######## traffic_monitor ########
==> traffic_monitor/ff_map.png <==
Scale bar: 20 um. Other sequential cells in the stronger grey, the rest of the logic in the fainter grey.
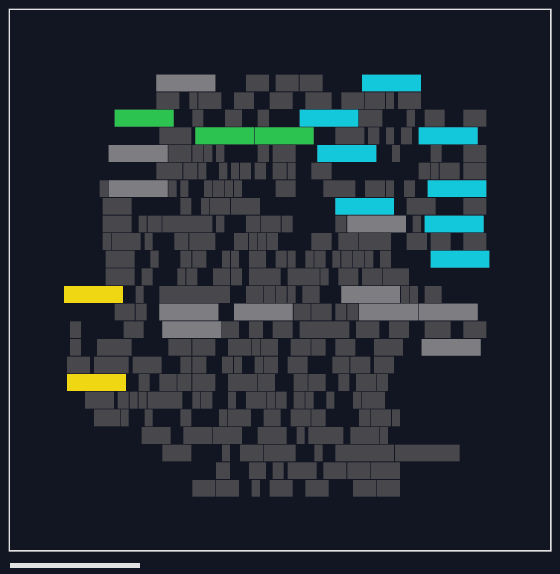

<file path="src/rtl/traffic_monitor.sv">
// Passive observer of the traffic light controller output. It predicts the light/counter
// sequence, latches the first deviation as a sticky error with a cause code, and counts periods.
module traffic_monitor #(
    parameter int RED_COUNT    = 60,
    parameter int GREEN_COUNT  = 40,
    parameter int YELLOW_COUNT = 5
) (
    input  logic       clk,
    input  logic       reset,
    input  logic [1:0] light,
    input  logic [7:0] time_left,
    input  logic       clr,
    output logic       err,
    output logic [2:0] err_code,
    output logic       in_sync,
    output logic [7:0] period_cnt,
    output logic       p1,
    output logic       p2
);

    typedef enum logic [1:0] {
        TRACK  = 2'd0,
        HALT   = 2'd1,
        RESYNC = 2'd2
    } state_t;

    localparam logic [1:0] L_RED    = 2'd0;
    localparam logic [1:0] L_GREEN  = 2'd1;
    localparam logic [1:0] L_YELLOW = 2'd2;
    localparam logic [1:0] L_ILL    = 2'd3;

    localparam logic [7:0] RED_RLD    = RED_COUNT[7:0];
    localparam logic [7:0] GREEN_RLD  = GREEN_COUNT[7:0];
    localparam logic [7:0] YELLOW_RLD = YELLOW_COUNT[7:0];

    state_t     state, state_nxt;
    logic [1:0] pred_light, pred_light_nxt;
    logic [7:0] pred_cnt, pred_cnt_nxt;
    logic       err_nxt;
    logic [2:0] err_code_nxt;
    logic [7:0] period_cnt_nxt;
    logic [2:0] cause;
    logic [7:0] bound;
    logic [9:0] pred_step;
    logic [9:0] obs_step;

    function automatic logic [7:0] reload_of(input logic [1:0] l);
        case (l)
            L_RED:    reload_of = RED_RLD;
            L_GREEN:  reload_of = GREEN_RLD;
            L_YELLOW: reload_of = YELLOW_RLD;
            default:  reload_of = 8'd0;
        endcase
    endfunction

    // Returns {light, count} one cycle later; phases only advance at count zero.
    function automatic logic [9:0] step(input logic [1:0] l, input logic [7:0] c);
        if (c != 8'd0) begin
            step = {l, c - 8'd1};
        end else begin
            case (l)
                L_RED:    step = {L_GREEN, GREEN_RLD};
                L_GREEN:  step = {L_YELLOW, YELLOW_RLD};
                L_YELLOW: step = {L_RED, RED_RLD};
                default:  step = {l, c};
            endcase
        end
    endfunction

    assign bound     = reload_of(light);
    assign p1        = (light == L_ILL);
    assign p2        = (light != L_ILL) && (time_left > bound);
    assign pred_step = step(pred_light, pred_cnt);
    assign obs_step  = step(light, time_left);
    assign in_sync   = (state == TRACK);

    always_comb begin
        cause = 3'd0;
        if (p1) begin
            cause = 3'd1;
        end else if (p2) begin
            cause = 3'd2;
        end else if (light != pred_light) begin
            cause = 3'd3;
        end else if (time_left != pred_cnt) begin
            cause = 3'd4;
        end
    end

    always_comb begin
        state_nxt      = state;
        pred_light_nxt = pred_light;
        pred_cnt_nxt   = pred_cnt;
        err_nxt        = err;
        err_code_nxt   = err_code;
        period_cnt_nxt = period_cnt;
        // clr wins over anything detected on the same sample
        if (clr) begin
            err_nxt      = 1'b0;
            err_code_nxt = 3'd0;
            state_nxt    = RESYNC;
        end else begin
            case (state)
                TRACK: begin
                    if (cause != 3'd0) begin
                        err_nxt      = 1'b1;
                        err_code_nxt = cause;
                        state_nxt    = HALT;
                    end else begin
                        {pred_light_nxt, pred_cnt_nxt} = pred_step;
                        if (pred_light == L_YELLOW && pred_cnt == 8'd0) begin
                            period_cnt_nxt = period_cnt + 8'd1;
                        end
                    end
                end
                RESYNC: begin
                    if (light != L_ILL && !p2) begin
                        {pred_light_nxt, pred_cnt_nxt} = obs_step;
                        state_nxt = TRACK;
                    end
                end
                default: begin
                end
            endcase
        end
    end

    always_ff @(posedge clk or negedge reset) begin
        if (!reset) begin
            state      <= TRACK;
            pred_light <= L_RED;
            pred_cnt   <= 8'd0;
            err        <= 1'b0;
            err_code   <= 3'd0;
            period_cnt <= 8'd0;
        end else begin
            state      <= state_nxt;
            pred_light <= pred_light_nxt;
            pred_cnt   <= pred_cnt_nxt;
            err        <= err_nxt;
            err_code   <= err_code_nxt;
            period_cnt <= period_cnt_nxt;
        end
    end

endmodule

</file>
<file path="config.mk">
export PLATFORM = sky130hd
export DESIGN_NAME = traffic_monitor
export DESIGN_NICKNAME = d
export VERILOG_FILES = /design/src/rtl/traffic_monitor.sv
export SDC_FILE = /design/constraint.sdc
export NUM_CORES = 1
export LEC_CHECK = 0
export CAP_MARGIN = 0
export CORE_MARGIN = 8
export CORE_UTILIZATION = 45
export DETAILED_ROUTE_END_ITERATION = 16
export GPL_TIMING_DRIVEN = 0
export PLACE_DENSITY_LB_ADDON = 0.3
export SYNTH_ARGS = -nofsm -noshare
export SYNTH_HDL_FRONTEND = slang
export SYNTH_SLANG_ARGS = --single-unit
</file>
<file path="constraint.sdc">
create_clock -name clk -period 3.6 [get_ports clk]
set_clock_uncertainty 0.2 [all_clocks]
set_input_delay 0.54 -clock clk [delete_from_list [all_inputs] [get_ports clk]]
set_output_delay 0.54 -clock clk [all_outputs]
set_load 0.01 [all_outputs]
</file>
######## multi_edge_debounce_flat ########
File: config.mk
export PLATFORM = sky130hd
export DESIGN_NAME = multi_edge_debounce_flat
export DESIGN_NICKNAME = d
export VERILOG_FILES = /design/src/rtl/multi_edge_debounce_pkg.sv /design/src/rtl/multi_edge_debounce_if.sv /design/src/rtl/multi_edge_debounce_channel.sv /design/src/rtl/multi_edge_debounce.sv /design/src/flat_wrapper.sv
export SDC_FILE = /design/constraint.sdc
export NUM_CORES = 1
export LEC_CHECK = 0
export CORE_MARGIN = 1.5
export CORE_UTILIZATION = 48
export CTS_CLUSTER_SIZE = 20
export DETAILED_ROUTE_END_ITERATION = 7
export GPL_ROUTABILITY_DRIVEN = 0
export HOLD_SLACK_MARGIN = 0.03
export PLACE_DENSITY = 0.72
export SETUP_SLACK_MARGIN = 0.15
export SKIP_CTS_REPAIR_TIMING = 1
export SYNTH_ARGS = -nofsm -noshare
export SYNTH_HDL_FRONTEND = slang
export SYNTH_SLANG_ARGS = --single-unit
File: constraint.sdc
create_clock -name clk -period 1.1 [get_ports clk]
set_input_delay 0.165 -clock clk [delete_from_list [all_inputs] [get_ports clk]]
set_output_delay 0.165 -clock clk [all_outputs]
set_load 0.05 [all_outputs]
File: src/rtl/multi_edge_debounce_pkg.sv
// Shared constants and counter-width helpers for the multi-channel input debouncer.
// Board defaults assume a 100 MHz system clock.
package multi_edge_debounce_pkg;

   // 5 ms debounce window and 1 s long-press at 100 MHz
   localparam int DEFAULT_DEBOUNCE_CYCLES = 500_000;
   localparam int DEFAULT_HOLD_CYCLES     = 100_000_000;

   function automatic int debounceCntWidth(input int cycles);
      return (cycles < 1) ? 1 : $clog2(cycles + 1);
   endfunction

   function automatic int holdCntWidth(input int cycles);
      return (cycles < 1) ? 1 : $clog2(cycles + 1);
   endfunction

endpackage

File: src/rtl/multi_edge_debounce_if.sv
// Raw inputs and clean event outputs of the debouncer, bundled for the control FSM side.
// master drives the raw inputs; slave is the debouncer itself.
interface multi_edge_debounce_if #(
   parameter int CHANNELS = 4
);
   logic [CHANNELS-1:0] signal_in;
   logic [CHANNELS-1:0] level;
   logic [CHANNELS-1:0] pos_edge;
   logic [CHANNELS-1:0] neg_edge;
   logic [CHANNELS-1:0] hold;

   modport master (
      output signal_in,
      input  level,
      input  pos_edge,
      input  neg_edge,
      input  hold
   );

   modport slave (
      input  signal_in,
      output level,
      output pos_edge,
      output neg_edge,
      output hold
   );
endinterface

File: src/rtl/multi_edge_debounce_channel.sv
// One input channel: synchroniser, debounce counter, level/edge registers and optional
// long-press counter. Polarity inversion is applied only after the last sync stage.
module debounce_channel
   import multi_edge_debounce_pkg::*;
#(
   parameter int SYNC_STAGES     = 2,
   parameter int DEBOUNCE_CYCLES = 16,
   parameter int HOLD_CYCLES     = 0,
   parameter bit INVERT          = 1'b0
) (
   input  logic clk,
   input  logic rst,
   input  logic signalIn_i,
   output logic level_o,
   output logic posEdge_o,
   output logic negEdge_o,
   output logic hold_o
);

   localparam int                CNT_W    = debounceCntWidth(DEBOUNCE_CYCLES);
   localparam logic [CNT_W-1:0]  CNT_LAST = CNT_W'(DEBOUNCE_CYCLES - 1);

   logic [SYNC_STAGES-1:0] syncChain_q;
   logic                   synced;
   logic [CNT_W-1:0]       cnt_q, cnt_d;
   logic                   level_q, level_d;
   logic                   posEdge_q, posEdge_d;
   logic                   negEdge_q, negEdge_d;

   always_ff @(posedge clk or posedge rst) begin
      if (rst) begin
         syncChain_q <= '0;
      end else begin
         syncChain_q <= {syncChain_q[SYNC_STAGES-2:0], signalIn_i};
      end
   end

   assign synced = syncChain_q[SYNC_STAGES-1] ^ INVERT;

   // Any sample agreeing with the current level restarts the stability window
   always_comb begin
      cnt_d     = '0;
      level_d   = level_q;
      posEdge_d = 1'b0;
      negEdge_d = 1'b0;
      if (synced != level_q) begin
         if (cnt_q == CNT_LAST) begin
            level_d   = synced;
            posEdge_d = synced;
            negEdge_d = ~synced;
         end else begin
            cnt_d = cnt_q + 1'b1;
         end
      end
   end

   always_ff @(posedge clk or posedge rst) begin
      if (rst) begin
         cnt_q     <= '0;
         level_q   <= 1'b0;
         posEdge_q <= 1'b0;
         negEdge_q <= 1'b0;
      end else begin
         cnt_q     <= cnt_d;
         level_q   <= level_d;
         posEdge_q <= posEdge_d;
         negEdge_q <= negEdge_d;
      end
   end

   assign level_o   = level_q;
   assign posEdge_o = posEdge_q;
   assign negEdge_o = negEdge_q;

   generate
      if (HOLD_CYCLES > 0) begin : gHold
         localparam int             HW       = holdCntWidth(HOLD_CYCLES);
         localparam logic [HW-1:0]  HOLD_MAX = HW'(HOLD_CYCLES);

         logic [HW-1:0] hcnt_q, hcnt_d;
         logic          hold_q, hold_d;

         // Saturating at HOLD_MAX is what limits the pulse to once per press
         always_comb begin
            hcnt_d = '0;
            hold_d = 1'b0;
            if (level_q) begin
               hcnt_d = hcnt_q;
               if (hcnt_q != HOLD_MAX) begin
                  hcnt_d = hcnt_q + 1'b1;
                  hold_d = (hcnt_d == HOLD_MAX);
               end
            end
         end

         always_ff @(posedge clk or posedge rst) begin
            if (rst) begin
               hcnt_q <= '0;
               hold_q <= 1'b0;
            end else begin
               hcnt_q <= hcnt_d;
               hold_q <= hold_d;
            end
         end

         assign hold_o = hold_q;
      end else begin : gNoHold
         assign hold_o = 1'b0;
      end
   endgenerate

endmodule

File: src/rtl/multi_edge_debounce.sv
// N-channel synchroniser/debouncer producing clean level plus single-cycle press,
// release and long-press events for the recorder control FSM.
module multi_edge_debounce
   import multi_edge_debounce_pkg::*;
#(
   parameter int                  CHANNELS        = 4,
   parameter int                  SYNC_STAGES     = 2,
   parameter int                  DEBOUNCE_CYCLES = 16,
   parameter int                  HOLD_CYCLES     = 0,
   parameter logic [CHANNELS-1:0] ACTIVE_LOW      = '0
) (
   input  logic                  clk,
   input  logic                  rst,
   multi_edge_debounce_if.slave  bus
);

   logic [CHANNELS-1:0] levelVec;
   logic [CHANNELS-1:0] posEdgeVec;
   logic [CHANNELS-1:0] negEdgeVec;
   logic [CHANNELS-1:0] holdVec;

   generate
      for (genvar i = 0; i < CHANNELS; i++) begin : gChan
         debounce_channel #(
            .SYNC_STAGES     (SYNC_STAGES),
            .DEBOUNCE_CYCLES (DEBOUNCE_CYCLES),
            .HOLD_CYCLES     (HOLD_CYCLES),
            .INVERT          (ACTIVE_LOW[i])
         ) uChan (
            .clk        (clk),
            .rst        (rst),
            .signalIn_i (bus.signal_in[i]),
            .level_o    (levelVec[i]),
            .posEdge_o  (posEdgeVec[i]),
            .negEdge_o  (negEdgeVec[i]),
            .hold_o     (holdVec[i])
         );
      end
   endgenerate

   assign bus.level    = levelVec;
   assign bus.pos_edge = posEdgeVec;
   assign bus.neg_edge = negEdgeVec;
   assign bus.hold     = holdVec;

endmodule

File: src/flat_wrapper.sv
// flat-port wrapper written by rule: the top's interface ports become plain ports
module multi_edge_debounce_flat import multi_edge_debounce_pkg::*;
#(
   parameter int                  CHANNELS        = 4,
   parameter int                  SYNC_STAGES     = 2,
   parameter int                  DEBOUNCE_CYCLES = 16,
   parameter int                  HOLD_CYCLES     = 0,
   parameter logic [CHANNELS-1:0] ACTIVE_LOW      = '0
)
  (clk, rst, bus_signal_in, bus_level, bus_pos_edge, bus_neg_edge, bus_hold);
  multi_edge_debounce_if #(.CHANNELS(CHANNELS)) bus_i ();
  input  logic clk;
  input  logic rst;
  input wire logic [$bits(bus_i.signal_in)-1:0] bus_signal_in;
  output wire logic [$bits(bus_i.level)-1:0] bus_level;
  output wire logic [$bits(bus_i.pos_edge)-1:0] bus_pos_edge;
  output wire logic [$bits(bus_i.neg_edge)-1:0] bus_neg_edge;
  output wire logic [$bits(bus_i.hold)-1:0] bus_hold;
  assign bus_i.signal_in = bus_signal_in;
  assign bus_level = bus_i.level;
  assign bus_pos_edge = bus_i.pos_edge;
  assign bus_neg_edge = bus_i.neg_edge;
  assign bus_hold = bus_i.hold;
  multi_edge_debounce #(.CHANNELS(CHANNELS), .SYNC_STAGES(SYNC_STAGES), .DEBOUNCE_CYCLES(DEBOUNCE_CYCLES), .HOLD_CYCLES(HOLD_CYCLES), .ACTIVE_LOW(ACTIVE_LOW)) u_core (.clk(clk), .rst(rst), .bus(bus_i));
endmodule
######## sipo_rx_flat ########
## src/rtl/shift_reg_pkg.sv

```systemverilog
// Shared definitions for the shift-register serial link (PISO transmitter / SIPO receiver).
// State encodings, bit-order selectors and a counter sizing helper.
package shift_reg_pkg;

   typedef enum logic {
      IDLE = 1'b0,
      RECV = 1'b1
   } state_t;

   localparam bit LSB_FIRST_MODE = 1'b1;
   localparam bit MSB_FIRST_MODE = 1'b0;

   // A counter for a one-bit word still needs a one-bit register.
   function automatic int cnt_width(input int w);
      return (w > 1) ? $clog2(w) : 1;
   endfunction

endpackage

```

## src/rtl/sipo_rx_if.sv

```systemverilog
// Serial input and parallel word handshake bundle of the SIPO receiver.
// The receiver takes the slave side; the transmitter/consumer pair takes the master side.
interface sipo_rx_if #(
   parameter int WIDTH = 4
);
   logic             si_valid;
   logic             si;
   logic             frm_start;
   logic             po_ready;
   logic [WIDTH-1:0] po;
   logic             po_valid;

   modport master (
      output si_valid, si, frm_start, po_ready,
      input  po, po_valid
   );

   modport slave (
      input  si_valid, si, frm_start, po_ready,
      output po, po_valid
   );
endinterface

```

## src/rtl/sipo_out_stage.sv

```systemverilog
// Parallel output holding register with valid/ready handshake and sticky overrun flag.
// A completed word replaces the held one only if the slot is empty or being consumed.
module sipo_out_stage #(
   parameter int WIDTH = 4
) (
   input  logic             clk,
   input  logic             rst,
   input  logic             done,
   input  logic [WIDTH-1:0] word,
   input  logic             po_ready,
   input  logic             clr_err,
   output logic [WIDTH-1:0] po,
   output logic             po_valid,
   output logic             overrun
);

   logic accept;
   logic drop;

   always_comb begin
      accept = done && (!po_valid || po_ready);
      drop   = done && po_valid && !po_ready;
   end

   always_ff @(posedge clk or negedge rst) begin
      if (!rst) begin
         po       <= '0;
         po_valid <= 1'b0;
      end else if (accept) begin
         po       <= word;
         po_valid <= 1'b1;
      end else if (po_valid && po_ready) begin
         po_valid <= 1'b0;
      end
   end

   // A drop on the same edge as a clear must stay visible.
   always_ff @(posedge clk or negedge rst) begin
      if (!rst) begin
         overrun <= 1'b0;
      end else if (drop) begin
         overrun <= 1'b1;
      end else if (clr_err) begin
         overrun <= 1'b0;
      end
   end

endmodule

```

## src/rtl/sipo_rx.sv

```systemverilog
// Serial-in/parallel-out receiver: framed bit stream in, WIDTH-bit words out.
// FSM, bit counter, shift register and framing-error flag live here; output handshake is in sipo_out_stage.
module sipo_rx
   import shift_reg_pkg::*;
#(
   parameter int WIDTH     = 4,
   parameter bit LSB_FIRST = LSB_FIRST_MODE
) (
   input  logic             clk,
   input  logic             rst,
   sipo_rx_if.slave         bus,
   input  logic             clr_err,
   output logic [WIDTH-1:0] sreg,
   output logic             busy,
   output logic             overrun,
   output logic             frm_err
);

   localparam int                 CNT_W = cnt_width(WIDTH);
   localparam logic [CNT_W-1:0]   LAST  = CNT_W'(WIDTH - 1);

   // Either order leaves the transmitted word in sreg after WIDTH shifts.
   function automatic logic [WIDTH-1:0] shift_in(input logic [WIDTH-1:0] cur, input logic b);
      logic [WIDTH-1:0] r;
      r = cur;
      if (LSB_FIRST == LSB_FIRST_MODE) begin
         for (int i = 0; i < WIDTH - 1; i++) r[i] = cur[i+1];
         r[WIDTH-1] = b;
      end else begin
         for (int i = WIDTH - 1; i > 0; i--) r[i] = cur[i-1];
         r[0] = b;
      end
      return r;
   endfunction

   state_t           state;
   state_t           state_n;
   logic [CNT_W-1:0] cnt;
   logic [CNT_W-1:0] cnt_n;
   logic [WIDTH-1:0] sreg_n;
   logic             shift_en;
   logic             done;
   logic             ferr_set;

   always_comb begin
      state_n  = state;
      cnt_n    = cnt;
      done     = 1'b0;
      ferr_set = 1'b0;
      shift_en = bus.si_valid && (bus.frm_start || state == RECV);
      sreg_n   = shift_in(sreg, bus.si);

      if (bus.si_valid && bus.frm_start) begin
         // A new frame marker always restarts the word; cutting one short is an error.
         ferr_set = (state == RECV);
         if (WIDTH == 1) begin
            done    = 1'b1;
            state_n = IDLE;
            cnt_n   = '0;
         end else begin
            state_n = RECV;
            cnt_n   = CNT_W'(1);
         end
      end else if (bus.si_valid && state == RECV) begin
         if (cnt == LAST) begin
            done    = 1'b1;
            state_n = IDLE;
            cnt_n   = '0;
         end else begin
            cnt_n = cnt + CNT_W'(1);
         end
      end
   end

   always_ff @(posedge clk or negedge rst) begin
      if (!rst) begin
         state <= IDLE;
         cnt   <= '0;
      end else begin
         state <= state_n;
         cnt   <= cnt_n;
      end
   end

   always_ff @(posedge clk or negedge rst) begin
      if (!rst) begin
         sreg <= '0;
      end else if (shift_en) begin
         sreg <= sreg_n;
      end
   end

   always_ff @(posedge clk or negedge rst) begin
      if (!rst) begin
         frm_err <= 1'b0;
      end else if (ferr_set) begin
         frm_err <= 1'b1;
      end else if (clr_err) begin
         frm_err <= 1'b0;
      end
   end

   assign busy = (state == RECV);

   // The completed word includes the bit sampled on this edge, hence sreg_n.
   sipo_out_stage #(
      .WIDTH(WIDTH)
   ) u_out (
      .clk     (clk),
      .rst     (rst),
      .done    (done),
      .word    (sreg_n),
      .po_ready(bus.po_ready),
      .clr_err (clr_err),
      .po      (bus.po),
      .po_valid(bus.po_valid),
      .overrun (overrun)
   );

endmodule

```

## src/flat_wrapper.sv

```systemverilog
// flat-port wrapper written by rule: the top's interface ports become plain ports
module sipo_rx_flat import shift_reg_pkg::*;
#(
   parameter int WIDTH     = 4,
   parameter bit LSB_FIRST = LSB_FIRST_MODE
)
  (clk, rst, clr_err, sreg, busy, overrun, frm_err, bus_si_valid, bus_si, bus_frm_start, bus_po_ready, bus_po, bus_po_valid);
  sipo_rx_if #(.WIDTH(WIDTH)) bus_i ();
  input  logic clk;
  input  logic rst;
  input  logic clr_err;
  output logic [WIDTH-1:0] sreg;
  output logic busy;
  output logic overrun;
  output logic frm_err;
  input wire logic [$bits(bus_i.si_valid)-1:0] bus_si_valid;
  input wire logic [$bits(bus_i.si)-1:0] bus_si;
  input wire logic [$bits(bus_i.frm_start)-1:0] bus_frm_start;
  input wire logic [$bits(bus_i.po_ready)-1:0] bus_po_ready;
  output wire logic [$bits(bus_i.po)-1:0] bus_po;
  output wire logic [$bits(bus_i.po_valid)-1:0] bus_po_valid;
  assign bus_i.si_valid = bus_si_valid;
  assign bus_i.si = bus_si;
  assign bus_i.frm_start = bus_frm_start;
  assign bus_i.po_ready = bus_po_ready;
  assign bus_po = bus_i.po;
  assign bus_po_valid = bus_i.po_valid;
  sipo_rx #(.WIDTH(WIDTH), .LSB_FIRST(LSB_FIRST)) u_core (.clk(clk), .rst(rst), .bus(bus_i), .clr_err(clr_err), .sreg(sreg), .busy(busy), .overrun(overrun), .frm_err(frm_err));
endmodule
```

## config.mk

```make
export PLATFORM = sky130hd
export DESIGN_NAME = sipo_rx_flat
export DESIGN_NICKNAME = d
export VERILOG_FILES = /design/src/rtl/shift_reg_pkg.sv /design/src/rtl/sipo_rx_if.sv /design/src/rtl/sipo_out_stage.sv /design/src/rtl/sipo_rx.sv /design/src/flat_wrapper.sv
export SDC_FILE = /design/constraint.sdc
export NUM_CORES = 1
export LEC_CHECK = 0
export ABC_CLOCK_PERIOD_IN_PS = 1610
export CAP_MARGIN = 20
export CORE_UTILIZATION = 30
export CTS_CLUSTER_DIAMETER = 100
export DETAILED_ROUTE_END_ITERATION = 7
export DONT_BUFFER_PORTS = 1
export GPL_ROUTABILITY_DRIVEN = 0
export HOLD_SLACK_MARGIN = 0.1
export PLACE_DENSITY = 0.46
export SYNTH_ARGS = -nofsm -noshare
export SYNTH_HDL_FRONTEND = slang
export SYNTH_SLANG_ARGS = --single-unit
```

## constraint.sdc

```tcl
create_clock -name clk -period 1.61 [get_ports clk]
set_input_delay 0.4025 -clock clk [delete_from_list [all_inputs] [get_ports clk]]
set_output_delay 0.4025 -clock clk [all_outputs]
set_load 0.01 [all_outputs]
```

==> sipo_rx_flat/layers.png <==
Only two layers are drawn.
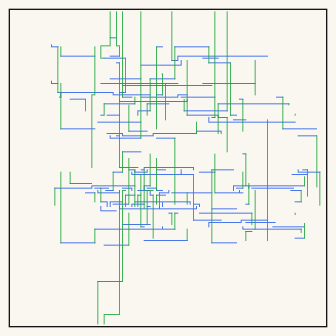
Green is M2, wire length 454 um. Blue is M1, wire length 468 um.
routed via count: 360
global-route usage over all layers: 9.28%
WL per Instance: 12.9 um
Routed WL: 967 um

==> sipo_rx_flat/route_heat.png <==
The die is cut into 9 by 9 equal tiles; dark blue is low, red is high, scaled to the fullest tile. Values are wire area over tile area, all layers added.
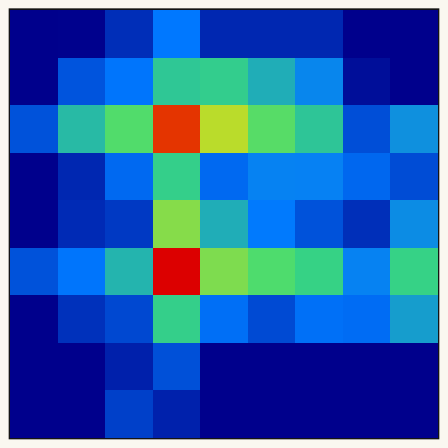
The mean over all tiles is 0.067. 9.9% of the tiles are over half the peak. The densest ninth of the die: middle.

==> flow_summary.toml, sipo_rx_flat <==
# generated from flow reports
[place]
placed_cell_area_sq_um = 646
io_buffers = 0

[synthesis]
ys_types = 17
ys_sh_simple_pct = 13.1
mux_share_pct = 17.2

[critical_path]
slowest_delay_ns = 0.38
r2r_cells = 4

[status]
status = "complete, no violations"

[grt]
grt_start_max_net_pins = 15

[power]
pg_seq_mw = 0.644
p_clk_mw = 0.246

[floorplan]
pin_count = 19

[timing]
slew-limit-headroom_pct = 59.2

[cells_and_area]
final_cell_mix = "14 x dfrtp_1, 5 x nand2_1, 4 x mux2_1, 4 x mux2_4"

[worst_hold_path]
min_from = "clr_err"
[sipo_rx_flat: logic make-up (layout without fill, tap and decap cells)]
group	after synthesis	count (layout)
flops	14	14
fa+ha+maj	1	1
compound gates	7	7
simple gates	11	11
mux	8	8
buf+inv	4	9
[sipo_rx_flat: per-layer routing]
metal  global-route usage [%]  up-vias  wire (um)
li1                         -      170          -
met1                     12.2      180        468
met2                     13.3       10        454
met3                     3.08        0         44
met4                     5.14        0          0
met5                        0        -          0
[sipo_rx_flat: cell usage after synthesis, types with 2 or more instances]
| cell type | number |
|---|---|
| nand2_1 | 5 |
| mux2_1 | 4 |
| inv_1 | 3 |
| nand3_1 | 2 |
| mux2_4 | 4 |
| o21ai_1 | 2 |
| o22ai_1 | 2 |
| dfrtp_1 | 14 |
[sipo_rx_flat: worst max-delay path: cells and delay by family, from the launching register on]
kind	cells	cell delay (ns)
flip-flops	1	0.38
adder cells (fa/ha/maj)	1	0.24
multiplexers	1	0.31
AND/OR/NAND/NOR	2	0.35
[sipo_rx_flat: layout make-up]
class	instances	area [sq um]
fillers	182	1130
flip-flops and latches	14	350
multi-input cells	27	245
clock buffers	4	36.3
well taps	25	31.3
repair buffers	2	17.5
inverters	3	11.3
==> multi_edge_debounce_flat/port_trees.png <==
Scale bar: 20 um.
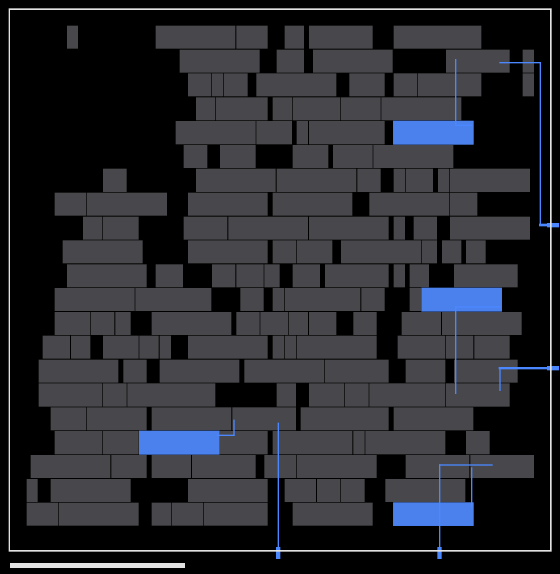
Blue is `bus_neg_edge`, bits 4, direction output, end cells 4, buffers 4, wire 93.3 um.
# IOs: 22
port buffer count: 17

==> flow_summary.toml, multi_edge_debounce_flat <==
# generated from flow reports
[status]
status = "complete, but fails checks"
violations = "setup timing"

[floorplan]
die-area_sq_mm = 0.00379

[timing]
setup_viol = 11
hold_slack_ns = 0.0920
rsz0062_at_grt = "yes"
worst_slack_ns = -0.0988
fmax_mhz = 834

[power]
power_leakage_nw = 1.22
power.internal_mw = 1.97
fin_total_pwr_mw = 2.60

[drt]
drt_iter0_markers = 39
drc = 0

[clocking]
clk_path_buf_depth = 2
htreeDepth = 2
clock_latency_ns = 0.35

[critical_path]
cp-startpoint = "u_core.gChan[2].uChan.level_o"

[synthesis]
yosysWarnings = 0
yosysTopAreaCell = "dfrtp_1"
[multi_edge_debounce_flat: layout make-up]
| type | count | area [sq um] | area share, % |
|---|---|---|---|
| Timing Repair Buffer | 40 | 522 | 21.9 |
| Clock buffer | 8 | 58.8 | 2.47 |
| Multi-Input combinational cell | 68 | 736 | 30.9 |
| Inverter | 1 | 7.51 | 0.315 |
| Tap cell | 46 | 57.6 | 2.42 |
| Sequential cell | 40 | 1000 | 42.0 |
[multi_edge_debounce_flat: synthesized netlist by cell type (all sizes together)]
library cell	count
nand2	8
and2	5
nor2	8
nand3	4
a31oi	4
dfrtp	40
ha	4
nand4b	4
xor2	12
inv	1
nor3b	8
and3	3
mux2	4
buf	16
conb	1
[multi_edge_debounce_flat: power by group through the flow]
stage	clock, mW	combinational, mW	sequential [mW]
3_5_place_dp	0	0.222	1.61
5_1_grt	0.869	0.293	1.59
2_1_floorplan	0	0.150	1.60
4_1_cts	0.792	0.222	1.58
6_report	0.753	0.263	1.58
3_3_place_gp	0	0.208	1.60
[multi_edge_debounce_flat: critical path, stage by stage, from the launching register on]
cell and delay (ns):
dfrtp_1 0.41, buf_6 0.14, buf_12 0.14
==> traffic_monitor/closeup.png <==
Window x 1 to 41, y 43 to 83 um. Cells in grey, sequential cells in the stronger grey; small squares are vias.
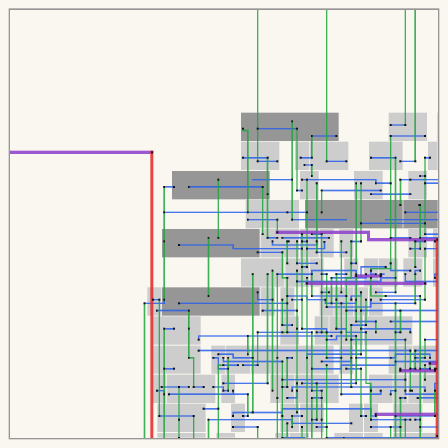
Purple is M3. Green is M2. Blue is M1. Red is M4.
61 logic cells have their middle in the window. Netlist names of flops here include `err_code` (2), `state` (2). Most frequent: nand2_1 (8), inv_1 (6). Sequential cells in the window: 5.

==> traffic_monitor/port_trees.png <==
Scale bar: 20 um.
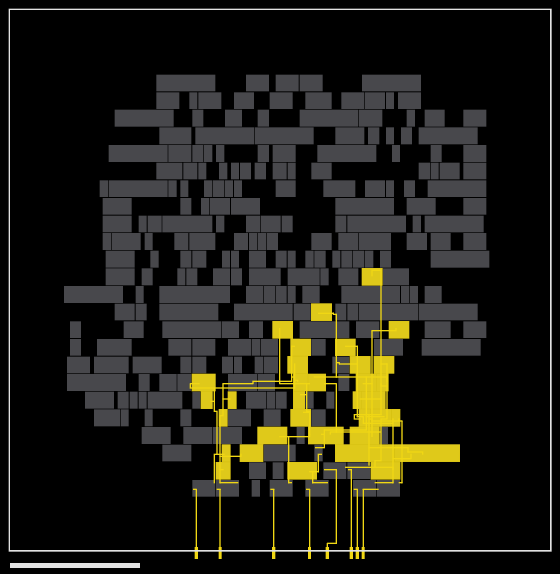
Yellow is `time_left`, bits 8, direction input, end cells 34, buffers 9, wire 430 um.
port buffer count: 27
# IOs: 28

Notes on traffic_monitor/ff_map.png above:
Green is `err_code`, placed flops 3. Cyan is `period_cnt`, placed flops 8. Yellow is `pred_light`, placed flops 2.
Another 11 sequential cells are not coloured.
final core occ: 57.4%
Seq. pwr: 0.408 mW
FF+latch area: 601 sq um

==> flow_summary.toml, traffic_monitor <==
# generated from flow reports
[status]
status = "complete, no violations"

[drt]
first_pass_iters = 4
post_drt_via_cell_ratio = 5.70

[power]
seq_power_share_pct = 36.6
switching_power_mw = 0.440
largestPowerGroup = "combinational logic"

[timing]
fmax_mhz = 297
fin_setup_tns_ns = 0
drv_slew = 0

[cells_and_area]
seq_share_pct = 24.0
comb_share_pct = 55.4

[grt]
antenna_found_initial = 0
global_route.usage.met1_pct = 18.2
grt_start_max_net_pins = 25
grt_use_met2_pct = 23.3

[synthesis]
synth_seq_share_pct = 29.4
edf_count = 0
numSynthFlops = 24
syn_avg_cell_area_sq_um = 8.91
yosysChipArea_sq_mm = 0.00204

[floorplan]
row_count = 24
taps = 52

[place]
dpl.hpwl_um = 3830

[worst_hold_path]
min_from = "period_cnt[7]"

[clocking]
cts_tree = "yes"
clock_latency_ns = 0.28
## traffic_monitor: state kept, by name, indices dropped and copies added, names as in the netlist
signal,cells
state,2
err_code,3
pred_light,2
pred_cnt,8
err,1
period_cnt,8
## traffic_monitor: how the worst max path moves through the flow
stage,start,endpoint,slack (ns),cells after the start
after CTS,light[1],p2,0.1,10
after floorplan,light[0],pred_cnt[0],0.44,11
after global placement,light[0],pred_cnt[0],-0.64,12
after detailed placement,light[0],pred_cnt[0],-0.67,12
final,time_left[5],pred_cnt[0],0.23,9
after global routing,light[1],pred_cnt[0],0.09,12
## traffic_monitor: cell usage after synthesis, types with 2 or more instances
cell      count
a211oi_1      3
a21oi_1      14
a31oi_1       2
and3_1        2
clkbuf_1      4
dfrtp_1      24
ha_1         18
inv_1        17
mux2_2        2
mux2_4        2
mux2i_1       6
nand2_1      20
nand3_1       5
nor2_1       21
nor2b_1       3
nor3_1        9
nor4_1        3
nor4_2        2
o211ai_1      3
o21ai_0      14
o31ai_1       2
o32a_1        2
or3_1         2
xnor2_1       3
xor2_1       16
## traffic_monitor: what timing repair did
item	4_1_cts	5_1_grt
pin swaps	0	2
setup endpoints to repair	19	7
resized	12	6
hold buffers	0	0
buffers inserted	0	2

==> screenshots <==
Clock wiring as the flow saved it.
image #1
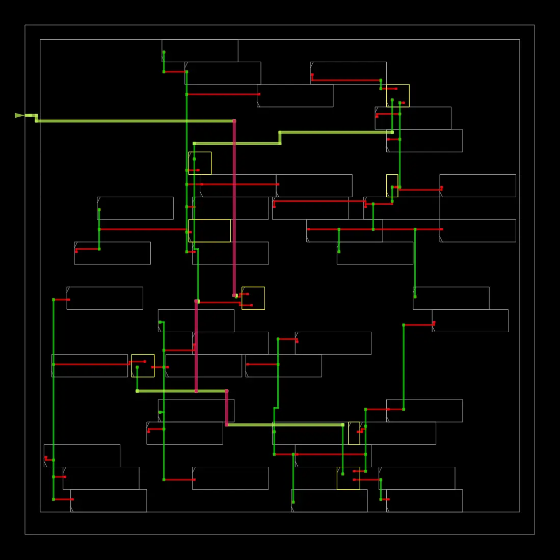
image #2
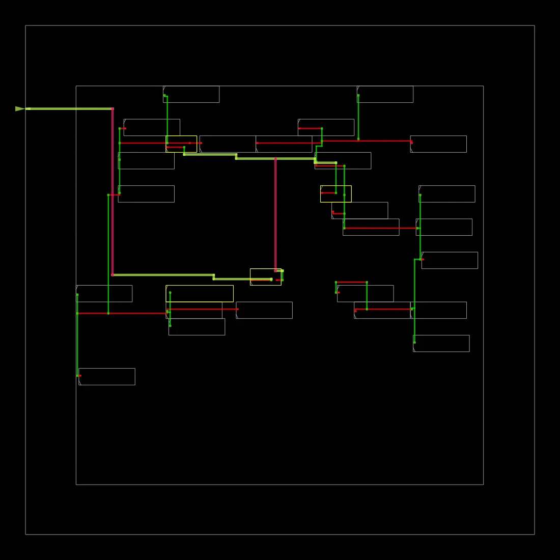
image #3
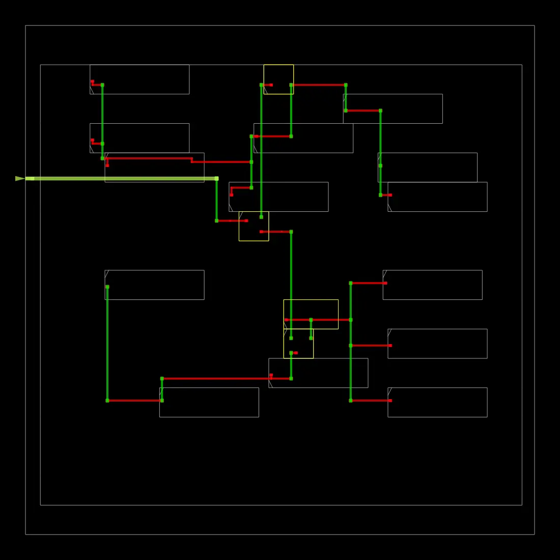
image #3: sipo_rx_flat
image #1: multi_edge_debounce_flat
image #2: traffic_monitor


######## qam_bit_packer ########
==> src/rtl/qam_bit_packer.sv <==
// qam_bit_packer: packs decoded QAM I/Q codes MSB-first into OUT_WIDTH-bit words
// and streams them out through a small first-word-fall-through FIFO.
module qam_bit_packer #(
    parameter int MODULATION_ORDER = 16,
    parameter int OUT_WIDTH        = 8,
    parameter int FIFO_DEPTH       = 4,
    localparam int BW              = $clog2(MODULATION_ORDER) / 2,
    localparam int LVL_W           = $clog2(FIFO_DEPTH) + 1
) (
    input  logic                 clk,
    input  logic                 rst,
    input  logic [BW-1:0]        i_binary,
    input  logic [BW-1:0]        q_binary,
    input  logic                 dv,
    input  logic                 flush,
    output logic [OUT_WIDTH-1:0] m_data,
    output logic                 m_valid,
    input  logic                 m_ready,
    output logic [LVL_W-1:0]     fifo_level,
    output logic                 overflow
);

    localparam int K     = 2 * BW;
    localparam int ACC_W = OUT_WIDTH + K - 1;
    localparam int CNT_W = $clog2(ACC_W + 1);
    localparam int AW    = $clog2(FIFO_DEPTH);

    logic [ACC_W-1:0]     acc_r, acc_nxt_s, abs_acc_s, base_acc_s, sym_top_s;
    logic [CNT_W-1:0]     cnt_r, cnt_nxt_s, abs_cnt_s, base_cnt_s;
    logic                 pend_r, pend_nxt_s, push_s;
    logic [OUT_WIDTH-1:0] push_word_s;

    logic [OUT_WIDTH-1:0] mem_r [FIFO_DEPTH];
    logic [AW-1:0]        wr_ptr_r, rd_ptr_r, rd_nxt_s;
    logic [LVL_W-1:0]     level_r, level_nxt_s;
    logic                 pop_s, wr_en_s, full_s, drop_s;
    logic [OUT_WIDTH-1:0] head_nxt_s, m_data_r;
    logic                 m_valid_r, overflow_r;

    // Accumulator: optional deferred flush, symbol append, word extraction, flush padding.
    always_comb begin
        sym_top_s   = ACC_W'({i_binary, q_binary}) << (ACC_W - K);
        base_acc_s  = acc_r;
        base_cnt_s  = cnt_r;
        push_s      = 1'b0;
        push_word_s = {OUT_WIDTH{1'b0}};
        pend_nxt_s  = 1'b0;
        // A deferred flush drains the old bits before this cycle's symbol lands.
        if (pend_r) begin
            push_s      = 1'b1;
            push_word_s = acc_r[ACC_W-1 -: OUT_WIDTH];
            base_acc_s  = {ACC_W{1'b0}};
            base_cnt_s  = {CNT_W{1'b0}};
        end else begin
            base_acc_s  = acc_r;
            base_cnt_s  = cnt_r;
        end
        if (dv) begin
            abs_acc_s = base_acc_s | (sym_top_s >> base_cnt_s);
            abs_cnt_s = base_cnt_s + CNT_W'(K);
        end else begin
            abs_acc_s = base_acc_s;
            abs_cnt_s = base_cnt_s;
        end
        if (abs_cnt_s >= CNT_W'(OUT_WIDTH)) begin
            push_s      = 1'b1;
            push_word_s = abs_acc_s[ACC_W-1 -: OUT_WIDTH];
            acc_nxt_s   = abs_acc_s << OUT_WIDTH;
            cnt_nxt_s   = abs_cnt_s - CNT_W'(OUT_WIDTH);
        end else begin
            acc_nxt_s   = abs_acc_s;
            cnt_nxt_s   = abs_cnt_s;
        end
        if (flush && (cnt_nxt_s != {CNT_W{1'b0}})) begin
            if (push_s) begin
                pend_nxt_s = 1'b1;
            end else begin
                push_s      = 1'b1;
                push_word_s = acc_nxt_s[ACC_W-1 -: OUT_WIDTH];
                acc_nxt_s   = {ACC_W{1'b0}};
                cnt_nxt_s   = {CNT_W{1'b0}};
            end
        end else begin
            pend_nxt_s = 1'b0;
        end
    end

    // Accumulator state register.
    always_ff @(posedge clk) begin
        if (rst) begin
            acc_r  <= {ACC_W{1'b0}};
            cnt_r  <= {CNT_W{1'b0}};
            pend_r <= 1'b0;
        end else begin
            acc_r  <= acc_nxt_s;
            cnt_r  <= cnt_nxt_s;
            pend_r <= pend_nxt_s;
        end
    end

    // FIFO control: push/pop arbitration, level update and next head word.
    always_comb begin
        pop_s       = m_valid_r && m_ready;
        full_s      = (level_r == LVL_W'(FIFO_DEPTH));
        wr_en_s     = push_s && (!full_s || pop_s);
        drop_s      = push_s && !wr_en_s;
        level_nxt_s = level_r;
        case ({wr_en_s, pop_s})
            2'b10:   level_nxt_s = level_r + LVL_W'(1);
            2'b01:   level_nxt_s = level_r - LVL_W'(1);
            default: level_nxt_s = level_r;
        endcase
        if (pop_s) begin
            rd_nxt_s = rd_ptr_r + AW'(1);
        end else begin
            rd_nxt_s = rd_ptr_r;
        end
        // The word written this cycle becomes the head when the FIFO drains to it.
        if (wr_en_s && (rd_nxt_s == wr_ptr_r)) begin
            head_nxt_s = push_word_s;
        end else begin
            head_nxt_s = mem_r[rd_nxt_s];
        end
    end

    // FIFO storage.
    always_ff @(posedge clk) begin
        if (rst) begin
            for (int e = 0; e < FIFO_DEPTH; e++) begin
                mem_r[e] <= {OUT_WIDTH{1'b0}};
            end
        end else if (wr_en_s) begin
            mem_r[wr_ptr_r] <= push_word_s;
        end else begin
            mem_r <= mem_r;
        end
    end

    // FIFO pointers, level, registered stream outputs and sticky overflow.
    always_ff @(posedge clk) begin
        if (rst) begin
            wr_ptr_r   <= {AW{1'b0}};
            rd_ptr_r   <= {AW{1'b0}};
            level_r    <= {LVL_W{1'b0}};
            m_valid_r  <= 1'b0;
            m_data_r   <= {OUT_WIDTH{1'b0}};
            overflow_r <= 1'b0;
        end else begin
            if (wr_en_s) begin
                wr_ptr_r <= wr_ptr_r + AW'(1);
            end else begin
                wr_ptr_r <= wr_ptr_r;
            end
            rd_ptr_r   <= rd_nxt_s;
            level_r    <= level_nxt_s;
            m_valid_r  <= (level_nxt_s != {LVL_W{1'b0}});
            m_data_r   <= head_nxt_s;
            overflow_r <= overflow_r | drop_s;
        end
    end

    assign m_data     = m_data_r;
    assign m_valid    = m_valid_r;
    assign fifo_level = level_r;
    assign overflow   = overflow_r;

endmodule

==> config.mk <==
export PLATFORM = sky130hd
export DESIGN_NAME = qam_bit_packer
export DESIGN_NICKNAME = d
export VERILOG_FILES = /design/src/rtl/qam_bit_packer.sv
export SDC_FILE = /design/constraint.sdc
export NUM_CORES = 1
export LEC_CHECK = 0
export CORE_MARGIN = 10
export CORE_UTILIZATION = 44
export CTS_CLUSTER_SIZE = 16
export DETAILED_ROUTE_END_ITERATION = 12
export GPL_TIMING_DRIVEN = 0
export SLEW_MARGIN = 20
export SYNTH_ARGS = -nofsm -noshare
export SYNTH_HDL_FRONTEND = slang
export SYNTH_SLANG_ARGS = --single-unit
==> constraint.sdc <==
create_clock -name clk -period 7.8 [get_ports clk]
set_input_delay 1.56 -clock clk [delete_from_list [all_inputs] [get_ports clk]]
set_output_delay 1.56 -clock clk [all_outputs]
set_load 0.01 [all_outputs]
######## sps_match_scorer_flat ########
`config.mk`:
```
export PLATFORM = sky130hd
export DESIGN_NAME = sps_match_scorer_flat
export DESIGN_NICKNAME = d
export VERILOG_FILES = /design/src/rtl/sps_match_scorer_if.sv /design/src/rtl/sps_match_scorer.sv /design/src/flat_wrapper.sv
export SDC_FILE = /design/constraint.sdc
export NUM_CORES = 1
export LEC_CHECK = 0
export CELL_PAD_IN_SITES_DETAIL_PLACEMENT = 1
export CELL_PAD_IN_SITES_GLOBAL_PLACEMENT = 1
export CORE_MARGIN = 2
export CORE_UTILIZATION = 45
export CTS_CLUSTER_SIZE = 12
export DETAILED_ROUTE_END_ITERATION = 10
export GPL_TIMING_DRIVEN = 0
export PLACE_DENSITY_LB_ADDON = 0.1
export SLEW_MARGIN = 10
export SYNTH_ARGS = -nofsm -noshare
export SYNTH_HDL_FRONTEND = slang
export SYNTH_SLANG_ARGS = --single-unit
```
`constraint.sdc`:
```
create_clock -name clk -period 5.8 [get_ports clk]
set_clock_uncertainty 0.05 [all_clocks]
set_input_delay 1.74 -clock clk [delete_from_list [all_inputs] [get_ports clk]]
set_output_delay 1.74 -clock clk [all_outputs]
set_load 0.05 [all_outputs]
```
`src/rtl/sps_match_scorer_if.sv`:
```
// Bus bundle between the round judge / controller side and the match scorer.
// master drives rounds and match control; slave reports scores and display.
interface sps_match_scorer_if;
    logic       round_valid;
    logic [1:0] round_result;
    logic       new_match;
    logic [3:0] p1_score;
    logic [3:0] p2_score;
    logic [3:0] round_cnt;
    logic [3:0] invalid_cnt;
    logic       match_over;
    logic       match_done;
    logic [1:0] winner;
    logic [6:0] seg;
    logic       digit_sel;

    modport master (
        output round_valid, round_result, new_match,
        input  p1_score, p2_score, round_cnt, invalid_cnt,
        input  match_over, match_done, winner, seg, digit_sel
    );

    modport slave (
        input  round_valid, round_result, new_match,
        output p1_score, p2_score, round_cnt, invalid_cnt,
        output match_over, match_done, winner, seg, digit_sel
    );
endinterface

```
`src/rtl/sps_match_scorer.sv`:
```
// Match-level scorer: accumulates judged rounds into per-player scores,
// decides the match winner and drives a multiplexed 7-segment score display.
module sps_match_scorer #(
    parameter int WIN_TARGET = 3,
    parameter int MAX_ROUNDS = 9,
    parameter int DISP_DIV   = 1024
) (
    input logic          clk,
    input logic          rst,
    sps_match_scorer_if.slave bus
);
    localparam int              DIV_W    = $clog2(DISP_DIV);
    localparam logic [DIV_W-1:0] DIV_LAST = DIV_W'(DISP_DIV - 1);
    localparam logic [3:0]      WIN_T    = 4'(WIN_TARGET);
    localparam logic [3:0]      MAX_R    = 4'(MAX_ROUNDS);
    localparam logic [6:0]      DASH     = 7'b1000000;

    typedef enum logic [1:0] {IDLE, PLAY, OVER} state_t;

    state_t           state_reg, state_next;
    logic [3:0]       p1_reg, p1_next;
    logic [3:0]       p2_reg, p2_next;
    logic [3:0]       rnd_reg, rnd_next;
    logic [3:0]       inv_reg, inv_next;
    logic [1:0]       winner_reg, winner_next;
    logic             done_reg, done_next;
    logic [DIV_W-1:0] div_reg, div_next;
    logic             dsel_reg, dsel_next;
    logic             blink_reg, blink_next;
    logic [6:0]       seg_reg, seg_next;
    logic             div_wrap;
    logic             match_over;

    // Hex digit to segments {g,f,e,d,c,b,a}
    function automatic logic [6:0] hex7(input logic [3:0] v);
        case (v)
            4'h0: hex7 = 7'b0111111;
            4'h1: hex7 = 7'b0000110;
            4'h2: hex7 = 7'b1011011;
            4'h3: hex7 = 7'b1001111;
            4'h4: hex7 = 7'b1100110;
            4'h5: hex7 = 7'b1101101;
            4'h6: hex7 = 7'b1111101;
            4'h7: hex7 = 7'b0000111;
            4'h8: hex7 = 7'b1111111;
            4'h9: hex7 = 7'b1101111;
            4'hA: hex7 = 7'b1110111;
            4'hB: hex7 = 7'b1111100;
            4'hC: hex7 = 7'b0111001;
            4'hD: hex7 = 7'b1011110;
            4'hE: hex7 = 7'b1111001;
            default: hex7 = 7'b1110001;
        endcase
    endfunction

    // State register
    always_ff @(posedge clk or posedge rst) begin
        if (rst) state_reg <= IDLE;
        else     state_reg <= state_next;
    end

    // Next state plus the score/count updates that decide it
    always_comb begin
        state_next  = state_reg;
        p1_next     = p1_reg;
        p2_next     = p2_reg;
        rnd_next    = rnd_reg;
        inv_next    = inv_reg;
        winner_next = winner_reg;
        if (bus.new_match) begin
            // new_match overrides any round arriving in the same cycle
            state_next  = PLAY;
            p1_next     = 4'd0;
            p2_next     = 4'd0;
            rnd_next    = 4'd0;
            inv_next    = 4'd0;
            winner_next = 2'b00;
        end else if (state_reg == PLAY && bus.round_valid) begin
            case (bus.round_result)
                2'b01:   p1_next = p1_reg + 4'd1;
                2'b10:   p2_next = p2_reg + 4'd1;
                default: ;
            endcase
            if (bus.round_result == 2'b11) begin
                if (inv_reg != 4'hF) inv_next = inv_reg + 4'd1;
            end else begin
                rnd_next = rnd_reg + 4'd1;
            end
            // Reaching the target beats the round limit
            if (p1_next == WIN_T) begin
                state_next  = OVER;
                winner_next = 2'b01;
            end else if (p2_next == WIN_T) begin
                state_next  = OVER;
                winner_next = 2'b10;
            end else if (rnd_next == MAX_R) begin
                state_next = OVER;
                if (p1_next > p2_next)      winner_next = 2'b01;
                else if (p2_next > p1_next) winner_next = 2'b10;
                else                        winner_next = 2'b00;
            end
        end
    end

    // Outputs: status flags, display timing and the next segment pattern
    always_comb begin
        match_over = (state_reg == OVER);
        done_next  = (state_next == OVER) && (state_reg != OVER);
        div_wrap   = (div_reg == DIV_LAST);
        div_next   = div_wrap ? '0 : div_reg + 1'b1;
        dsel_next  = dsel_reg ^ div_wrap;
        // Blink phase flips once per full p1/p2 slot pair
        blink_next = blink_reg ^ (div_wrap & dsel_reg);
        seg_next   = hex7(dsel_next ? p2_reg : p1_reg);
        if (state_reg == IDLE)
            seg_next = DASH;
        else if (state_reg == OVER && blink_next)
            seg_next = 7'b0000000;
    end

    // Match datapath and display registers
    always_ff @(posedge clk or posedge rst) begin
        if (rst) begin
            p1_reg     <= 4'd0;
            p2_reg     <= 4'd0;
            rnd_reg    <= 4'd0;
            inv_reg    <= 4'd0;
            winner_reg <= 2'b00;
            done_reg   <= 1'b0;
            div_reg    <= '0;
            dsel_reg   <= 1'b0;
            blink_reg  <= 1'b0;
            seg_reg    <= DASH;
        end else begin
            p1_reg     <= p1_next;
            p2_reg     <= p2_next;
            rnd_reg    <= rnd_next;
            inv_reg    <= inv_next;
            winner_reg <= winner_next;
            done_reg   <= done_next;
            div_reg    <= div_next;
            dsel_reg   <= dsel_next;
            blink_reg  <= blink_next;
            seg_reg    <= seg_next;
        end
    end

    assign bus.p1_score    = p1_reg;
    assign bus.p2_score    = p2_reg;
    assign bus.round_cnt   = rnd_reg;
    assign bus.invalid_cnt = inv_reg;
    assign bus.match_over  = match_over;
    assign bus.match_done  = done_reg;
    assign bus.winner      = winner_reg;
    assign bus.seg         = seg_reg;
    assign bus.digit_sel   = dsel_reg;
endmodule

```
`src/flat_wrapper.sv`:
```
// flat-port wrapper written by rule: the top's interface ports become plain ports
module sps_match_scorer_flat 
#(
    parameter int WIN_TARGET = 3,
    parameter int MAX_ROUNDS = 9,
    parameter int DISP_DIV   = 1024
)
  (clk, rst, bus_round_valid, bus_round_result, bus_new_match, bus_p1_score, bus_p2_score, bus_round_cnt, bus_invalid_cnt, bus_match_over, bus_match_done, bus_winner, bus_seg, bus_digit_sel);
  sps_match_scorer_if bus_i ();
  input logic clk;
  input logic rst;
  input wire logic [$bits(bus_i.round_valid)-1:0] bus_round_valid;
  input wire logic [$bits(bus_i.round_result)-1:0] bus_round_result;
  input wire logic [$bits(bus_i.new_match)-1:0] bus_new_match;
  output wire logic [$bits(bus_i.p1_score)-1:0] bus_p1_score;
  output wire logic [$bits(bus_i.p2_score)-1:0] bus_p2_score;
  output wire logic [$bits(bus_i.round_cnt)-1:0] bus_round_cnt;
  output wire logic [$bits(bus_i.invalid_cnt)-1:0] bus_invalid_cnt;
  output wire logic [$bits(bus_i.match_over)-1:0] bus_match_over;
  output wire logic [$bits(bus_i.match_done)-1:0] bus_match_done;
  output wire logic [$bits(bus_i.winner)-1:0] bus_winner;
  output wire logic [$bits(bus_i.seg)-1:0] bus_seg;
  output wire logic [$bits(bus_i.digit_sel)-1:0] bus_digit_sel;
  assign bus_i.round_valid = bus_round_valid;
  assign bus_i.round_result = bus_round_result;
  assign bus_i.new_match = bus_new_match;
  assign bus_p1_score = bus_i.p1_score;
  assign bus_p2_score = bus_i.p2_score;
  assign bus_round_cnt = bus_i.round_cnt;
  assign bus_invalid_cnt = bus_i.invalid_cnt;
  assign bus_match_over = bus_i.match_over;
  assign bus_match_done = bus_i.match_done;
  assign bus_winner = bus_i.winner;
  assign bus_seg = bus_i.seg;
  assign bus_digit_sel = bus_i.digit_sel;
  sps_match_scorer #(.WIN_TARGET(WIN_TARGET), .MAX_ROUNDS(MAX_ROUNDS), .DISP_DIV(DISP_DIV)) u_core (.clk(clk), .rst(rst), .bus(bus_i));
endmodule
```
######## hazard_ctrl ########
<file path="src/rtl/hazard_ctrl.sv">
// Hazard controller beside ID: load-use bubbles, taken-branch squash, mul/div hold
// and a saturating stall-cycle counter. Mux selects respond combinationally.
module hazard_ctrl #(
    parameter int REG_W     = 5,
    parameter int LOAD_LAT  = 1,
    parameter int ZERO_SKIP = 1,
    parameter int CNT_W     = 16
) (
    input  logic             clk,
    input  logic             rst,
    input  logic [REG_W-1:0] ifid_rs,
    input  logic [REG_W-1:0] ifid_rt,
    input  logic             ifid_rs_used,
    input  logic             ifid_rt_used,
    input  logic             idex_memread,
    input  logic [REG_W-1:0] idex_rt,
    input  logic             ex_branch_taken,
    input  logic             id_mdu_req,
    input  logic             mdu_busy,
    output logic [1:0]       pc_mux,
    output logic [1:0]       ifid_mux,
    output logic [1:0]       idex_mux,
    output logic             stall_active,
    output logic [CNT_W-1:0] stall_cycles
);

    typedef enum logic [1:0] {
        IDLE      = 2'd0,
        LOAD_WAIT = 2'd1,
        MDU_WAIT  = 2'd2
    } state_t;

    localparam int              REM_W    = 3;
    localparam logic [REM_W-1:0] LOAD_REM = REM_W'(LOAD_LAT - 1);

    localparam logic [1:0] SEL_ADVANCE = 2'b00;
    localparam logic [1:0] SEL_HOLD    = 2'b10;
    localparam logic [1:0] SEL_SQUASH  = 2'b01;

    state_t           state_q, state_d;
    logic [REM_W-1:0] rem_q, rem_d;
    logic [CNT_W-1:0] stall_cycles_q, stall_cycles_d;

    logic rs_hit, rt_hit, zero_blocked, lu, mdu_stall, use_idle_rules;

    assign rs_hit       = ifid_rs_used && (ifid_rs == idex_rt);
    assign rt_hit       = ifid_rt_used && (ifid_rt == idex_rt);
    assign zero_blocked = (ZERO_SKIP != 0) && (idex_rt == '0);
    assign lu           = idex_memread && (rs_hit || rt_hit) && !zero_blocked;
    assign mdu_stall    = id_mdu_req && mdu_busy;

    // A fresh load-use seen while waiting on the MDU takes the IDLE path directly.
    assign use_idle_rules = (state_q == IDLE) || ((state_q == MDU_WAIT) && lu);

    always_comb begin
        // NOTE: every signal gets a default here so no path can infer a latch.
        pc_mux       = SEL_ADVANCE;
        ifid_mux     = SEL_ADVANCE;
        idex_mux     = SEL_ADVANCE;
        stall_active = 1'b0;
        state_d      = state_q;
        rem_d        = rem_q;

        if (rst) begin
            state_d = IDLE;
            rem_d   = '0;
        end else if (ex_branch_taken) begin
            ifid_mux = SEL_SQUASH;
            idex_mux = SEL_SQUASH;
            state_d  = IDLE;
            rem_d    = '0;
        end else if (use_idle_rules) begin
            if (lu) begin
                stall_active = 1'b1;
                if (LOAD_LAT > 1) begin
                    state_d = LOAD_WAIT;
                    rem_d   = LOAD_REM;
                end else begin
                    state_d = IDLE;
                end
            end else if (mdu_stall) begin
                stall_active = 1'b1;
                state_d      = MDU_WAIT;
            end
        end else if (state_q == LOAD_WAIT) begin
            stall_active = 1'b1;
            rem_d        = rem_q - REM_W'(1);
            if (rem_q == REM_W'(1)) begin
                state_d = mdu_stall ? MDU_WAIT : IDLE;
            end
        end else begin
            if (mdu_busy) begin
                stall_active = 1'b1;
            end else begin
                state_d = IDLE;
            end
        end

        if (stall_active) begin
            pc_mux   = SEL_HOLD;
            ifid_mux = SEL_HOLD;
            idex_mux = SEL_SQUASH;
        end
    end

    always_comb begin
        stall_cycles_d = stall_cycles_q;
        if (stall_active && (stall_cycles_q != {CNT_W{1'b1}})) begin
            stall_cycles_d = stall_cycles_q + CNT_W'(1);
        end
    end

    // NOTE: state updates use non-blocking assignments so every flop samples pre-edge values.
    always_ff @(posedge clk or posedge rst) begin
        if (rst) begin
            state_q        <= IDLE;
            rem_q          <= '0;
            stall_cycles_q <= '0;
        end else begin
            state_q        <= state_d;
            rem_q          <= rem_d;
            stall_cycles_q <= stall_cycles_d;
        end
    end

    assign stall_cycles = stall_cycles_q;

endmodule

</file>
<file path="config.mk">
export PLATFORM = sky130hd
export DESIGN_NAME = hazard_ctrl
export DESIGN_NICKNAME = d
export VERILOG_FILES = /design/src/rtl/hazard_ctrl.sv
export SDC_FILE = /design/constraint.sdc
export NUM_CORES = 1
export LEC_CHECK = 0
export ABC_AREA = 0
export CAP_MARGIN = 20
export CORE_ASPECT_RATIO = 0.7
export CORE_UTILIZATION = 29
export CTS_BUF_LIST = sky130_fd_sc_hd__clkbuf_8
export DETAILED_ROUTE_END_ITERATION = 8
export GPL_TIMING_DRIVEN = 0
export HOLD_SLACK_MARGIN = 0.03
export PLACE_DENSITY = 0.66
export SLEW_MARGIN = 25
export SYNTH_ARGS = -nofsm -noshare
export SYNTH_HDL_FRONTEND = slang
export SYNTH_SLANG_ARGS = --single-unit
export TNS_END_PERCENT = 5
</file>
<file path="constraint.sdc">
create_clock -name clk -period 3.04 [get_ports clk]
set_clock_uncertainty 0.2 [all_clocks]
set_input_delay 0.608 -clock clk [delete_from_list [all_inputs] [get_ports clk]]
set_output_delay 0.608 -clock clk [all_outputs]
set_load 0.1 [all_outputs]
</file>
######## hazard_sequencer_flat ########
[src/rtl/hazard_sequencer_pkg.sv]
`default_nettype none
// ============================================================================
//  Module   : hazard_sequencer_pkg
//  Purpose  : Shared encodings for the decode-stage hazard sequencer: FSM state
//             codes, PC source selects, interrupt push selects and the opcodes
//             the sequencer reacts to.
//  Ports    : none (package)
//  Revision : 1.0 - initial release
// ============================================================================
package hazard_sequencer_pkg;

    localparam int OPW_DEF = 5;

    // Sequencer state encodings
    localparam logic [2:0] ST_IDLE    = 3'd0;
    localparam logic [2:0] ST_IMM     = 3'd1;
    localparam logic [2:0] ST_FLUSH   = 3'd2;
    localparam logic [2:0] ST_INT_PC  = 3'd3;
    localparam logic [2:0] ST_INT_FLG = 3'd4;
    localparam logic [2:0] ST_INT_VEC = 3'd5;

    // PC source selects
    localparam logic [1:0] PCSRC_SEQ = 2'b00;
    localparam logic [1:0] PCSRC_BR  = 2'b01;
    localparam logic [1:0] PCSRC_STK = 2'b10;
    localparam logic [1:0] PCSRC_VEC = 2'b11;

    // Interrupt-entry stack push selects
    localparam logic [1:0] PUSH_NONE = 2'b00;
    localparam logic [1:0] PUSH_PC   = 2'b01;
    localparam logic [1:0] PUSH_FLG  = 2'b10;

    // Opcodes shared with the control unit (same values as the OP_* defines)
    localparam logic [OPW_DEF-1:0] OP_NOP = 5'd0;
    localparam logic [OPW_DEF-1:0] OP_LDM = 5'd20;
    localparam logic [OPW_DEF-1:0] OP_RET = 5'd26;
    localparam logic [OPW_DEF-1:0] OP_RTI = 5'd27;

endpackage
`default_nettype wire

[src/rtl/hazard_sequencer_if.sv]
`default_nettype none
// ============================================================================
//  Module   : hazard_sequencer_if
//  Purpose  : Bundles the decode/EX-side requests into the sequencer and the
//             pipeline-control responses coming back out of it.
//  Ports    : master - decode side (drives requests, receives controls)
//             slave  - sequencer  (receives requests, drives controls)
//  Revision : 1.0 - initial release
// ============================================================================
interface hazard_sequencer_if #(
    parameter int OPW = 5
);
    logic           id_valid;
    logic [OPW-1:0] id_opcode;
    logic           branch_taken;
    logic           int_pin;
    logic           stall_in;

    logic           nop_signal;
    logic           imm_phase;
    logic           pc_hold;
    logic           flush_if_id;
    logic [1:0]     pc_src;
    logic [1:0]     int_push;
    logic           int_ack;
    logic           busy;

    modport master (
        output id_valid, id_opcode, branch_taken, int_pin, stall_in,
        input  nop_signal, imm_phase, pc_hold, flush_if_id, pc_src,
               int_push, int_ack, busy
    );

    modport slave (
        input  id_valid, id_opcode, branch_taken, int_pin, stall_in,
        output nop_signal, imm_phase, pc_hold, flush_if_id, pc_src,
               int_push, int_ack, busy
    );
endinterface
`default_nettype wire

[src/rtl/hazard_sequencer_edge_latch.sv]
`default_nettype none
// ============================================================================
//  Module   : hazard_sequencer_edge_latch
//  Purpose  : Rising-edge detector with a sticky pending flag. A rising edge
//             sets the flag, i_clr clears it; an edge coinciding with a clear
//             wins so no request is lost.
//  Ports    : clk, rst      - clock, synchronous active-high reset
//             i_level       - raw level input
//             i_clr         - clear request (acceptance pulse)
//             o_pending     - sticky pending flag
//  Revision : 1.0 - initial release
// ============================================================================
module hazard_sequencer_edge_latch (
    input  wire logic clk,
    input  wire logic rst,
    input  wire logic i_level,
    input  wire logic i_clr,
    output logic      o_pending
);
    logic r_prev;
    logic r_pending;
    logic w_rise;

    assign w_rise    = i_level & ~r_prev;
    assign o_pending = r_pending;

    always_ff @(posedge clk) begin
        if (rst) begin
            r_prev    <= 1'b0;
            r_pending <= 1'b0;
        end else begin
            r_prev    <= i_level;
            r_pending <= w_rise | (r_pending & ~i_clr);
        end
    end
endmodule
`default_nettype wire

[src/rtl/hazard_sequencer.sv]
`default_nettype none
// ============================================================================
//  Module   : hazard_sequencer
//  Purpose  : Registered FSM sequencing LDM two-word fetch, taken-branch and
//             RET/RTI bubbles, and the interrupt entry (push PC, push flags,
//             jump to vector). Outputs decode from the registered state; only
//             the IDLE branch flush and interrupt acceptance look at inputs.
//  Ports    : clk, rst - clock, synchronous active-high reset
//             bus      - hazard_sequencer_if.slave (requests in, controls out)
//  Revision : 1.0 - initial release
// ============================================================================
module hazard_sequencer
    import hazard_sequencer_pkg::*;
#(
    parameter int OPW         = 5,
    parameter int RET_BUBBLES = 2,
    parameter int JMP_BUBBLES = 1
) (
    input  wire logic          clk,
    input  wire logic          rst,
    hazard_sequencer_if.slave  bus
);
    if (RET_BUBBLES < 1 || RET_BUBBLES > 7) begin : g_bad_ret_bubbles
        $error("RET_BUBBLES must be in 1..7");
    end
    if (JMP_BUBBLES < 1 || JMP_BUBBLES > 7) begin : g_bad_jmp_bubbles
        $error("JMP_BUBBLES must be in 1..7");
    end

    logic [2:0] r_state;
    logic [2:0] r_cnt;
    logic       r_ret;

    logic       w_int_pending;
    logic       w_is_ldm;
    logic       w_is_ret;

    logic       w_nop_signal;
    logic       w_imm_phase;
    logic       w_pc_hold;
    logic       w_flush_if_id;
    logic [1:0] w_pc_src;
    logic [1:0] w_int_push;
    logic       w_int_ack;
    logic       w_busy;

    assign w_is_ldm = bus.id_valid && (bus.id_opcode == OPW'(OP_LDM));
    assign w_is_ret = bus.id_valid && ((bus.id_opcode == OPW'(OP_RET)) ||
                                       (bus.id_opcode == OPW'(OP_RTI)));

    hazard_sequencer_edge_latch u_int_latch (
        .clk       (clk),
        .rst       (rst),
        .i_level   (bus.int_pin),
        .i_clr     (w_int_ack),
        .o_pending (w_int_pending)
    );

    always_ff @(posedge clk) begin
        if (rst) begin
            r_state <= ST_IDLE;
            r_cnt   <= 3'd0;
            r_ret   <= 1'b0;
        end else if (!bus.stall_in) begin
            case (r_state)
                ST_IDLE: begin
                    // A taken branch makes whatever sits in ID wrong-path.
                    if (bus.branch_taken) begin
                        if (JMP_BUBBLES > 1) begin
                            r_state <= ST_FLUSH;
                            r_cnt   <= 3'(JMP_BUBBLES - 1);
                            r_ret   <= 1'b0;
                        end
                    end else if (w_is_ldm) begin
                        r_state <= ST_IMM;
                    end else if (w_is_ret) begin
                        r_state <= ST_FLUSH;
                        r_cnt   <= 3'(RET_BUBBLES);
                        r_ret   <= 1'b1;
                    end else if (w_int_pending) begin
                        r_state <= ST_INT_PC;
                    end
                end
                ST_IMM:     r_state <= ST_IDLE;
                ST_FLUSH: begin
                    if (r_cnt <= 3'd1) begin
                        r_state <= ST_IDLE;
                        r_cnt   <= 3'd0;
                        r_ret   <= 1'b0;
                    end else begin
                        r_cnt <= r_cnt - 3'd1;
                    end
                end
                ST_INT_PC:  r_state <= ST_INT_FLG;
                ST_INT_FLG: r_state <= ST_INT_VEC;
                ST_INT_VEC: r_state <= ST_IDLE;
                default:    r_state <= ST_IDLE;
            endcase
        end
    end

    always_comb begin
        w_nop_signal  = 1'b0;
        w_imm_phase   = 1'b0;
        w_pc_hold     = 1'b0;
        w_flush_if_id = 1'b0;
        w_pc_src      = PCSRC_SEQ;
        w_int_push    = PUSH_NONE;
        w_int_ack     = 1'b0;
        w_busy        = 1'b0;
        if (bus.stall_in) begin
            w_pc_hold = 1'b1;
        end else begin
            w_busy = (r_state != ST_IDLE);
            case (r_state)
                ST_IDLE: begin
                    if (bus.branch_taken) begin
                        w_flush_if_id = 1'b1;
                        w_pc_src      = PCSRC_BR;
                    end else if (!w_is_ldm && !w_is_ret && w_int_pending) begin
                        w_int_ack = 1'b1;
                    end
                end
                ST_IMM: w_imm_phase = 1'b1;
                ST_FLUSH: begin
                    w_nop_signal  = 1'b1;
                    w_flush_if_id = 1'b1;
                    w_pc_hold     = 1'b1;
                    // Last RET bubble releases the PC to the popped address.
                    if (r_cnt == 3'd1 && r_ret) begin
                        w_pc_src  = PCSRC_STK;
                        w_pc_hold = 1'b0;
                    end
                end
                ST_INT_PC: begin
                    w_int_push   = PUSH_PC;
                    w_nop_signal = 1'b1;
                    w_pc_hold    = 1'b1;
                end
                ST_INT_FLG: begin
                    w_int_push   = PUSH_FLG;
                    w_nop_signal = 1'b1;
                    w_pc_hold    = 1'b1;
                end
                ST_INT_VEC: begin
                    w_pc_src      = PCSRC_VEC;
                    w_flush_if_id = 1'b1;
                end
                default: ;
            endcase
        end
    end

    assign bus.nop_signal  = w_nop_signal;
    assign bus.imm_phase   = w_imm_phase;
    assign bus.pc_hold     = w_pc_hold;
    assign bus.flush_if_id = w_flush_if_id;
    assign bus.pc_src      = w_pc_src;
    assign bus.int_push    = w_int_push;
    assign bus.int_ack     = w_int_ack;
    assign bus.busy        = w_busy;
endmodule
`default_nettype wire
[src/flat_wrapper.sv]
// flat-port wrapper written by rule: the top's interface ports become plain ports
module hazard_sequencer_flat import hazard_sequencer_pkg::*;
#(
    parameter int OPW         = 5,
    parameter int RET_BUBBLES = 2,
    parameter int JMP_BUBBLES = 1
)
  (clk, rst, bus_id_valid, bus_id_opcode, bus_branch_taken, bus_int_pin, bus_stall_in, bus_nop_signal, bus_imm_phase, bus_pc_hold, bus_flush_if_id, bus_pc_src, bus_int_push, bus_int_ack, bus_busy);
  hazard_sequencer_if #(.OPW(OPW)) bus_i ();
  input  wire logic clk;
  input  wire logic rst;
  input wire logic [$bits(bus_i.id_valid)-1:0] bus_id_valid;
  input wire logic [$bits(bus_i.id_opcode)-1:0] bus_id_opcode;
  input wire logic [$bits(bus_i.branch_taken)-1:0] bus_branch_taken;
  input wire logic [$bits(bus_i.int_pin)-1:0] bus_int_pin;
  input wire logic [$bits(bus_i.stall_in)-1:0] bus_stall_in;
  output wire logic [$bits(bus_i.nop_signal)-1:0] bus_nop_signal;
  output wire logic [$bits(bus_i.imm_phase)-1:0] bus_imm_phase;
  output wire logic [$bits(bus_i.pc_hold)-1:0] bus_pc_hold;
  output wire logic [$bits(bus_i.flush_if_id)-1:0] bus_flush_if_id;
  output wire logic [$bits(bus_i.pc_src)-1:0] bus_pc_src;
  output wire logic [$bits(bus_i.int_push)-1:0] bus_int_push;
  output wire logic [$bits(bus_i.int_ack)-1:0] bus_int_ack;
  output wire logic [$bits(bus_i.busy)-1:0] bus_busy;
  assign bus_i.id_valid = bus_id_valid;
  assign bus_i.id_opcode = bus_id_opcode;
  assign bus_i.branch_taken = bus_branch_taken;
  assign bus_i.int_pin = bus_int_pin;
  assign bus_i.stall_in = bus_stall_in;
  assign bus_nop_signal = bus_i.nop_signal;
  assign bus_imm_phase = bus_i.imm_phase;
  assign bus_pc_hold = bus_i.pc_hold;
  assign bus_flush_if_id = bus_i.flush_if_id;
  assign bus_pc_src = bus_i.pc_src;
  assign bus_int_push = bus_i.int_push;
  assign bus_int_ack = bus_i.int_ack;
  assign bus_busy = bus_i.busy;
  hazard_sequencer #(.OPW(OPW), .RET_BUBBLES(RET_BUBBLES), .JMP_BUBBLES(JMP_BUBBLES)) u_core (.clk(clk), .rst(rst), .bus(bus_i));
endmodule
[config.mk]
export PLATFORM = sky130hd
export DESIGN_NAME = hazard_sequencer_flat
export DESIGN_NICKNAME = d
export VERILOG_FILES = /design/src/rtl/hazard_sequencer_pkg.sv /design/src/rtl/hazard_sequencer_if.sv /design/src/rtl/hazard_sequencer_edge_latch.sv /design/src/rtl/hazard_sequencer.sv /design/src/flat_wrapper.sv
export SDC_FILE = /design/constraint.sdc
export NUM_CORES = 1
export LEC_CHECK = 0
export CORE_UTILIZATION = 46
export CTS_CLUSTER_DIAMETER = 100
export DETAILED_ROUTE_END_ITERATION = 10
export GPL_TIMING_DRIVEN = 1
export PLACE_DENSITY = 0.87
export SYNTH_ARGS = -nofsm -noshare
export SYNTH_HDL_FRONTEND = slang
export SYNTH_HIERARCHICAL = 1
export SYNTH_SLANG_ARGS = --single-unit
[constraint.sdc]
create_clock -name clk -period 1.7 [get_ports clk]
set_input_delay 0.34 -clock clk [delete_from_list [all_inputs] [get_ports clk]]
set_output_delay 0.34 -clock clk [all_outputs]
set_load 0.01 [all_outputs]
==> hazard_ctrl/clock_nets.png <==
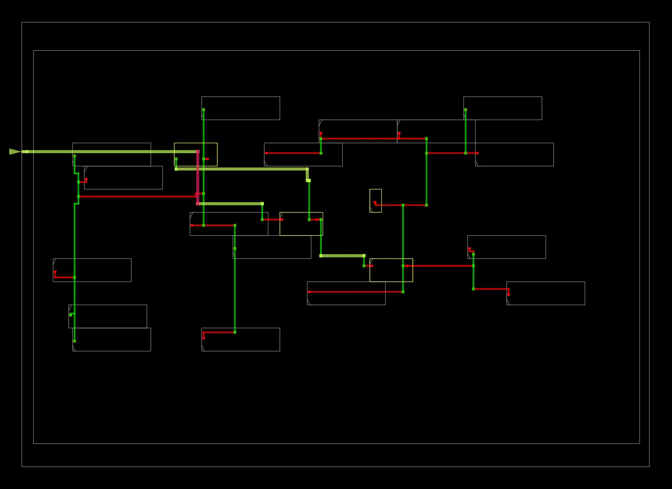
clk sink count: 17
CTS Buf Count: 3
clk pwr: 0.166 mW
flop count: 17

==> hazard_ctrl/class_map.png <==
Fill, decap, tap and diode cells in grey.
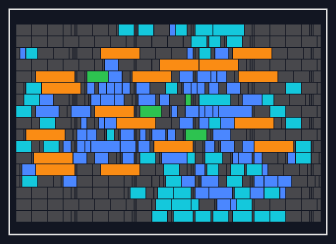
Orange is sequential cells, cells 17. Blue is remaining logic cells, cells 81. Green is clock drivers and dummy loads, cells 4. Cyan is remaining buffers and delay cells, cells 52.

==> flow_summary.toml, hazard_ctrl <==
# generated from flow reports
[critical_path]
cp_cell_sequence = "clkdlybuf4s50_1, xnor2_1, nand4_1, o22ai_2, a31oi_4, inv_2, buf_4, buf_12"
path_delay_family = "buffers and inverters"
start_kind = "input pin"

[drt]
drt_iter0_markers = 34
routed_wl_um = 2780

[synthesis]
synth.logic.top_family = "simple AND/OR/NAND/NOR gates"
async_reset_ff_share_pct = 100
mux_share_pct = 2.39
synth_cells = 103
yosysWarnings = 0
syn_avg_cell_area_sq_um = 10.2

[floorplan]
pin_count = 46
row_count = 17

[status]
status = "complete, no violations"

[timing]
setup_viol = 0
period_needed_ns = 2.96
hold_slack_ns = 0.292

[worst_hold_path]
hold-path-endpoint = "stall_cycles[8]"

[place]
post-place-ws_ns = -1.28

[power]
largestPowerGroup = "combinational logic"
fin_total_pwr_mw = 0.911
peakVddDrop_mv = 0.670

[clocking]
clock_latency_ns = 0.25
root_buffer = "clkbuf_8"
cts_tree = "yes"

[cells_and_area]
final_common_cell = "clkdlybuf4s50_1"

[grt]
antenna_found_initial = 0
grt_usage_pct = 15.6
hazard_ctrl: cell usage after synthesis (2+ instances only):
master / n / area (sq um)
dfrtp_1: 17 / 425
xor2_1: 14 / 123
nand2_1: 10 / 37.5
xnor2_1: 10 / 87.6
nor3_1: 7 / 35.0
nand3_1: 5 / 25.0
buf_4: 4 / 30.0
nor4_1: 4 / 25.0
and3_1: 3 / 18.8
and3_4: 2 / 22.5
inv_1: 2 / 7.51
nand4_1: 2 / 12.5
nor2_1: 2 / 7.51
nor3b_1: 2 / 15.0
nor4b_1: 2 / 17.5
hazard_ctrl: layout make-up:
type,instances,share of cell area [%]
repair buffers,47,29.1
inverters,2,0.455
clock buffers,3,2.50
well taps,47,3.56
multi-input cells,79,36.3
flip-flops and latches,17,25.8
clock inverters,1,0.227
plain buffers,5,2.12
hazard_ctrl: per-layer routing:
metal	vias up	wire [um]	GRT usage [%]
li1	453	-	-
met1	437	1290	18.2
met2	22	1370	28.3
met3	2	114	4.81
met4	0	6	2.88
met5	-	0	0
hazard_ctrl: registers in the layout (all words and copies together), names as in the netlist:
register,flops
state_q,1
stall_cycles,16
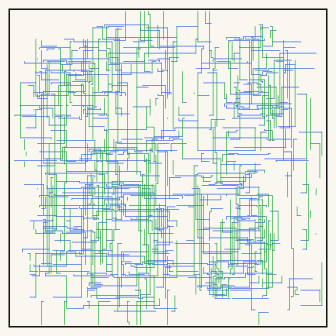
(sps_match_scorer_flat/layers.png)
Only two layers are drawn.
Green is M2, wire length 2790 um. Blue is M1, wire length 2460 um.

==> flow_summary.toml, sps_match_scorer_flat <==
# generated from flow reports
[grt]
grt_overflow_total = 0
grt_start_max_net_pins = 36
grt_pass1_vias = 1979
grt_usage_pct = 20.3

[drt]
routed_wl_um = 5420
post_drt_via_cell_ratio = 5.37
dr_total_vias = 1870
ant_nets = 0

[critical_path]
cp_cell_sequence = "clkdlybuf4s50_1, nand2b_1, buf_6, or3_4, and2_1, ha_1, a21oi_1, o21ai_0, nand2_1, nand3_1, a21oi_2"
cp_data_arrival_time_ns = 4.20
path_class = "input pin to flop"

[floorplan]
die-area_sq_mm = 0.00581

[status]
status = "complete, no violations"

[cells_and_area]
fin_nets = 298
n_antenna_cell = 0
largest_register_ffs = 10

[run]
drv_cap = 0
log.warning_count = 30

[clocking]
clkTransAtPathRegs_ns = 0.09
cts_buffers = 5
cts.sinks = 40
cts_tree = "yes"

[synthesis]
synth_seq_share_pct = 42.7
yosys-top-cells-count = "39 x dfrtp_1, 32 x nor2_1, 19 x nand2_1"
yosysTopAreaCellShare_pct = 41.6

[timing]
post-route-period-util_pct = 69.5
worst_pin_slew_ns = 0.622

[place]
placed_cell_area_sq_mm = 0.00278

[power]
switching_share_pct = 29.7
fin_total_pwr_mw = 0.659
## sps_match_scorer_flat: logic make-up (layout without fill, tap and decap cells)
group | count (synthesis) | count (layout) | synth area share [%]
muxes | 7 | 7 | 3.09
adders and majority gates | 15 | 15 | 8.00
DFF | 40 | 40 | 42.7
xor gates and xnor gates | 24 | 24 | 9.28
buffers and inverters | 15 | 57 | 3.04
and+or+nand+nor | 98 | 98 | 22.1
AOI/OAI and AO/OA | 37 | 37 | 11.8
## sps_match_scorer_flat: through the flow
step | setup WS (ns) | std cells | utilization, %
2_1_floorplan | 2.31 | 236 | -
3_3_place_gp | 1.48 | 339 | 54.5
3_5_place_dp | 1.44 | 340 | 54.9
4_1_cts | 1.75 | 348 | 57.1
5_1_grt | 1.51 | 348 | 57.1
6_report | 1.77 | 348 | 57.1
## sps_match_scorer_flat: routing by layer
layer	up-vias	GRT usage [%]
met1	934	26.1
li1	904	-
met3	5	3.32
met2	27	36.1
met4	0	4.18
met5	-	0
## sps_match_scorer_flat: area by class of cell
class                      count  area [sq um]
buffer                         7          41.3
clock buffer                   5          68.8
clock inverter                 3          47.5
fill                         604          2170
inverter                       8          30.0
multi-input combinational    181          1270
sequential                    40          1000
tap                           70          87.6
timing repair buffer          34           350
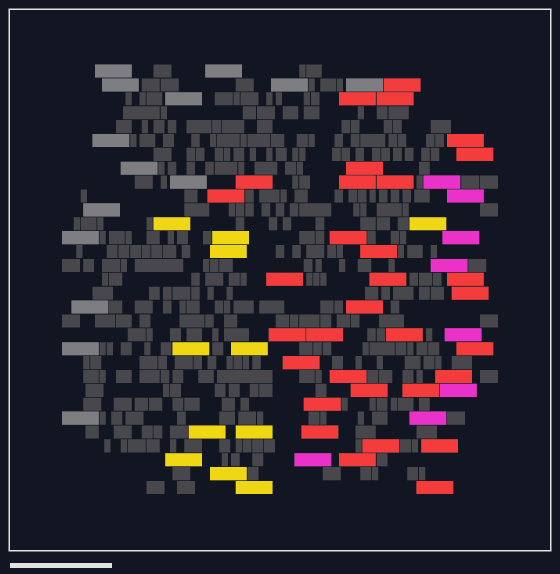
(qam_bit_packer/ff_map.png)
Scale bar: 20 um. Other sequential cells in the stronger grey, the rest of the logic in the fainter grey.
Magenta is `m_data`, placed flops 8. Yellow is `acc_r`, placed flops 11. Red is `mem_r`, placed flops 32.

==> qam_bit_packer/layers.png <==
Only two layers are drawn.
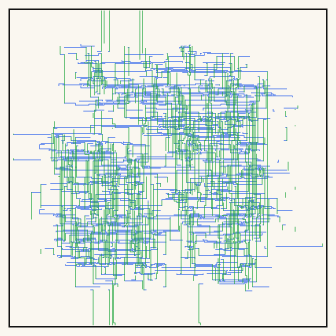
Green is M2, wire length 4210 um. Blue is M1, wire length 4240 um.
Routed WL: 9120 um
global-route usage over all layers: 16.1%
routed via count: 2993
WL per Instance: 17.7 um

==> flow_summary.toml, qam_bit_packer <==
# generated from flow reports
[cells_and_area]
final_cell_mix = "65 x dfxtp_1, 36 x nor2_1, 34 x a21oi_1"
n_antenna_cell = 0
fin_nets = 427
largest-register = "mem_r"

[critical_path]
crit_path_end_kind = "flop"
path_class = "input pin to flop"
r2r_cells = 12

[status]
status = "complete, no violations"

[timing]
rsz0062_at_grt = "no"

[clocking]
htreeDepth = 3

[floorplan]
dieHeight_um = 106
taps = 99

[worst_hold_path]
min_from = "mem_r[29]"

[power]
power_leakage_nw = 1.33

[run]
log.warning_count = 29

[place]
gp_congestion = 0.890
qam_bit_packer: where the power goes:
part | internal [mW] | total (mW) | switching [mW]
logic | 0.146 | 0.350 | 0.204
clock network | 0.147 | 0.287 | 0.140
registers | 0.377 | 0.404 | 0.0274
total | 0.669 | 1.04 | 0.372
qam_bit_packer: Yosys cell counts, types with 4 or more instances:
master	count	area share [%]
dfxtp_1	65	40
nor2_1	36	4.2
a21oi_1	34	5.3
nand2_1	27	3.1
o22ai_1	22	4.2
nand3_1	20	3.1
clkbuf_1	17	2.0
o21ai_0	17	2.6
a211oi_1	11	2.5
nor3_1	11	1.7
and2_1	10	1.9
mux2_2	9	3.1
buf_1	7	0.81
mux2i_1	7	2.2
o32ai_1	7	1.9
nor2b_1	6	1.2
and3_1	5	0.97
ha_1	5	1.9
nand2b_1	5	0.97
xnor2_1	5	1.4
inv_1	4	0.46
qam_bit_packer: per-layer routing:
metal	up-vias	routed length, um
met1	1420	4240
met3	17	501
met2	97	4210
met5	-	0
li1	1459	-
met4	0	176
==> hazard_sequencer_flat/route_heat.png <==
The die is cut into 8 by 8 equal tiles; dark blue is low, red is high, scaled to the fullest tile. Values are wire area over tile area, all layers added.
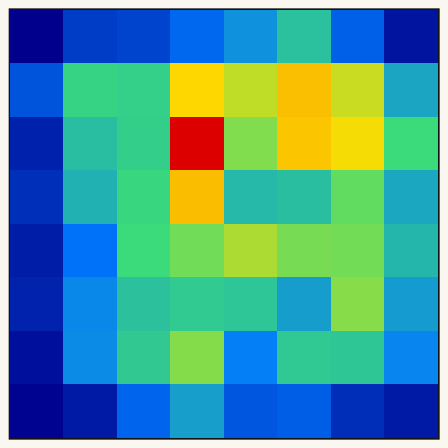
3.1% of the tiles are nearly empty. The fullest tile reaches 0.72. 25% of the tiles are over half the peak. The emptiest ninth of the die: bottom left. The mean over all tiles is 0.27.
routed via count: 1014
WL per Instance: 17.5 um
Routed WL: 2920 um

==> hazard_sequencer_flat/clock_nets.png <==
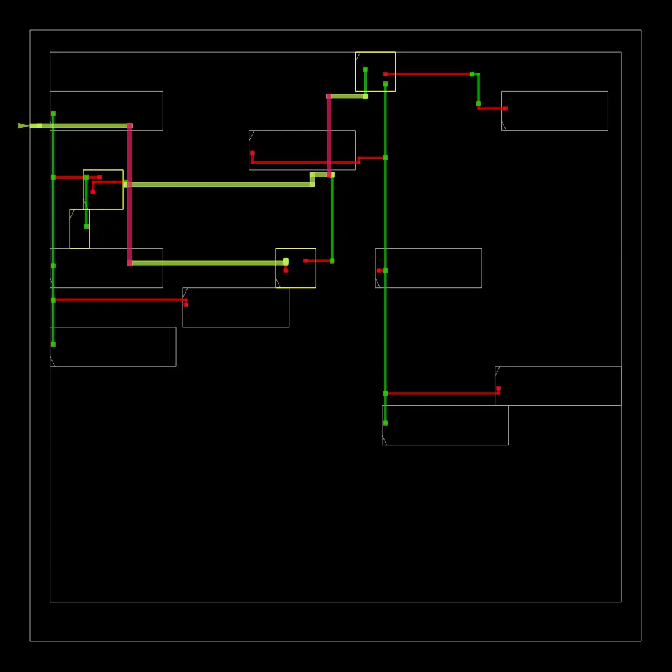
clk pwr: 0.172 mW
clk sink count: 9

==> flow_summary.toml, hazard_sequencer_flat <==
# generated from flow reports
[status]
status = "complete, but fails checks"
violations = "setup timing"

[worst_hold_path]
whs_path_depth = 2

[synthesis]
ys_types = 43
ff_type = "dfxtp_1"
yosysWarnings = 6
edf_count = 0
ys_sh_adder_pct = 3.34

[cells_and_area]
final_cells = 167
layout.nonclk_buf_share_pct = 34.6
n_antenna_cell = 0
area_delta_synth_final_pct = 78.1

[place]
post-place-ws_ns = -0.826
placed_cell_area_sq_mm = 0.00113

[clocking]
hold_buffers = 0

[timing]
setup_viol = 2
fmax_mhz = 540
post-route-period-util_pct = 109
worst_slack_ns = -0.150
period_needed_ns = 1.85

[critical_path]
slowest_delay_ns = 0.53
crit_path_end_kind = "primary output"
path_delay_family = "simple AND/OR/NAND/NOR gates"

[grt]
grt_overflow_total = 0

[floorplan]
fp.dieW_um = 42.3
pin_count = 21
die-area_sq_mm = 0.00179

[power]
fin_total_pwr_mw = 0.864
p_per_area_mw_per_mm2 = 648

[run]
drv_cap = 0
-- hazard_sequencer_flat: worst max-delay path by stage --
stage	start	end	slack (ns)	cells past startpoint
final	bus_id_opcode[3]	bus_int_ack	-0.15	5
after global routing	u_core/r_state[1]	bus_int_ack	-0.20	5
after CTS	bus_id_opcode[1]	bus_int_ack	-0.15	5
after detailed placement	bus_id_opcode[1]	bus_int_ack	-0.83	5
after global placement	bus_id_opcode[1]	bus_int_ack	-0.78	5
after floorplan	bus_id_opcode[0]	bus_int_ack	0.06	3
-- hazard_sequencer_flat: flip-flops by register name (all words and copies together), names as in the netlist --
signal	cells
u_core/u_int_latch/o_pending	1
u_core/r_cnt	3
u_core/u_int_latch/r_prev	1
u_core/r_state	3
u_core/r_ret	1
-- hazard_sequencer_flat: layer usage --
metal	routed length [um]	up-vias	GRT usage (%)
met5	0	-	0
met4	155	0	7.50
met3	192	27	6.47
met2	1530	56	50.5
met1	1050	467	31.2
li1	-	464	-
-- hazard_sequencer_flat: synth_stat cells (3+ instances only) --
master / number
a21oi_1: 7
nand2_1: 9
nand2b_1: 6
nor3_1: 5
dfxtp_1: 9
o21a_1: 4
o21ai_0: 3
nor2_1: 9
inv_1: 4

==> gallery <==
Port wiring.
(a)
Scale bar: 20 um.
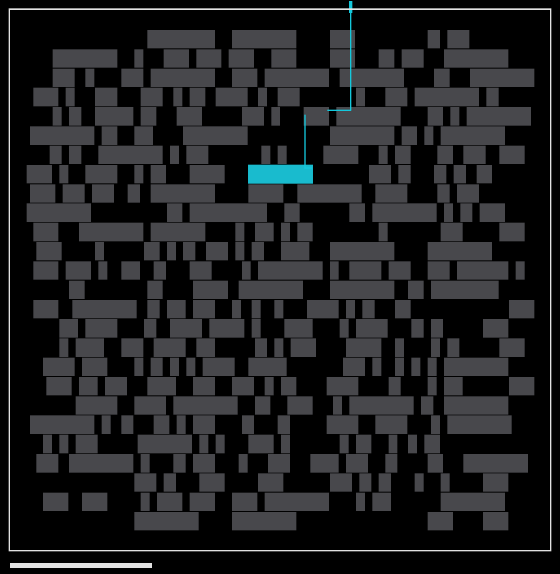
(b)
Scale bar: 10 um.
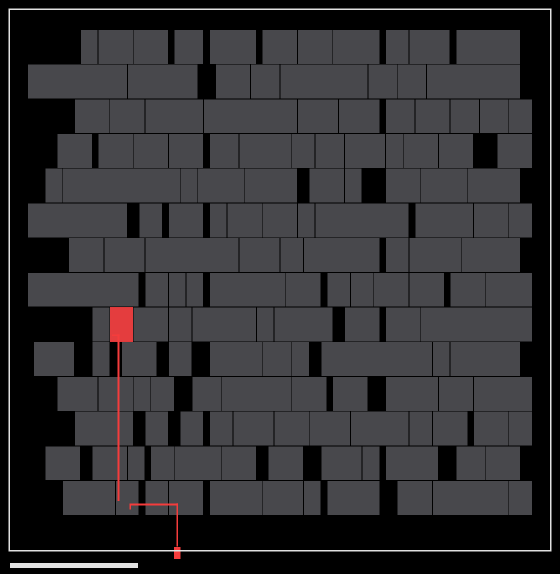
(c)
Scale bar: 20 um.
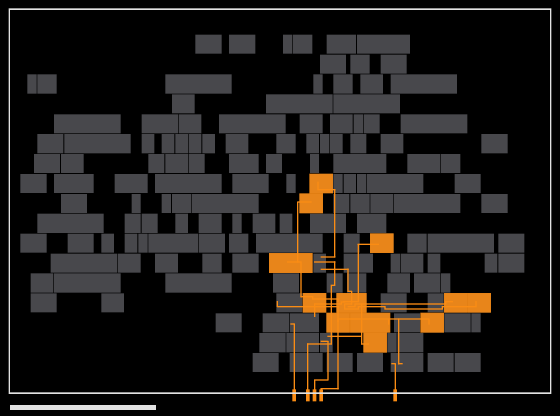
(d)
Scale bar: 20 um.
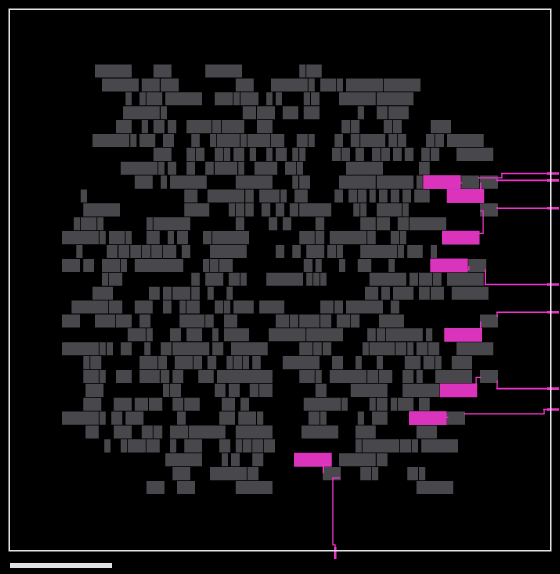
sps_match_scorer_flat -> (a)
hazard_sequencer_flat -> (b)
hazard_ctrl -> (c)
qam_bit_packer -> (d)
The one with the most cells is (d).


######## ext_burst_ctrl ########
==> ext_burst_ctrl/closeup.png <==
Window x 17 to 57, y 201 to 241 um. Cells in grey, sequential cells in the stronger grey; small squares are vias.
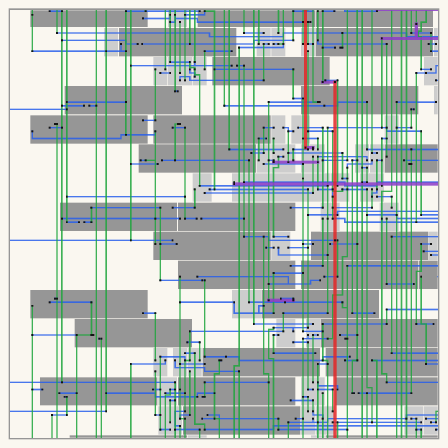

$ cat src/rtl/ext_burst_pkg.sv
// Shared definitions for the external burst controller: FSM encoding,
// transaction size code and per-word address step.
package ext_burst_pkg;

    typedef enum logic [2:0] {
        ST_IDLE  = 3'd0,
        ST_FETCH = 3'd1,
        ST_ISSUE = 3'd2,
        ST_WAIT  = 3'd3,
        ST_CLEAR = 3'd4
    } state_t;

    localparam logic [1:0]  TRAN_SIZE_WORD = 2'b10;
    localparam logic [31:0] ADDR_INCR      = 32'd4;

    // Word-aligned address step; wraps naturally at 2^32.
    function automatic logic [31:0] next_word_addr(input logic [31:0] addr);
        return addr + ADDR_INCR;
    endfunction

endpackage

$ cat src/rtl/ext_burst_fifo.sv
// Write-data FIFO for the burst controller. A push into a full FIFO is
// accepted when a pop happens in the same cycle; flush empties it at once.
module ext_burst_fifo
    import ext_burst_pkg::*;
#(
    parameter int DEPTH = 8,
    parameter int WIDTH = 32
) (
    input  logic             clk_i,
    input  logic             reset_i,
    input  logic             flush_i,
    input  logic             push_i,
    input  logic [WIDTH-1:0] data_i,
    input  logic             pop_i,
    output logic [WIDTH-1:0] data_o,
    output logic             empty_o,
    output logic             full_o
);

    localparam int AW = (DEPTH > 1) ? $clog2(DEPTH) : 1;
    localparam logic [AW:0] PTR_ONE = {{AW{1'b0}}, 1'b1};

    logic [WIDTH-1:0] mem_q [DEPTH];
    logic [AW:0]      wr_ptr_q, wr_ptr_d;
    logic [AW:0]      rd_ptr_q, rd_ptr_d;
    logic             push_ok, pop_ok;

    // Pointers carry one extra wrap bit to tell full from empty.
    assign empty_o = (wr_ptr_q == rd_ptr_q);
    assign full_o  = (wr_ptr_q[AW] != rd_ptr_q[AW]) &&
                     (wr_ptr_q[AW-1:0] == rd_ptr_q[AW-1:0]);
    assign pop_ok  = pop_i && !empty_o;
    assign push_ok = push_i && (!full_o || pop_ok);
    assign data_o  = mem_q[rd_ptr_q[AW-1:0]];

    always_comb begin
        wr_ptr_d = wr_ptr_q;
        rd_ptr_d = rd_ptr_q;
        if (flush_i) begin
            wr_ptr_d = '0;
            rd_ptr_d = '0;
        end else begin
            if (push_ok) wr_ptr_d = wr_ptr_q + PTR_ONE;
            if (pop_ok)  rd_ptr_d = rd_ptr_q + PTR_ONE;
        end
    end

    always_ff @(posedge clk_i or negedge reset_i) begin
        if (!reset_i) begin
            wr_ptr_q <= '0;
            rd_ptr_q <= '0;
        end else begin
            wr_ptr_q <= wr_ptr_d;
            rd_ptr_q <= rd_ptr_d;
        end
    end

    always_ff @(posedge clk_i) begin
        if (push_ok && !flush_i) mem_q[wr_ptr_q[AW-1:0]] <= data_i;
    end

endmodule

$ cat src/rtl/ext_burst_ctrl.sv
// Burst controller that turns a base/count command into single-word SoC
// transactions. Optional WAIT watchdog enabled by EXT_BURST_TIMEOUT_EN.
module ext_burst_ctrl
    import ext_burst_pkg::*;
#(
    parameter int FIFO_DEPTH     = 8,
    parameter int TIMEOUT_CYCLES = 1024
) (
    input  logic        clk_i,
    input  logic        reset_i,
    input  logic [31:0] cfg_base_addr_i,
    input  logic [15:0] cfg_count_i,
    input  logic        cfg_write_i,
    input  logic        cmd_start_i,
    input  logic        cmd_abort_i,
    input  logic [31:0] wdata_i,
    input  logic        wdata_valid_i,
    output logic        wdata_ready_o,
    output logic [31:0] rdata_o,
    output logic        rdata_valid_o,
    input  logic        rdata_ready_i,
    output logic [31:0] tran_addr_o,
    output logic [31:0] tran_data_o,
    output logic [1:0]  tran_size_o,
    output logic        tran_start_o,
    output logic        tran_write_o,
    output logic        tran_clear_o,
    input  logic [31:0] tran_data_i,
    input  logic        tran_ready_i,
    output logic        busy_o,
    output logic        done_o,
    output logic        aborted_o,
    output logic        error_o,
    output logic [15:0] remaining_o
);

`ifdef EXT_BURST_TIMEOUT_EN
    localparam bit TMO_EN = 1'b1;
`else
    localparam bit TMO_EN = 1'b0;
`endif

    localparam int TMO_W = (TIMEOUT_CYCLES > 1) ? $clog2(TIMEOUT_CYCLES) : 1;
    localparam logic [TMO_W-1:0] TMO_LIMIT = TMO_W'(TIMEOUT_CYCLES - 1);
    localparam logic [TMO_W-1:0] TMO_ONE   = {{(TMO_W-1){1'b0}}, 1'b1};

    state_t      state_q;
    logic [31:0] addr_q;
    logic [15:0] cnt_q;
    logic        write_q;
    logic        abort_pend_q;
    logic [31:0] tran_addr_q, tran_data_q;
    logic        tran_write_q, tran_start_q, tran_clear_q;
    logic [31:0] rdata_q;
    logic        rdata_valid_q;
    logic        done_q, aborted_q, error_q;
    logic [TMO_W-1:0] tmo_q;

    logic        fifo_push, fifo_pop, fifo_flush;
    logic        fifo_empty, fifo_full;
    logic [31:0] fifo_head;
    logic        start_ok, fetch_go, word_done, abort_now;
    logic        fetch_abort, clear_abort, timeout_hit;

    assign start_ok    = cmd_start_i && (cfg_count_i != 16'd0);
    assign fetch_go    = write_q ? !fifo_empty : !rdata_valid_q;
    assign word_done   = (state_q == ST_CLEAR) && !tran_ready_i;
    assign abort_now   = abort_pend_q || cmd_abort_i;
    assign fetch_abort = (state_q == ST_FETCH) && cmd_abort_i;
    assign clear_abort = word_done && abort_now;
    assign timeout_hit = TMO_EN && (state_q == ST_WAIT) && !tran_ready_i &&
                         (tmo_q == TMO_LIMIT);

    // Abort and watchdog paths both discard any queued write data on the way to IDLE.
    assign fifo_flush    = fetch_abort || clear_abort || timeout_hit;
    assign fifo_pop      = (state_q == ST_ISSUE) && write_q;
    assign wdata_ready_o = reset_i && (!fifo_full || fifo_pop);
    assign fifo_push     = wdata_valid_i && wdata_ready_o;

    ext_burst_fifo #(
        .DEPTH (FIFO_DEPTH),
        .WIDTH (32)
    ) u_wfifo (
        .clk_i   (clk_i),
        .reset_i (reset_i),
        .flush_i (fifo_flush),
        .push_i  (fifo_push),
        .data_i  (wdata_i),
        .pop_i   (fifo_pop),
        .data_o  (fifo_head),
        .empty_o (fifo_empty),
        .full_o  (fifo_full)
    );

    always_ff @(posedge clk_i or negedge reset_i) begin
        if (!reset_i) begin
            state_q       <= ST_IDLE;
            addr_q        <= '0;
            cnt_q         <= '0;
            write_q       <= 1'b0;
            abort_pend_q  <= 1'b0;
            tran_addr_q   <= '0;
            tran_data_q   <= '0;
            tran_write_q  <= 1'b0;
            tran_start_q  <= 1'b0;
            tran_clear_q  <= 1'b0;
            rdata_q       <= '0;
            rdata_valid_q <= 1'b0;
            done_q        <= 1'b0;
            aborted_q     <= 1'b0;
            error_q       <= 1'b0;
            tmo_q         <= '0;
        end else begin
            tran_start_q <= 1'b0;
            tran_clear_q <= 1'b0;
            done_q       <= 1'b0;
            aborted_q    <= 1'b0;
            if (rdata_valid_q && rdata_ready_i) rdata_valid_q <= 1'b0;

            unique case (state_q)
                ST_IDLE: begin
                    if (start_ok) begin
                        addr_q       <= cfg_base_addr_i;
                        cnt_q        <= cfg_count_i;
                        write_q      <= cfg_write_i;
                        abort_pend_q <= 1'b0;
                        error_q      <= 1'b0;
                        state_q      <= ST_FETCH;
                    end
                end
                ST_FETCH: begin
                    if (cmd_abort_i) begin
                        done_q    <= 1'b1;
                        aborted_q <= 1'b1;
                        state_q   <= ST_IDLE;
                    end else if (fetch_go) begin
                        tran_start_q <= 1'b1;
                        tran_addr_q  <= addr_q;
                        tran_data_q  <= write_q ? fifo_head : 32'd0;
                        tran_write_q <= write_q;
                        state_q      <= ST_ISSUE;
                    end
                end
                ST_ISSUE: begin
                    if (cmd_abort_i) abort_pend_q <= 1'b1;
                    tmo_q   <= '0;
                    state_q <= ST_WAIT;
                end
                ST_WAIT: begin
                    if (cmd_abort_i) abort_pend_q <= 1'b1;
                    if (tran_ready_i) begin
                        if (!write_q) begin
                            rdata_q       <= tran_data_i;
                            rdata_valid_q <= 1'b1;
                        end
                        tran_clear_q <= 1'b1;
                        state_q      <= ST_CLEAR;
                    end else if (timeout_hit) begin
                        tran_clear_q <= 1'b1;
                        error_q      <= 1'b1;
                        done_q       <= 1'b1;
                        aborted_q    <= abort_now;
                        abort_pend_q <= 1'b0;
                        state_q      <= ST_IDLE;
                    end else if (TMO_EN) begin
                        tmo_q <= tmo_q + TMO_ONE;
                    end
                end
                ST_CLEAR: begin
                    if (cmd_abort_i) abort_pend_q <= 1'b1;
                    // The word counts as completed only once the SoC drops ready.
                    if (!tran_ready_i) begin
                        cnt_q  <= cnt_q - 16'd1;
                        addr_q <= next_word_addr(addr_q);
                        if (abort_now || (cnt_q == 16'd1)) begin
                            done_q       <= 1'b1;
                            aborted_q    <= abort_now;
                            abort_pend_q <= 1'b0;
                            state_q      <= ST_IDLE;
                        end else begin
                            state_q <= ST_FETCH;
                        end
                    end
                end
                default: state_q <= ST_IDLE;
            endcase
        end
    end

    assign tran_size_o   = TRAN_SIZE_WORD;
    assign tran_addr_o   = tran_addr_q;
    assign tran_data_o   = tran_data_q;
    assign tran_write_o  = tran_write_q;
    assign tran_start_o  = tran_start_q;
    assign tran_clear_o  = tran_clear_q;
    assign rdata_o       = rdata_q;
    assign rdata_valid_o = rdata_valid_q;
    assign busy_o        = (state_q != ST_IDLE);
    assign done_o        = done_q;
    assign aborted_o     = aborted_q;
    assign error_o       = error_q;
    assign remaining_o   = cnt_q;

endmodule

$ cat config.mk
export PLATFORM = sky130hd
export DESIGN_NAME = ext_burst_ctrl
export DESIGN_NICKNAME = d
export VERILOG_FILES = /design/src/rtl/ext_burst_pkg.sv /design/src/rtl/ext_burst_fifo.sv /design/src/rtl/ext_burst_ctrl.sv
export SDC_FILE = /design/constraint.sdc
export NUM_CORES = 1
export LEC_CHECK = 0
export ABC_AREA = 1
export CAP_MARGIN = 20
export CORE_ASPECT_RATIO = 2
export CORE_MARGIN = 2
export CORE_UTILIZATION = 43
export CTS_BUF_LIST = sky130_fd_sc_hd__clkbuf_16
export CTS_CLUSTER_DIAMETER = 80
export DETAILED_ROUTE_END_ITERATION = 12
export GPL_ROUTABILITY_DRIVEN = 0
export PLACE_DENSITY = 0.76
export SETUP_SLACK_MARGIN = 0.2
export SKIP_LAST_GASP = 1
export SLEW_MARGIN = 20
export SYNTH_ARGS = -nofsm -noshare
export SYNTH_HDL_FRONTEND = slang
export SYNTH_HIERARCHICAL = 1
export SYNTH_SLANG_ARGS = --single-unit
$ cat constraint.sdc
create_clock -name clk_i -period 5.1 [get_ports clk_i]
set_input_delay 1.275 -clock clk_i [delete_from_list [all_inputs] [get_ports clk_i]]
set_output_delay 1.275 -clock clk_i [all_outputs]
set_load 0.005 [all_outputs]
######## bcd_mode_timer ########
==> src/rtl/bcd_mode_timer_pkg.sv <==
// bcd_mode_timer_pkg: shared state encoding, count-direction constants and the BCD conversion used at elaboration.
package bcd_mode_timer_pkg;

    typedef enum logic [1:0] {ST_IDLE, ST_RUN, ST_PAUSE, ST_DONE} state_t;

    localparam logic MODE_UP   = 1'b0;
    localparam logic MODE_DOWN = 1'b1;

    // Packs up to 16 decimal digits, digit 0 in the low nibble.
    function automatic logic [63:0] bin2bcd(input int unsigned v);
        logic [63:0] r;
        int unsigned x;
        r = '0;
        x = v;
        for (int i = 0; i < 16; i++) begin
            r[4*i +: 4] = 4'(x % 10);
            x = x / 10;
        end
        return r;
    endfunction

endpackage

==> src/rtl/bcd_digit_updown.sv <==
// bcd_digit_updown: one loadable BCD digit stepping up or down, flagging its wrap so the next digit can follow.
module bcd_digit_updown (
    input  logic       clk,
    input  logic       rst,
    input  logic       en,
    input  logic       dir,
    input  logic       load,
    input  logic [3:0] load_val,
    output logic [3:0] digit,
    output logic       carry_out,
    output logic       borrow_out
);

    assign carry_out  = en && !dir && digit == 4'd9;
    assign borrow_out = en && dir && digit == 4'd0;

    always_ff @(posedge clk) begin
        if (rst)
            digit <= '0;
        else if (load)
            digit <= load_val;
        else if (en)
            digit <= dir ? (digit == 4'd0 ? 4'd9 : digit - 4'd1)
                         : (digit == 4'd9 ? 4'd0 : digit + 4'd1);
    end

endmodule

==> src/rtl/bcd_mode_timer.sv <==
// bcd_mode_timer: N-digit BCD up/down timer with tick prescaler, run/pause/done control and optional auto-reload.
module bcd_mode_timer
    import bcd_mode_timer_pkg::*;
#(
    parameter int DIGITS      = 2,
    parameter int MAX_VAL     = 99,
    parameter int TICK_DIV    = 100,
    parameter int AUTO_RELOAD = 0
) (
    input  logic                Clk,
    input  logic                Reset,
    input  logic                ModeSel,
    input  logic                Start,
    input  logic                Stop,
    input  logic                Clear,
    output logic [4*DIGITS-1:0] CountOut,
    output logic                Running,
    output logic                Done
);

    localparam int W  = 4 * DIGITS;
    localparam int PW = (TICK_DIV > 2) ? $clog2(TICK_DIV) : 1;
    localparam logic [63:0]   MAX_FULL = bin2bcd(MAX_VAL);
    localparam logic [63:0]   PRE_FULL = bin2bcd(MAX_VAL - 1);
    localparam logic [W-1:0]  MAX_BCD  = MAX_FULL[W-1:0];
    localparam logic [W-1:0]  PRE_UP   = PRE_FULL[W-1:0];
    localparam logic [W-1:0]  PRE_DN   = W'(1);
    localparam logic [PW-1:0] LAST     = PW'(TICK_DIV - 1);

    state_t          state;
    logic            mode;
    logic [PW-1:0]   presc;
    logic            tick, run_go, reload, step, hit, load;
    logic [W-1:0]    load_val;
    logic [DIGITS:0] en;
    logic [DIGITS-1:0] cy, bw;
    logic            unused_top;

    assign tick    = presc == LAST;
    assign run_go  = state == ST_RUN && !Clear && !Stop;
    // Only reachable with auto-reload: a run sitting on its terminal value reloads on the next tick.
    assign reload  = run_go && tick && AUTO_RELOAD != 0
                     && CountOut == (mode == MODE_UP ? MAX_BCD : '0);
    assign step    = run_go && tick && !reload;
    // Terminal is detected one step early so Done lines up with the terminal value appearing.
    assign hit     = step && CountOut == (mode == MODE_UP ? PRE_UP : PRE_DN);
    assign load    = Clear || state == ST_IDLE || (state == ST_DONE && Start && !Stop) || reload;
    assign load_val = ((reload ? mode : ModeSel) == MODE_DOWN) ? MAX_BCD : '0;
    assign Running = state == ST_RUN;

    assign en[0]      = step;
    assign unused_top = en[DIGITS];

    for (genvar g = 0; g < DIGITS; g++) begin : g_digit
        bcd_digit_updown u_digit (
            .clk       (Clk),
            .rst       (Reset),
            .en        (en[g]),
            .dir       (mode),
            .load      (load),
            .load_val  (load_val[4*g +: 4]),
            .digit     (CountOut[4*g +: 4]),
            .carry_out (cy[g]),
            .borrow_out(bw[g])
        );
        assign en[g+1] = cy[g] | bw[g];
    end

    always_ff @(posedge Clk) begin
        if (Reset) begin
            state <= ST_IDLE;
            mode  <= MODE_UP;
            presc <= '0;
            Done  <= 1'b0;
        end else begin
            Done <= hit;
            if (Clear) begin
                state <= ST_IDLE;
                presc <= '0;
            end else begin
                case (state)
                    ST_IDLE, ST_DONE:
                        if (Start && !Stop) begin
                            state <= ST_RUN;
                            mode  <= ModeSel;
                            presc <= '0;
                        end
                    ST_RUN:
                        if (Stop)
                            state <= ST_PAUSE;
                        else begin
                            presc <= tick ? '0 : presc + 1'b1;
                            if (hit && AUTO_RELOAD == 0)
                                state <= ST_DONE;
                        end
                    ST_PAUSE:
                        if (Start && !Stop)
                            state <= ST_RUN;
                    default:
                        state <= ST_IDLE;
                endcase
            end
        end
    end

endmodule
==> config.mk <==
export PLATFORM = sky130hd
export DESIGN_NAME = bcd_mode_timer
export DESIGN_NICKNAME = d
export VERILOG_FILES = /design/src/rtl/bcd_mode_timer_pkg.sv /design/src/rtl/bcd_digit_updown.sv /design/src/rtl/bcd_mode_timer.sv
export SDC_FILE = /design/constraint.sdc
export NUM_CORES = 1
export LEC_CHECK = 0
export CELL_PAD_IN_SITES_DETAIL_PLACEMENT = 0
export CELL_PAD_IN_SITES_GLOBAL_PLACEMENT = 1
export CORE_ASPECT_RATIO = 0.8
export CORE_MARGIN = 2
export CORE_UTILIZATION = 41
export DETAILED_ROUTE_END_ITERATION = 16
export HOLD_SLACK_MARGIN = 0.05
export PLACE_DENSITY_LB_ADDON = 0.1
export SLEW_MARGIN = 20
export SYNTH_ARGS = -nofsm -noshare
export SYNTH_HDL_FRONTEND = slang
export SYNTH_SLANG_ARGS = --single-unit
==> constraint.sdc <==
create_clock -name Clk -period 2.57 [get_ports Clk]
set_clock_uncertainty 0.15 [all_clocks]
set_input_delay 0.3855 -clock Clk [delete_from_list [all_inputs] [get_ports Clk]]
set_output_delay 0.3855 -clock Clk [all_outputs]
set_load 0.01 [all_outputs]
######## rcc_lsecss_monitor ########
### config.mk
export PLATFORM = sky130hd
export DESIGN_NAME = rcc_lsecss_monitor
export DESIGN_NICKNAME = d
export VERILOG_FILES = /design/src/rtl/rcc_lsecss_monitor.sv
export SDC_FILE = /design/constraint.sdc
export NUM_CORES = 1
export LEC_CHECK = 0
export CAP_MARGIN = 40
export CORE_MARGIN = 10
export CORE_UTILIZATION = 30
export DETAILED_ROUTE_END_ITERATION = 16
export PLACE_DENSITY = 0.48
export SYNTH_ARGS = -nofsm -noshare
export SYNTH_HDL_FRONTEND = slang
export SYNTH_SLANG_ARGS = --single-unit
export TNS_END_PERCENT = 50
### constraint.sdc
create_clock -name lsi_clk -period 4.8 [get_ports lsi_clk]
set_clock_uncertainty 0.05 [all_clocks]
set_input_delay 1.2 -clock lsi_clk [delete_from_list [all_inputs] [get_ports lsi_clk]]
set_output_delay 1.2 -clock lsi_clk [all_outputs]
set_load 0.1 [all_outputs]
### src/rtl/rcc_lsecss_monitor.sv
// LSE clock security system: watches a divided LSE toggle from the LSI domain
// and latches a sticky failure when the toggle stops for TIMEOUT LSI cycles.
module rcc_lsecss_monitor #(
  parameter int SYNC_STAGES = 2,
  parameter int CNT_W       = 6,
  parameter int TIMEOUT     = 40,
  parameter int ARM_EDGES   = 4
) (
  input  logic lsi_clk,
  input  logic rst_n,
  input  logic lse_div_tog,
  input  logic lsecsson,
  input  logic lse_rdy,
  output logic lsecss_fail,
  output logic lsecss_irq,
  output logic lsecss_armed
);

  localparam int                ECNT_W   = $clog2(ARM_EDGES + 1);
  localparam logic [CNT_W-1:0]  CNT_MAX  = '1;
  localparam logic [CNT_W-1:0]  TMO      = CNT_W'(TIMEOUT);
  localparam logic [CNT_W-1:0]  TMO_M1   = CNT_W'(TIMEOUT - 1);
  localparam logic [ECNT_W-1:0] EDGES_M1 = ECNT_W'(ARM_EDGES - 1);

  typedef enum logic [1:0] {IDLE, ARM, MONITOR, FAIL} state_e;

  state_e                  state_q, state_d;
  logic [SYNC_STAGES-1:0]  sync_q;
  logic                    hist_q;
  logic [CNT_W-1:0]        cnt_q, cnt_d, cnt_inc;
  logic [ECNT_W-1:0]       ecnt_q, ecnt_d;
  logic                    fail_q, fail_d;
  logic                    irq_q, irq_d;
  logic                    armed_q, armed_d;
  logic                    tog_edge;

  // Either polarity of the synchronized toggle is one LSE activity edge.
  assign tog_edge = sync_q[SYNC_STAGES-1] ^ hist_q;
  assign cnt_inc  = (cnt_q == CNT_MAX) ? cnt_q : cnt_q + 1'b1;

  always_comb begin
    state_d = state_q;
    cnt_d   = cnt_inc;
    ecnt_d  = ecnt_q;
    unique case (state_q)
      IDLE: begin
        cnt_d  = '0;
        ecnt_d = '0;
        if (lsecsson && lse_rdy) state_d = ARM;
      end
      ARM: begin
        if (tog_edge) begin
          cnt_d  = '0;
          ecnt_d = ecnt_q + 1'b1;
          if (ecnt_q >= EDGES_M1) state_d = MONITOR;
        end else if (cnt_q >= TMO) begin
          // LSE still settling: a long gap restarts the good-edge run.
          ecnt_d = '0;
        end
        if (!lsecsson || !lse_rdy) state_d = IDLE;
      end
      MONITOR: begin
        if (tog_edge)             cnt_d   = '0;
        else if (cnt_q == TMO_M1) state_d = FAIL;
        if (!lsecsson) state_d = IDLE;
      end
      FAIL: cnt_d = cnt_q;
      default: state_d = IDLE;
    endcase
    if (state_d != state_q) begin
      cnt_d  = '0;
      ecnt_d = '0;
    end
    fail_d  = (state_d == FAIL);
    irq_d   = (state_d == FAIL) && (state_q != FAIL);
    armed_d = (state_d == MONITOR);
  end

  // NOTE: every flop is cleared by reset so reset also overrides a failure
  // detected in the same cycle; sequential state uses non-blocking updates.
  always_ff @(posedge lsi_clk) begin
    if (!rst_n) begin
      state_q <= IDLE;
      sync_q  <= '0;
      hist_q  <= 1'b0;
      cnt_q   <= '0;
      ecnt_q  <= '0;
      fail_q  <= 1'b0;
      irq_q   <= 1'b0;
      armed_q <= 1'b0;
    end else begin
      state_q <= state_d;
      sync_q  <= {sync_q[SYNC_STAGES-2:0], lse_div_tog};
      hist_q  <= sync_q[SYNC_STAGES-1];
      cnt_q   <= cnt_d;
      ecnt_q  <= ecnt_d;
      fail_q  <= fail_d;
      irq_q   <= irq_d;
      armed_q <= armed_d;
    end
  end

  assign lsecss_fail  = fail_q;
  assign lsecss_irq   = irq_q;
  assign lsecss_armed = armed_q;

endmodule

==> bcd_mode_timer/clock_nets.png <==
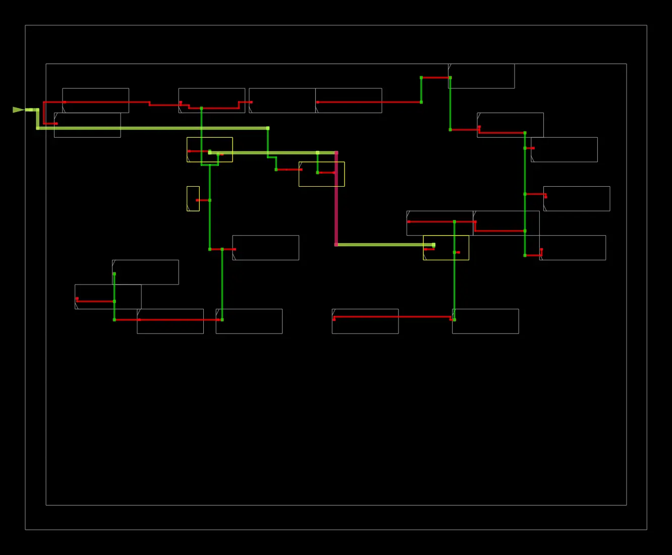
clk pwr: 0.209 mW
clk sink count: 19
CTS Buf Count: 3
clk latency late pin: 0.26 ns

==> flow_summary.toml, bcd_mode_timer <==
# generated from flow reports
[status]
status = "complete, no violations"

[place]
gp_congestion = 0.803

[critical_path]
reg2reg_setup_slack_ns = 0.32
r2r_cells = 7

[synthesis]
compound_area_share_pct = 24.8
synth.logic.top_family = "AND-OR/OR-AND gates"
edf_count = 0
numSynthFlops = 19
mux_share_pct = 3.71
ys_types = 49
synth_cells = 165

[clocking]
postCtsSetupBuffers = 0
cts_resized = 0

[power]
peakVddDrop_mv = 0.308

[timing]
worst_slack_ns = 0.317
period_needed_ns = 2.25

[grt]
antenna_found_initial = 0
grt_start_max_net_pins = 14
grt_pass1_vias = 1247

[cells_and_area]
final_cell_mix = "19 x dfxtp_1, 17 x nor2_1, 15 x clkdlybuf4s50_1"
## bcd_mode_timer: layout make-up
| class | instances | area share [%] |
|---|---|---|
| inverters | 11 | 2.53 |
| multi-input cells | 127 | 56.8 |
| well taps | 40 | 3.07 |
| clock buffers | 4 | 2.76 |
| repair buffers | 20 | 11.5 |
| flip-flops and latches | 19 | 23.3 |
## bcd_mode_timer: critical path, stage by stage (launching register included)
cell	delay (ns)
dfxtp_1	0.54
inv_1	0.14
ha_1	0.27
o21bai_1	0.17
a21oi_1	0.16
a41oi_1	0.07
a2111oi_0	0.51
a2111oi_1	0.11
## bcd_mode_timer: metal layers
| metal | wire length, um | vias up |
|---|---|---|
| met5 | 0 | - |
| met4 | 10 | 0 |
| met3 | 151 | 2 |
| met2 | 1370 | 31 |
| met1 | 1710 | 590 |
| li1 | - | 638 |
## bcd_mode_timer: power breakdown
part           leakage (nW)  total [mW]  switching, mW  internal (mW)
combinational         0.393       0.105         0.0575         0.0475
clock                0.0228       0.209         0.0991          0.110
sequential            0.154       0.310        0.00951          0.300
total                 0.570       0.624          0.166          0.458
## bcd_mode_timer: sequential cells by signal, summed over array words and instances, names as in the netlist
register               cells
Done                       1
state                      2
mode                       1
presc                      7
g_digit.u_digit.digit      8
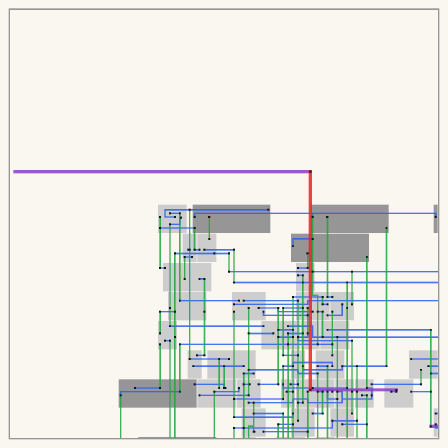
(rcc_lsecss_monitor/closeup.png)
Window x 0 to 40, y 38 to 78 um. Cells in grey, sequential cells in the stronger grey; small squares are vias.
Purple is M3. Red is M4. Green is M2. Blue is M1.
Sequential cells in the window: 4. Netlist names of flops here include `cnt_q` (4). 32 logic cells have their middle in the window. Most frequent: dfxtp_1 (4), inv_1 (3), nor3_1 (3).

==> flow_summary.toml, rcc_lsecss_monitor <==
# generated from flow reports
[critical_path]
slowest_stage = "clkdlybuf4s50_1"
worst-path-buf-inv = 1

[cells_and_area]
inverters = 8
fin_nets = 137

[clocking]
clk_path_buf_depth = 2
htreeDepth = 1
clock_latency_ns = 0.29
cts_tree = "yes"

[synthesis]
ys_types = 47
edf_count = 0

[run]
log.warning_count = 31
drv_cap = 0

[drt]
routedWlPerCell_um = 13.4

[status]
status = "complete, no violations"

[place]
place_inst = 165

[grt]
antenna_found_initial = 0

[power]
pg_seq_mw = 0.145

[worst_hold_path]
min_from = "sync_q[0]"
## rcc_lsecss_monitor: layout by cell type, fill, tap and decap left out, types with 2 or more instances in the layout
| master | synthesis | routed |
|---|---|---|
| nand3_1 | 4 | 4 |
| o31ai_1 | 3 | 3 |
| nor3_1 | 7 | 7 |
| buf_8 | 0 | 3 |
| nor2_1 | 5 | 5 |
| clkbuf_4 | 0 | 3 |
| and3_1 | 2 | 2 |
| nor4_1 | 3 | 3 |
| a21oi_1 | 5 | 5 |
| clkdlybuf4s50_1 | 0 | 7 |
| and4b_1 | 2 | 2 |
| nand2_1 | 6 | 6 |
| inv_1 | 8 | 8 |
| and2_1 | 5 | 5 |
| o21ai_0 | 3 | 3 |
| ha_1 | 8 | 8 |
| dfxtp_1 | 17 | 17 |
## rcc_lsecss_monitor: cell families (layout without fill, tap and decap cells)
logic type / count (synthesis) / count (layout) / share of synthesized area [%]
flops: 17 / 17 / 33.3
buf+inv: 11 / 22 / 4.40
fa+ha+maj: 8 / 8 / 9.78
compound gates: 29 / 29 / 23.7
simple gates: 44 / 44 / 26.2
xor+xnor: 2 / 2 / 1.71
mux: 1 / 1 / 0.978
==> ext_burst_ctrl/ff_map.png <==
Scale bar: 50 um. Other sequential cells in the stronger grey, the rest of the logic in the fainter grey.
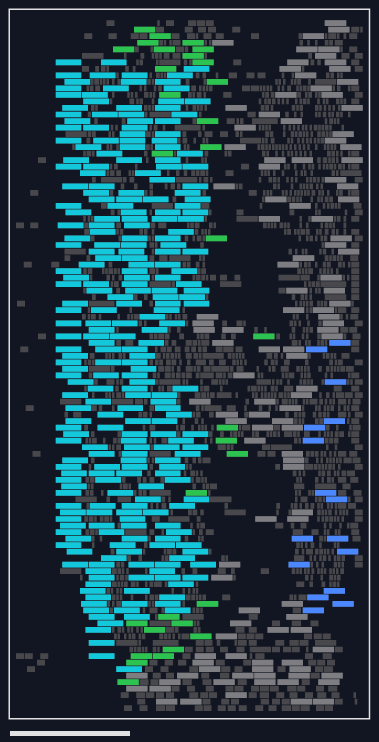
Green is `tran_data_o`, placed flops 32, where a vertical strip down the middle. Cyan is `u_wfifo/mem_q`, placed flops 256. Blue is `remaining_o`, placed flops 16.

## Picture notes: ext_burst_ctrl/closeup.png
Blue is M1. Green is M2. Red is M4. Purple is M3.
Most frequent: edfxtp_1 (27), o21ai_0 (13), nor2_1 (11). 65 logic cells have their middle in the window. Netlist names of flops here include `u_wfifo/mem_q` (27). Sequential cells in the window: 27.

==> flow_summary.toml, ext_burst_ctrl <==
# generated from flow reports
[cells_and_area]
final_cells = 2598
inverters = 84
area_delta_synth_final_pct = 22.2
nClkBuffers = 37

[status]
status = "complete, no violations"

[timing]
drv_slew = 0
post-route-period-util_pct = 77.7
finClkSkew_ns = 0.0284

[run]
drv_cap = 0

[clocking]
clock_latency_ns = 0.55
cts.sinks = 419

[synthesis]
synth_area_sq_mm = 0.0182

[power]
power_leakage_nw = 8.78

[critical_path]
r2r_cells = 11
path_depth = 9

[floorplan]
fp_util_pct = 43.6
==> ext_burst_ctrl: metrics by stage <==
stage	power (mW)	setup WS [ns]	util (%)
4_1_cts	12.0	1.11	53.3
3_3_place_gp	8.94	0.970	50.4
5_1_grt	12.6	0.954	53.3
2_1_floorplan	7.21	1.08	-
6_report	11.9	1.14	53.3
3_5_place_dp	9.08	0.890	50.4
==> ext_burst_ctrl: cell usage in the layout (no fill, tap or decap), types with 17 or more instances in the layout <==
| cell | n |
|---|---|
| clkbuf_16 | 37 |
| o22ai_1 | 64 |
| clkdlybuf4s50_1 | 238 |
| o21ai_1 | 90 |
| nor2_1 | 229 |
| a21oi_1 | 17 |
| edfxtp_1 | 256 |
| nand2_1 | 487 |
| mux2_1 | 32 |
| nand3_1 | 81 |
| dfrtp_1 | 162 |
| buf_4 | 24 |
| inv_1 | 81 |
| o21ai_0 | 158 |
==> ext_burst_ctrl: tightest hold or removal path, stage by stage (launching register included) <==
cell	delay (ns)
dfrtp_1	0.35
nand2_1	0.05
o21ai_0	0.06
==> ext_burst_ctrl: power by group <==
group	internal [mW]	total [mW]	switching, mW
Combinational	1.69	4.19	2.50
Sequential	4.31	4.84	0.526
Clock	1.60	2.87	1.27


==> gallery <==
Metal layers overlaid.
Only two layers are drawn.
panel A
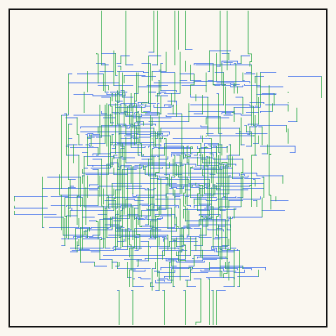
panel B
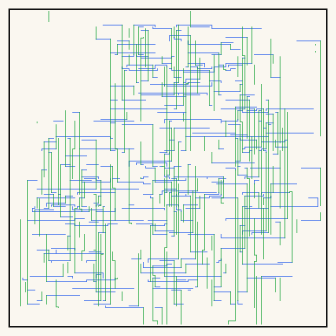
panel C
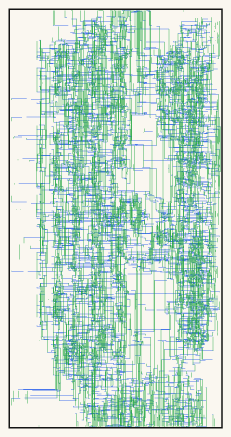
panel D
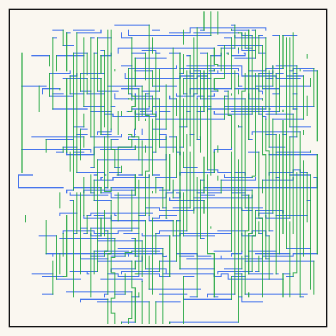
panel E
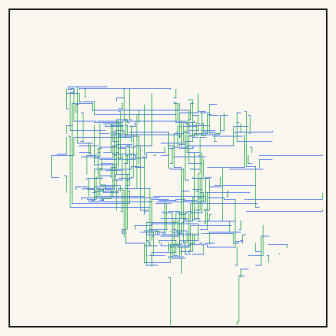
panel F
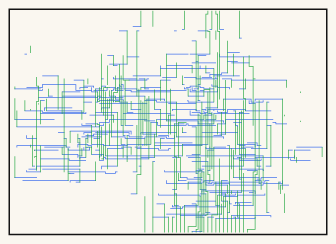
- least wire: panel E
| picture | from |
|---|---|
| panel D | hazard_sequencer_flat |
| panel C | ext_burst_ctrl |
| panel B | multi_edge_debounce_flat |
| panel F | hazard_ctrl |
| panel A | traffic_monitor |
| panel E | rcc_lsecss_monitor |

Key to panel D:
Blue is M1, wire length 1050 um. Green is M2, wire length 1530 um.


==> screenshots <==
Clock wiring as the flow saved it.
picture 1
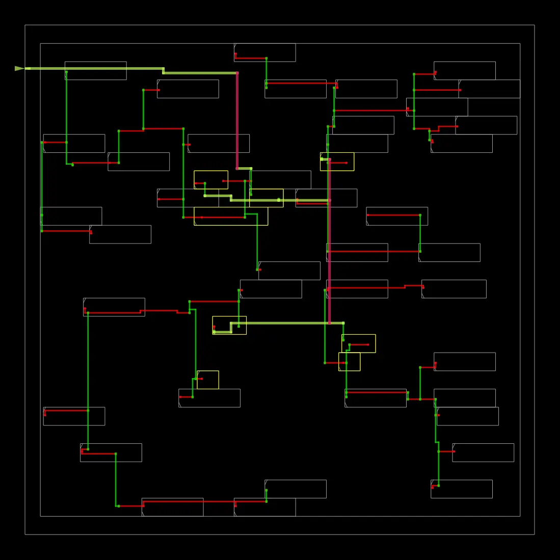
picture 2
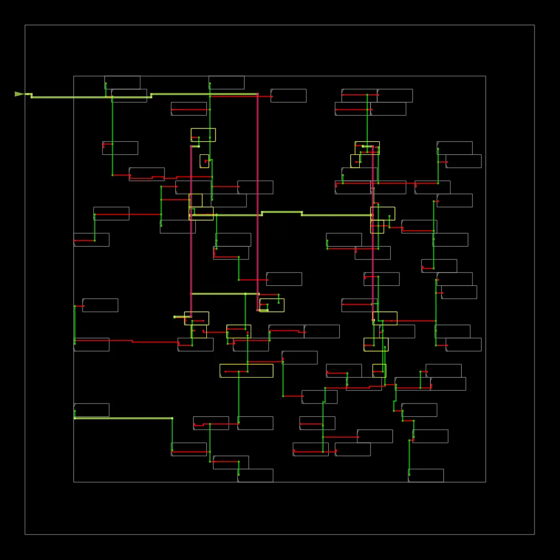
picture 3
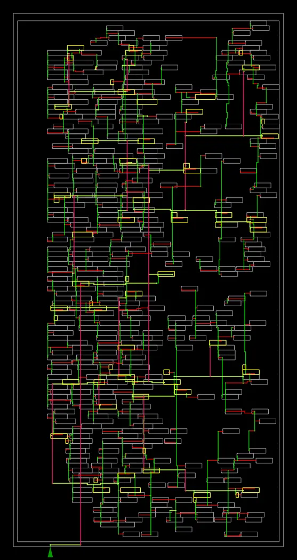
The one with the fewest clock buffers is picture 1.
The one with the fewest sequential cells is picture 1.
- sps_match_scorer_flat = picture 1
- ext_burst_ctrl = picture 3
- qam_bit_packer = picture 2

Power is estimated from default activity; no workload was simulated.
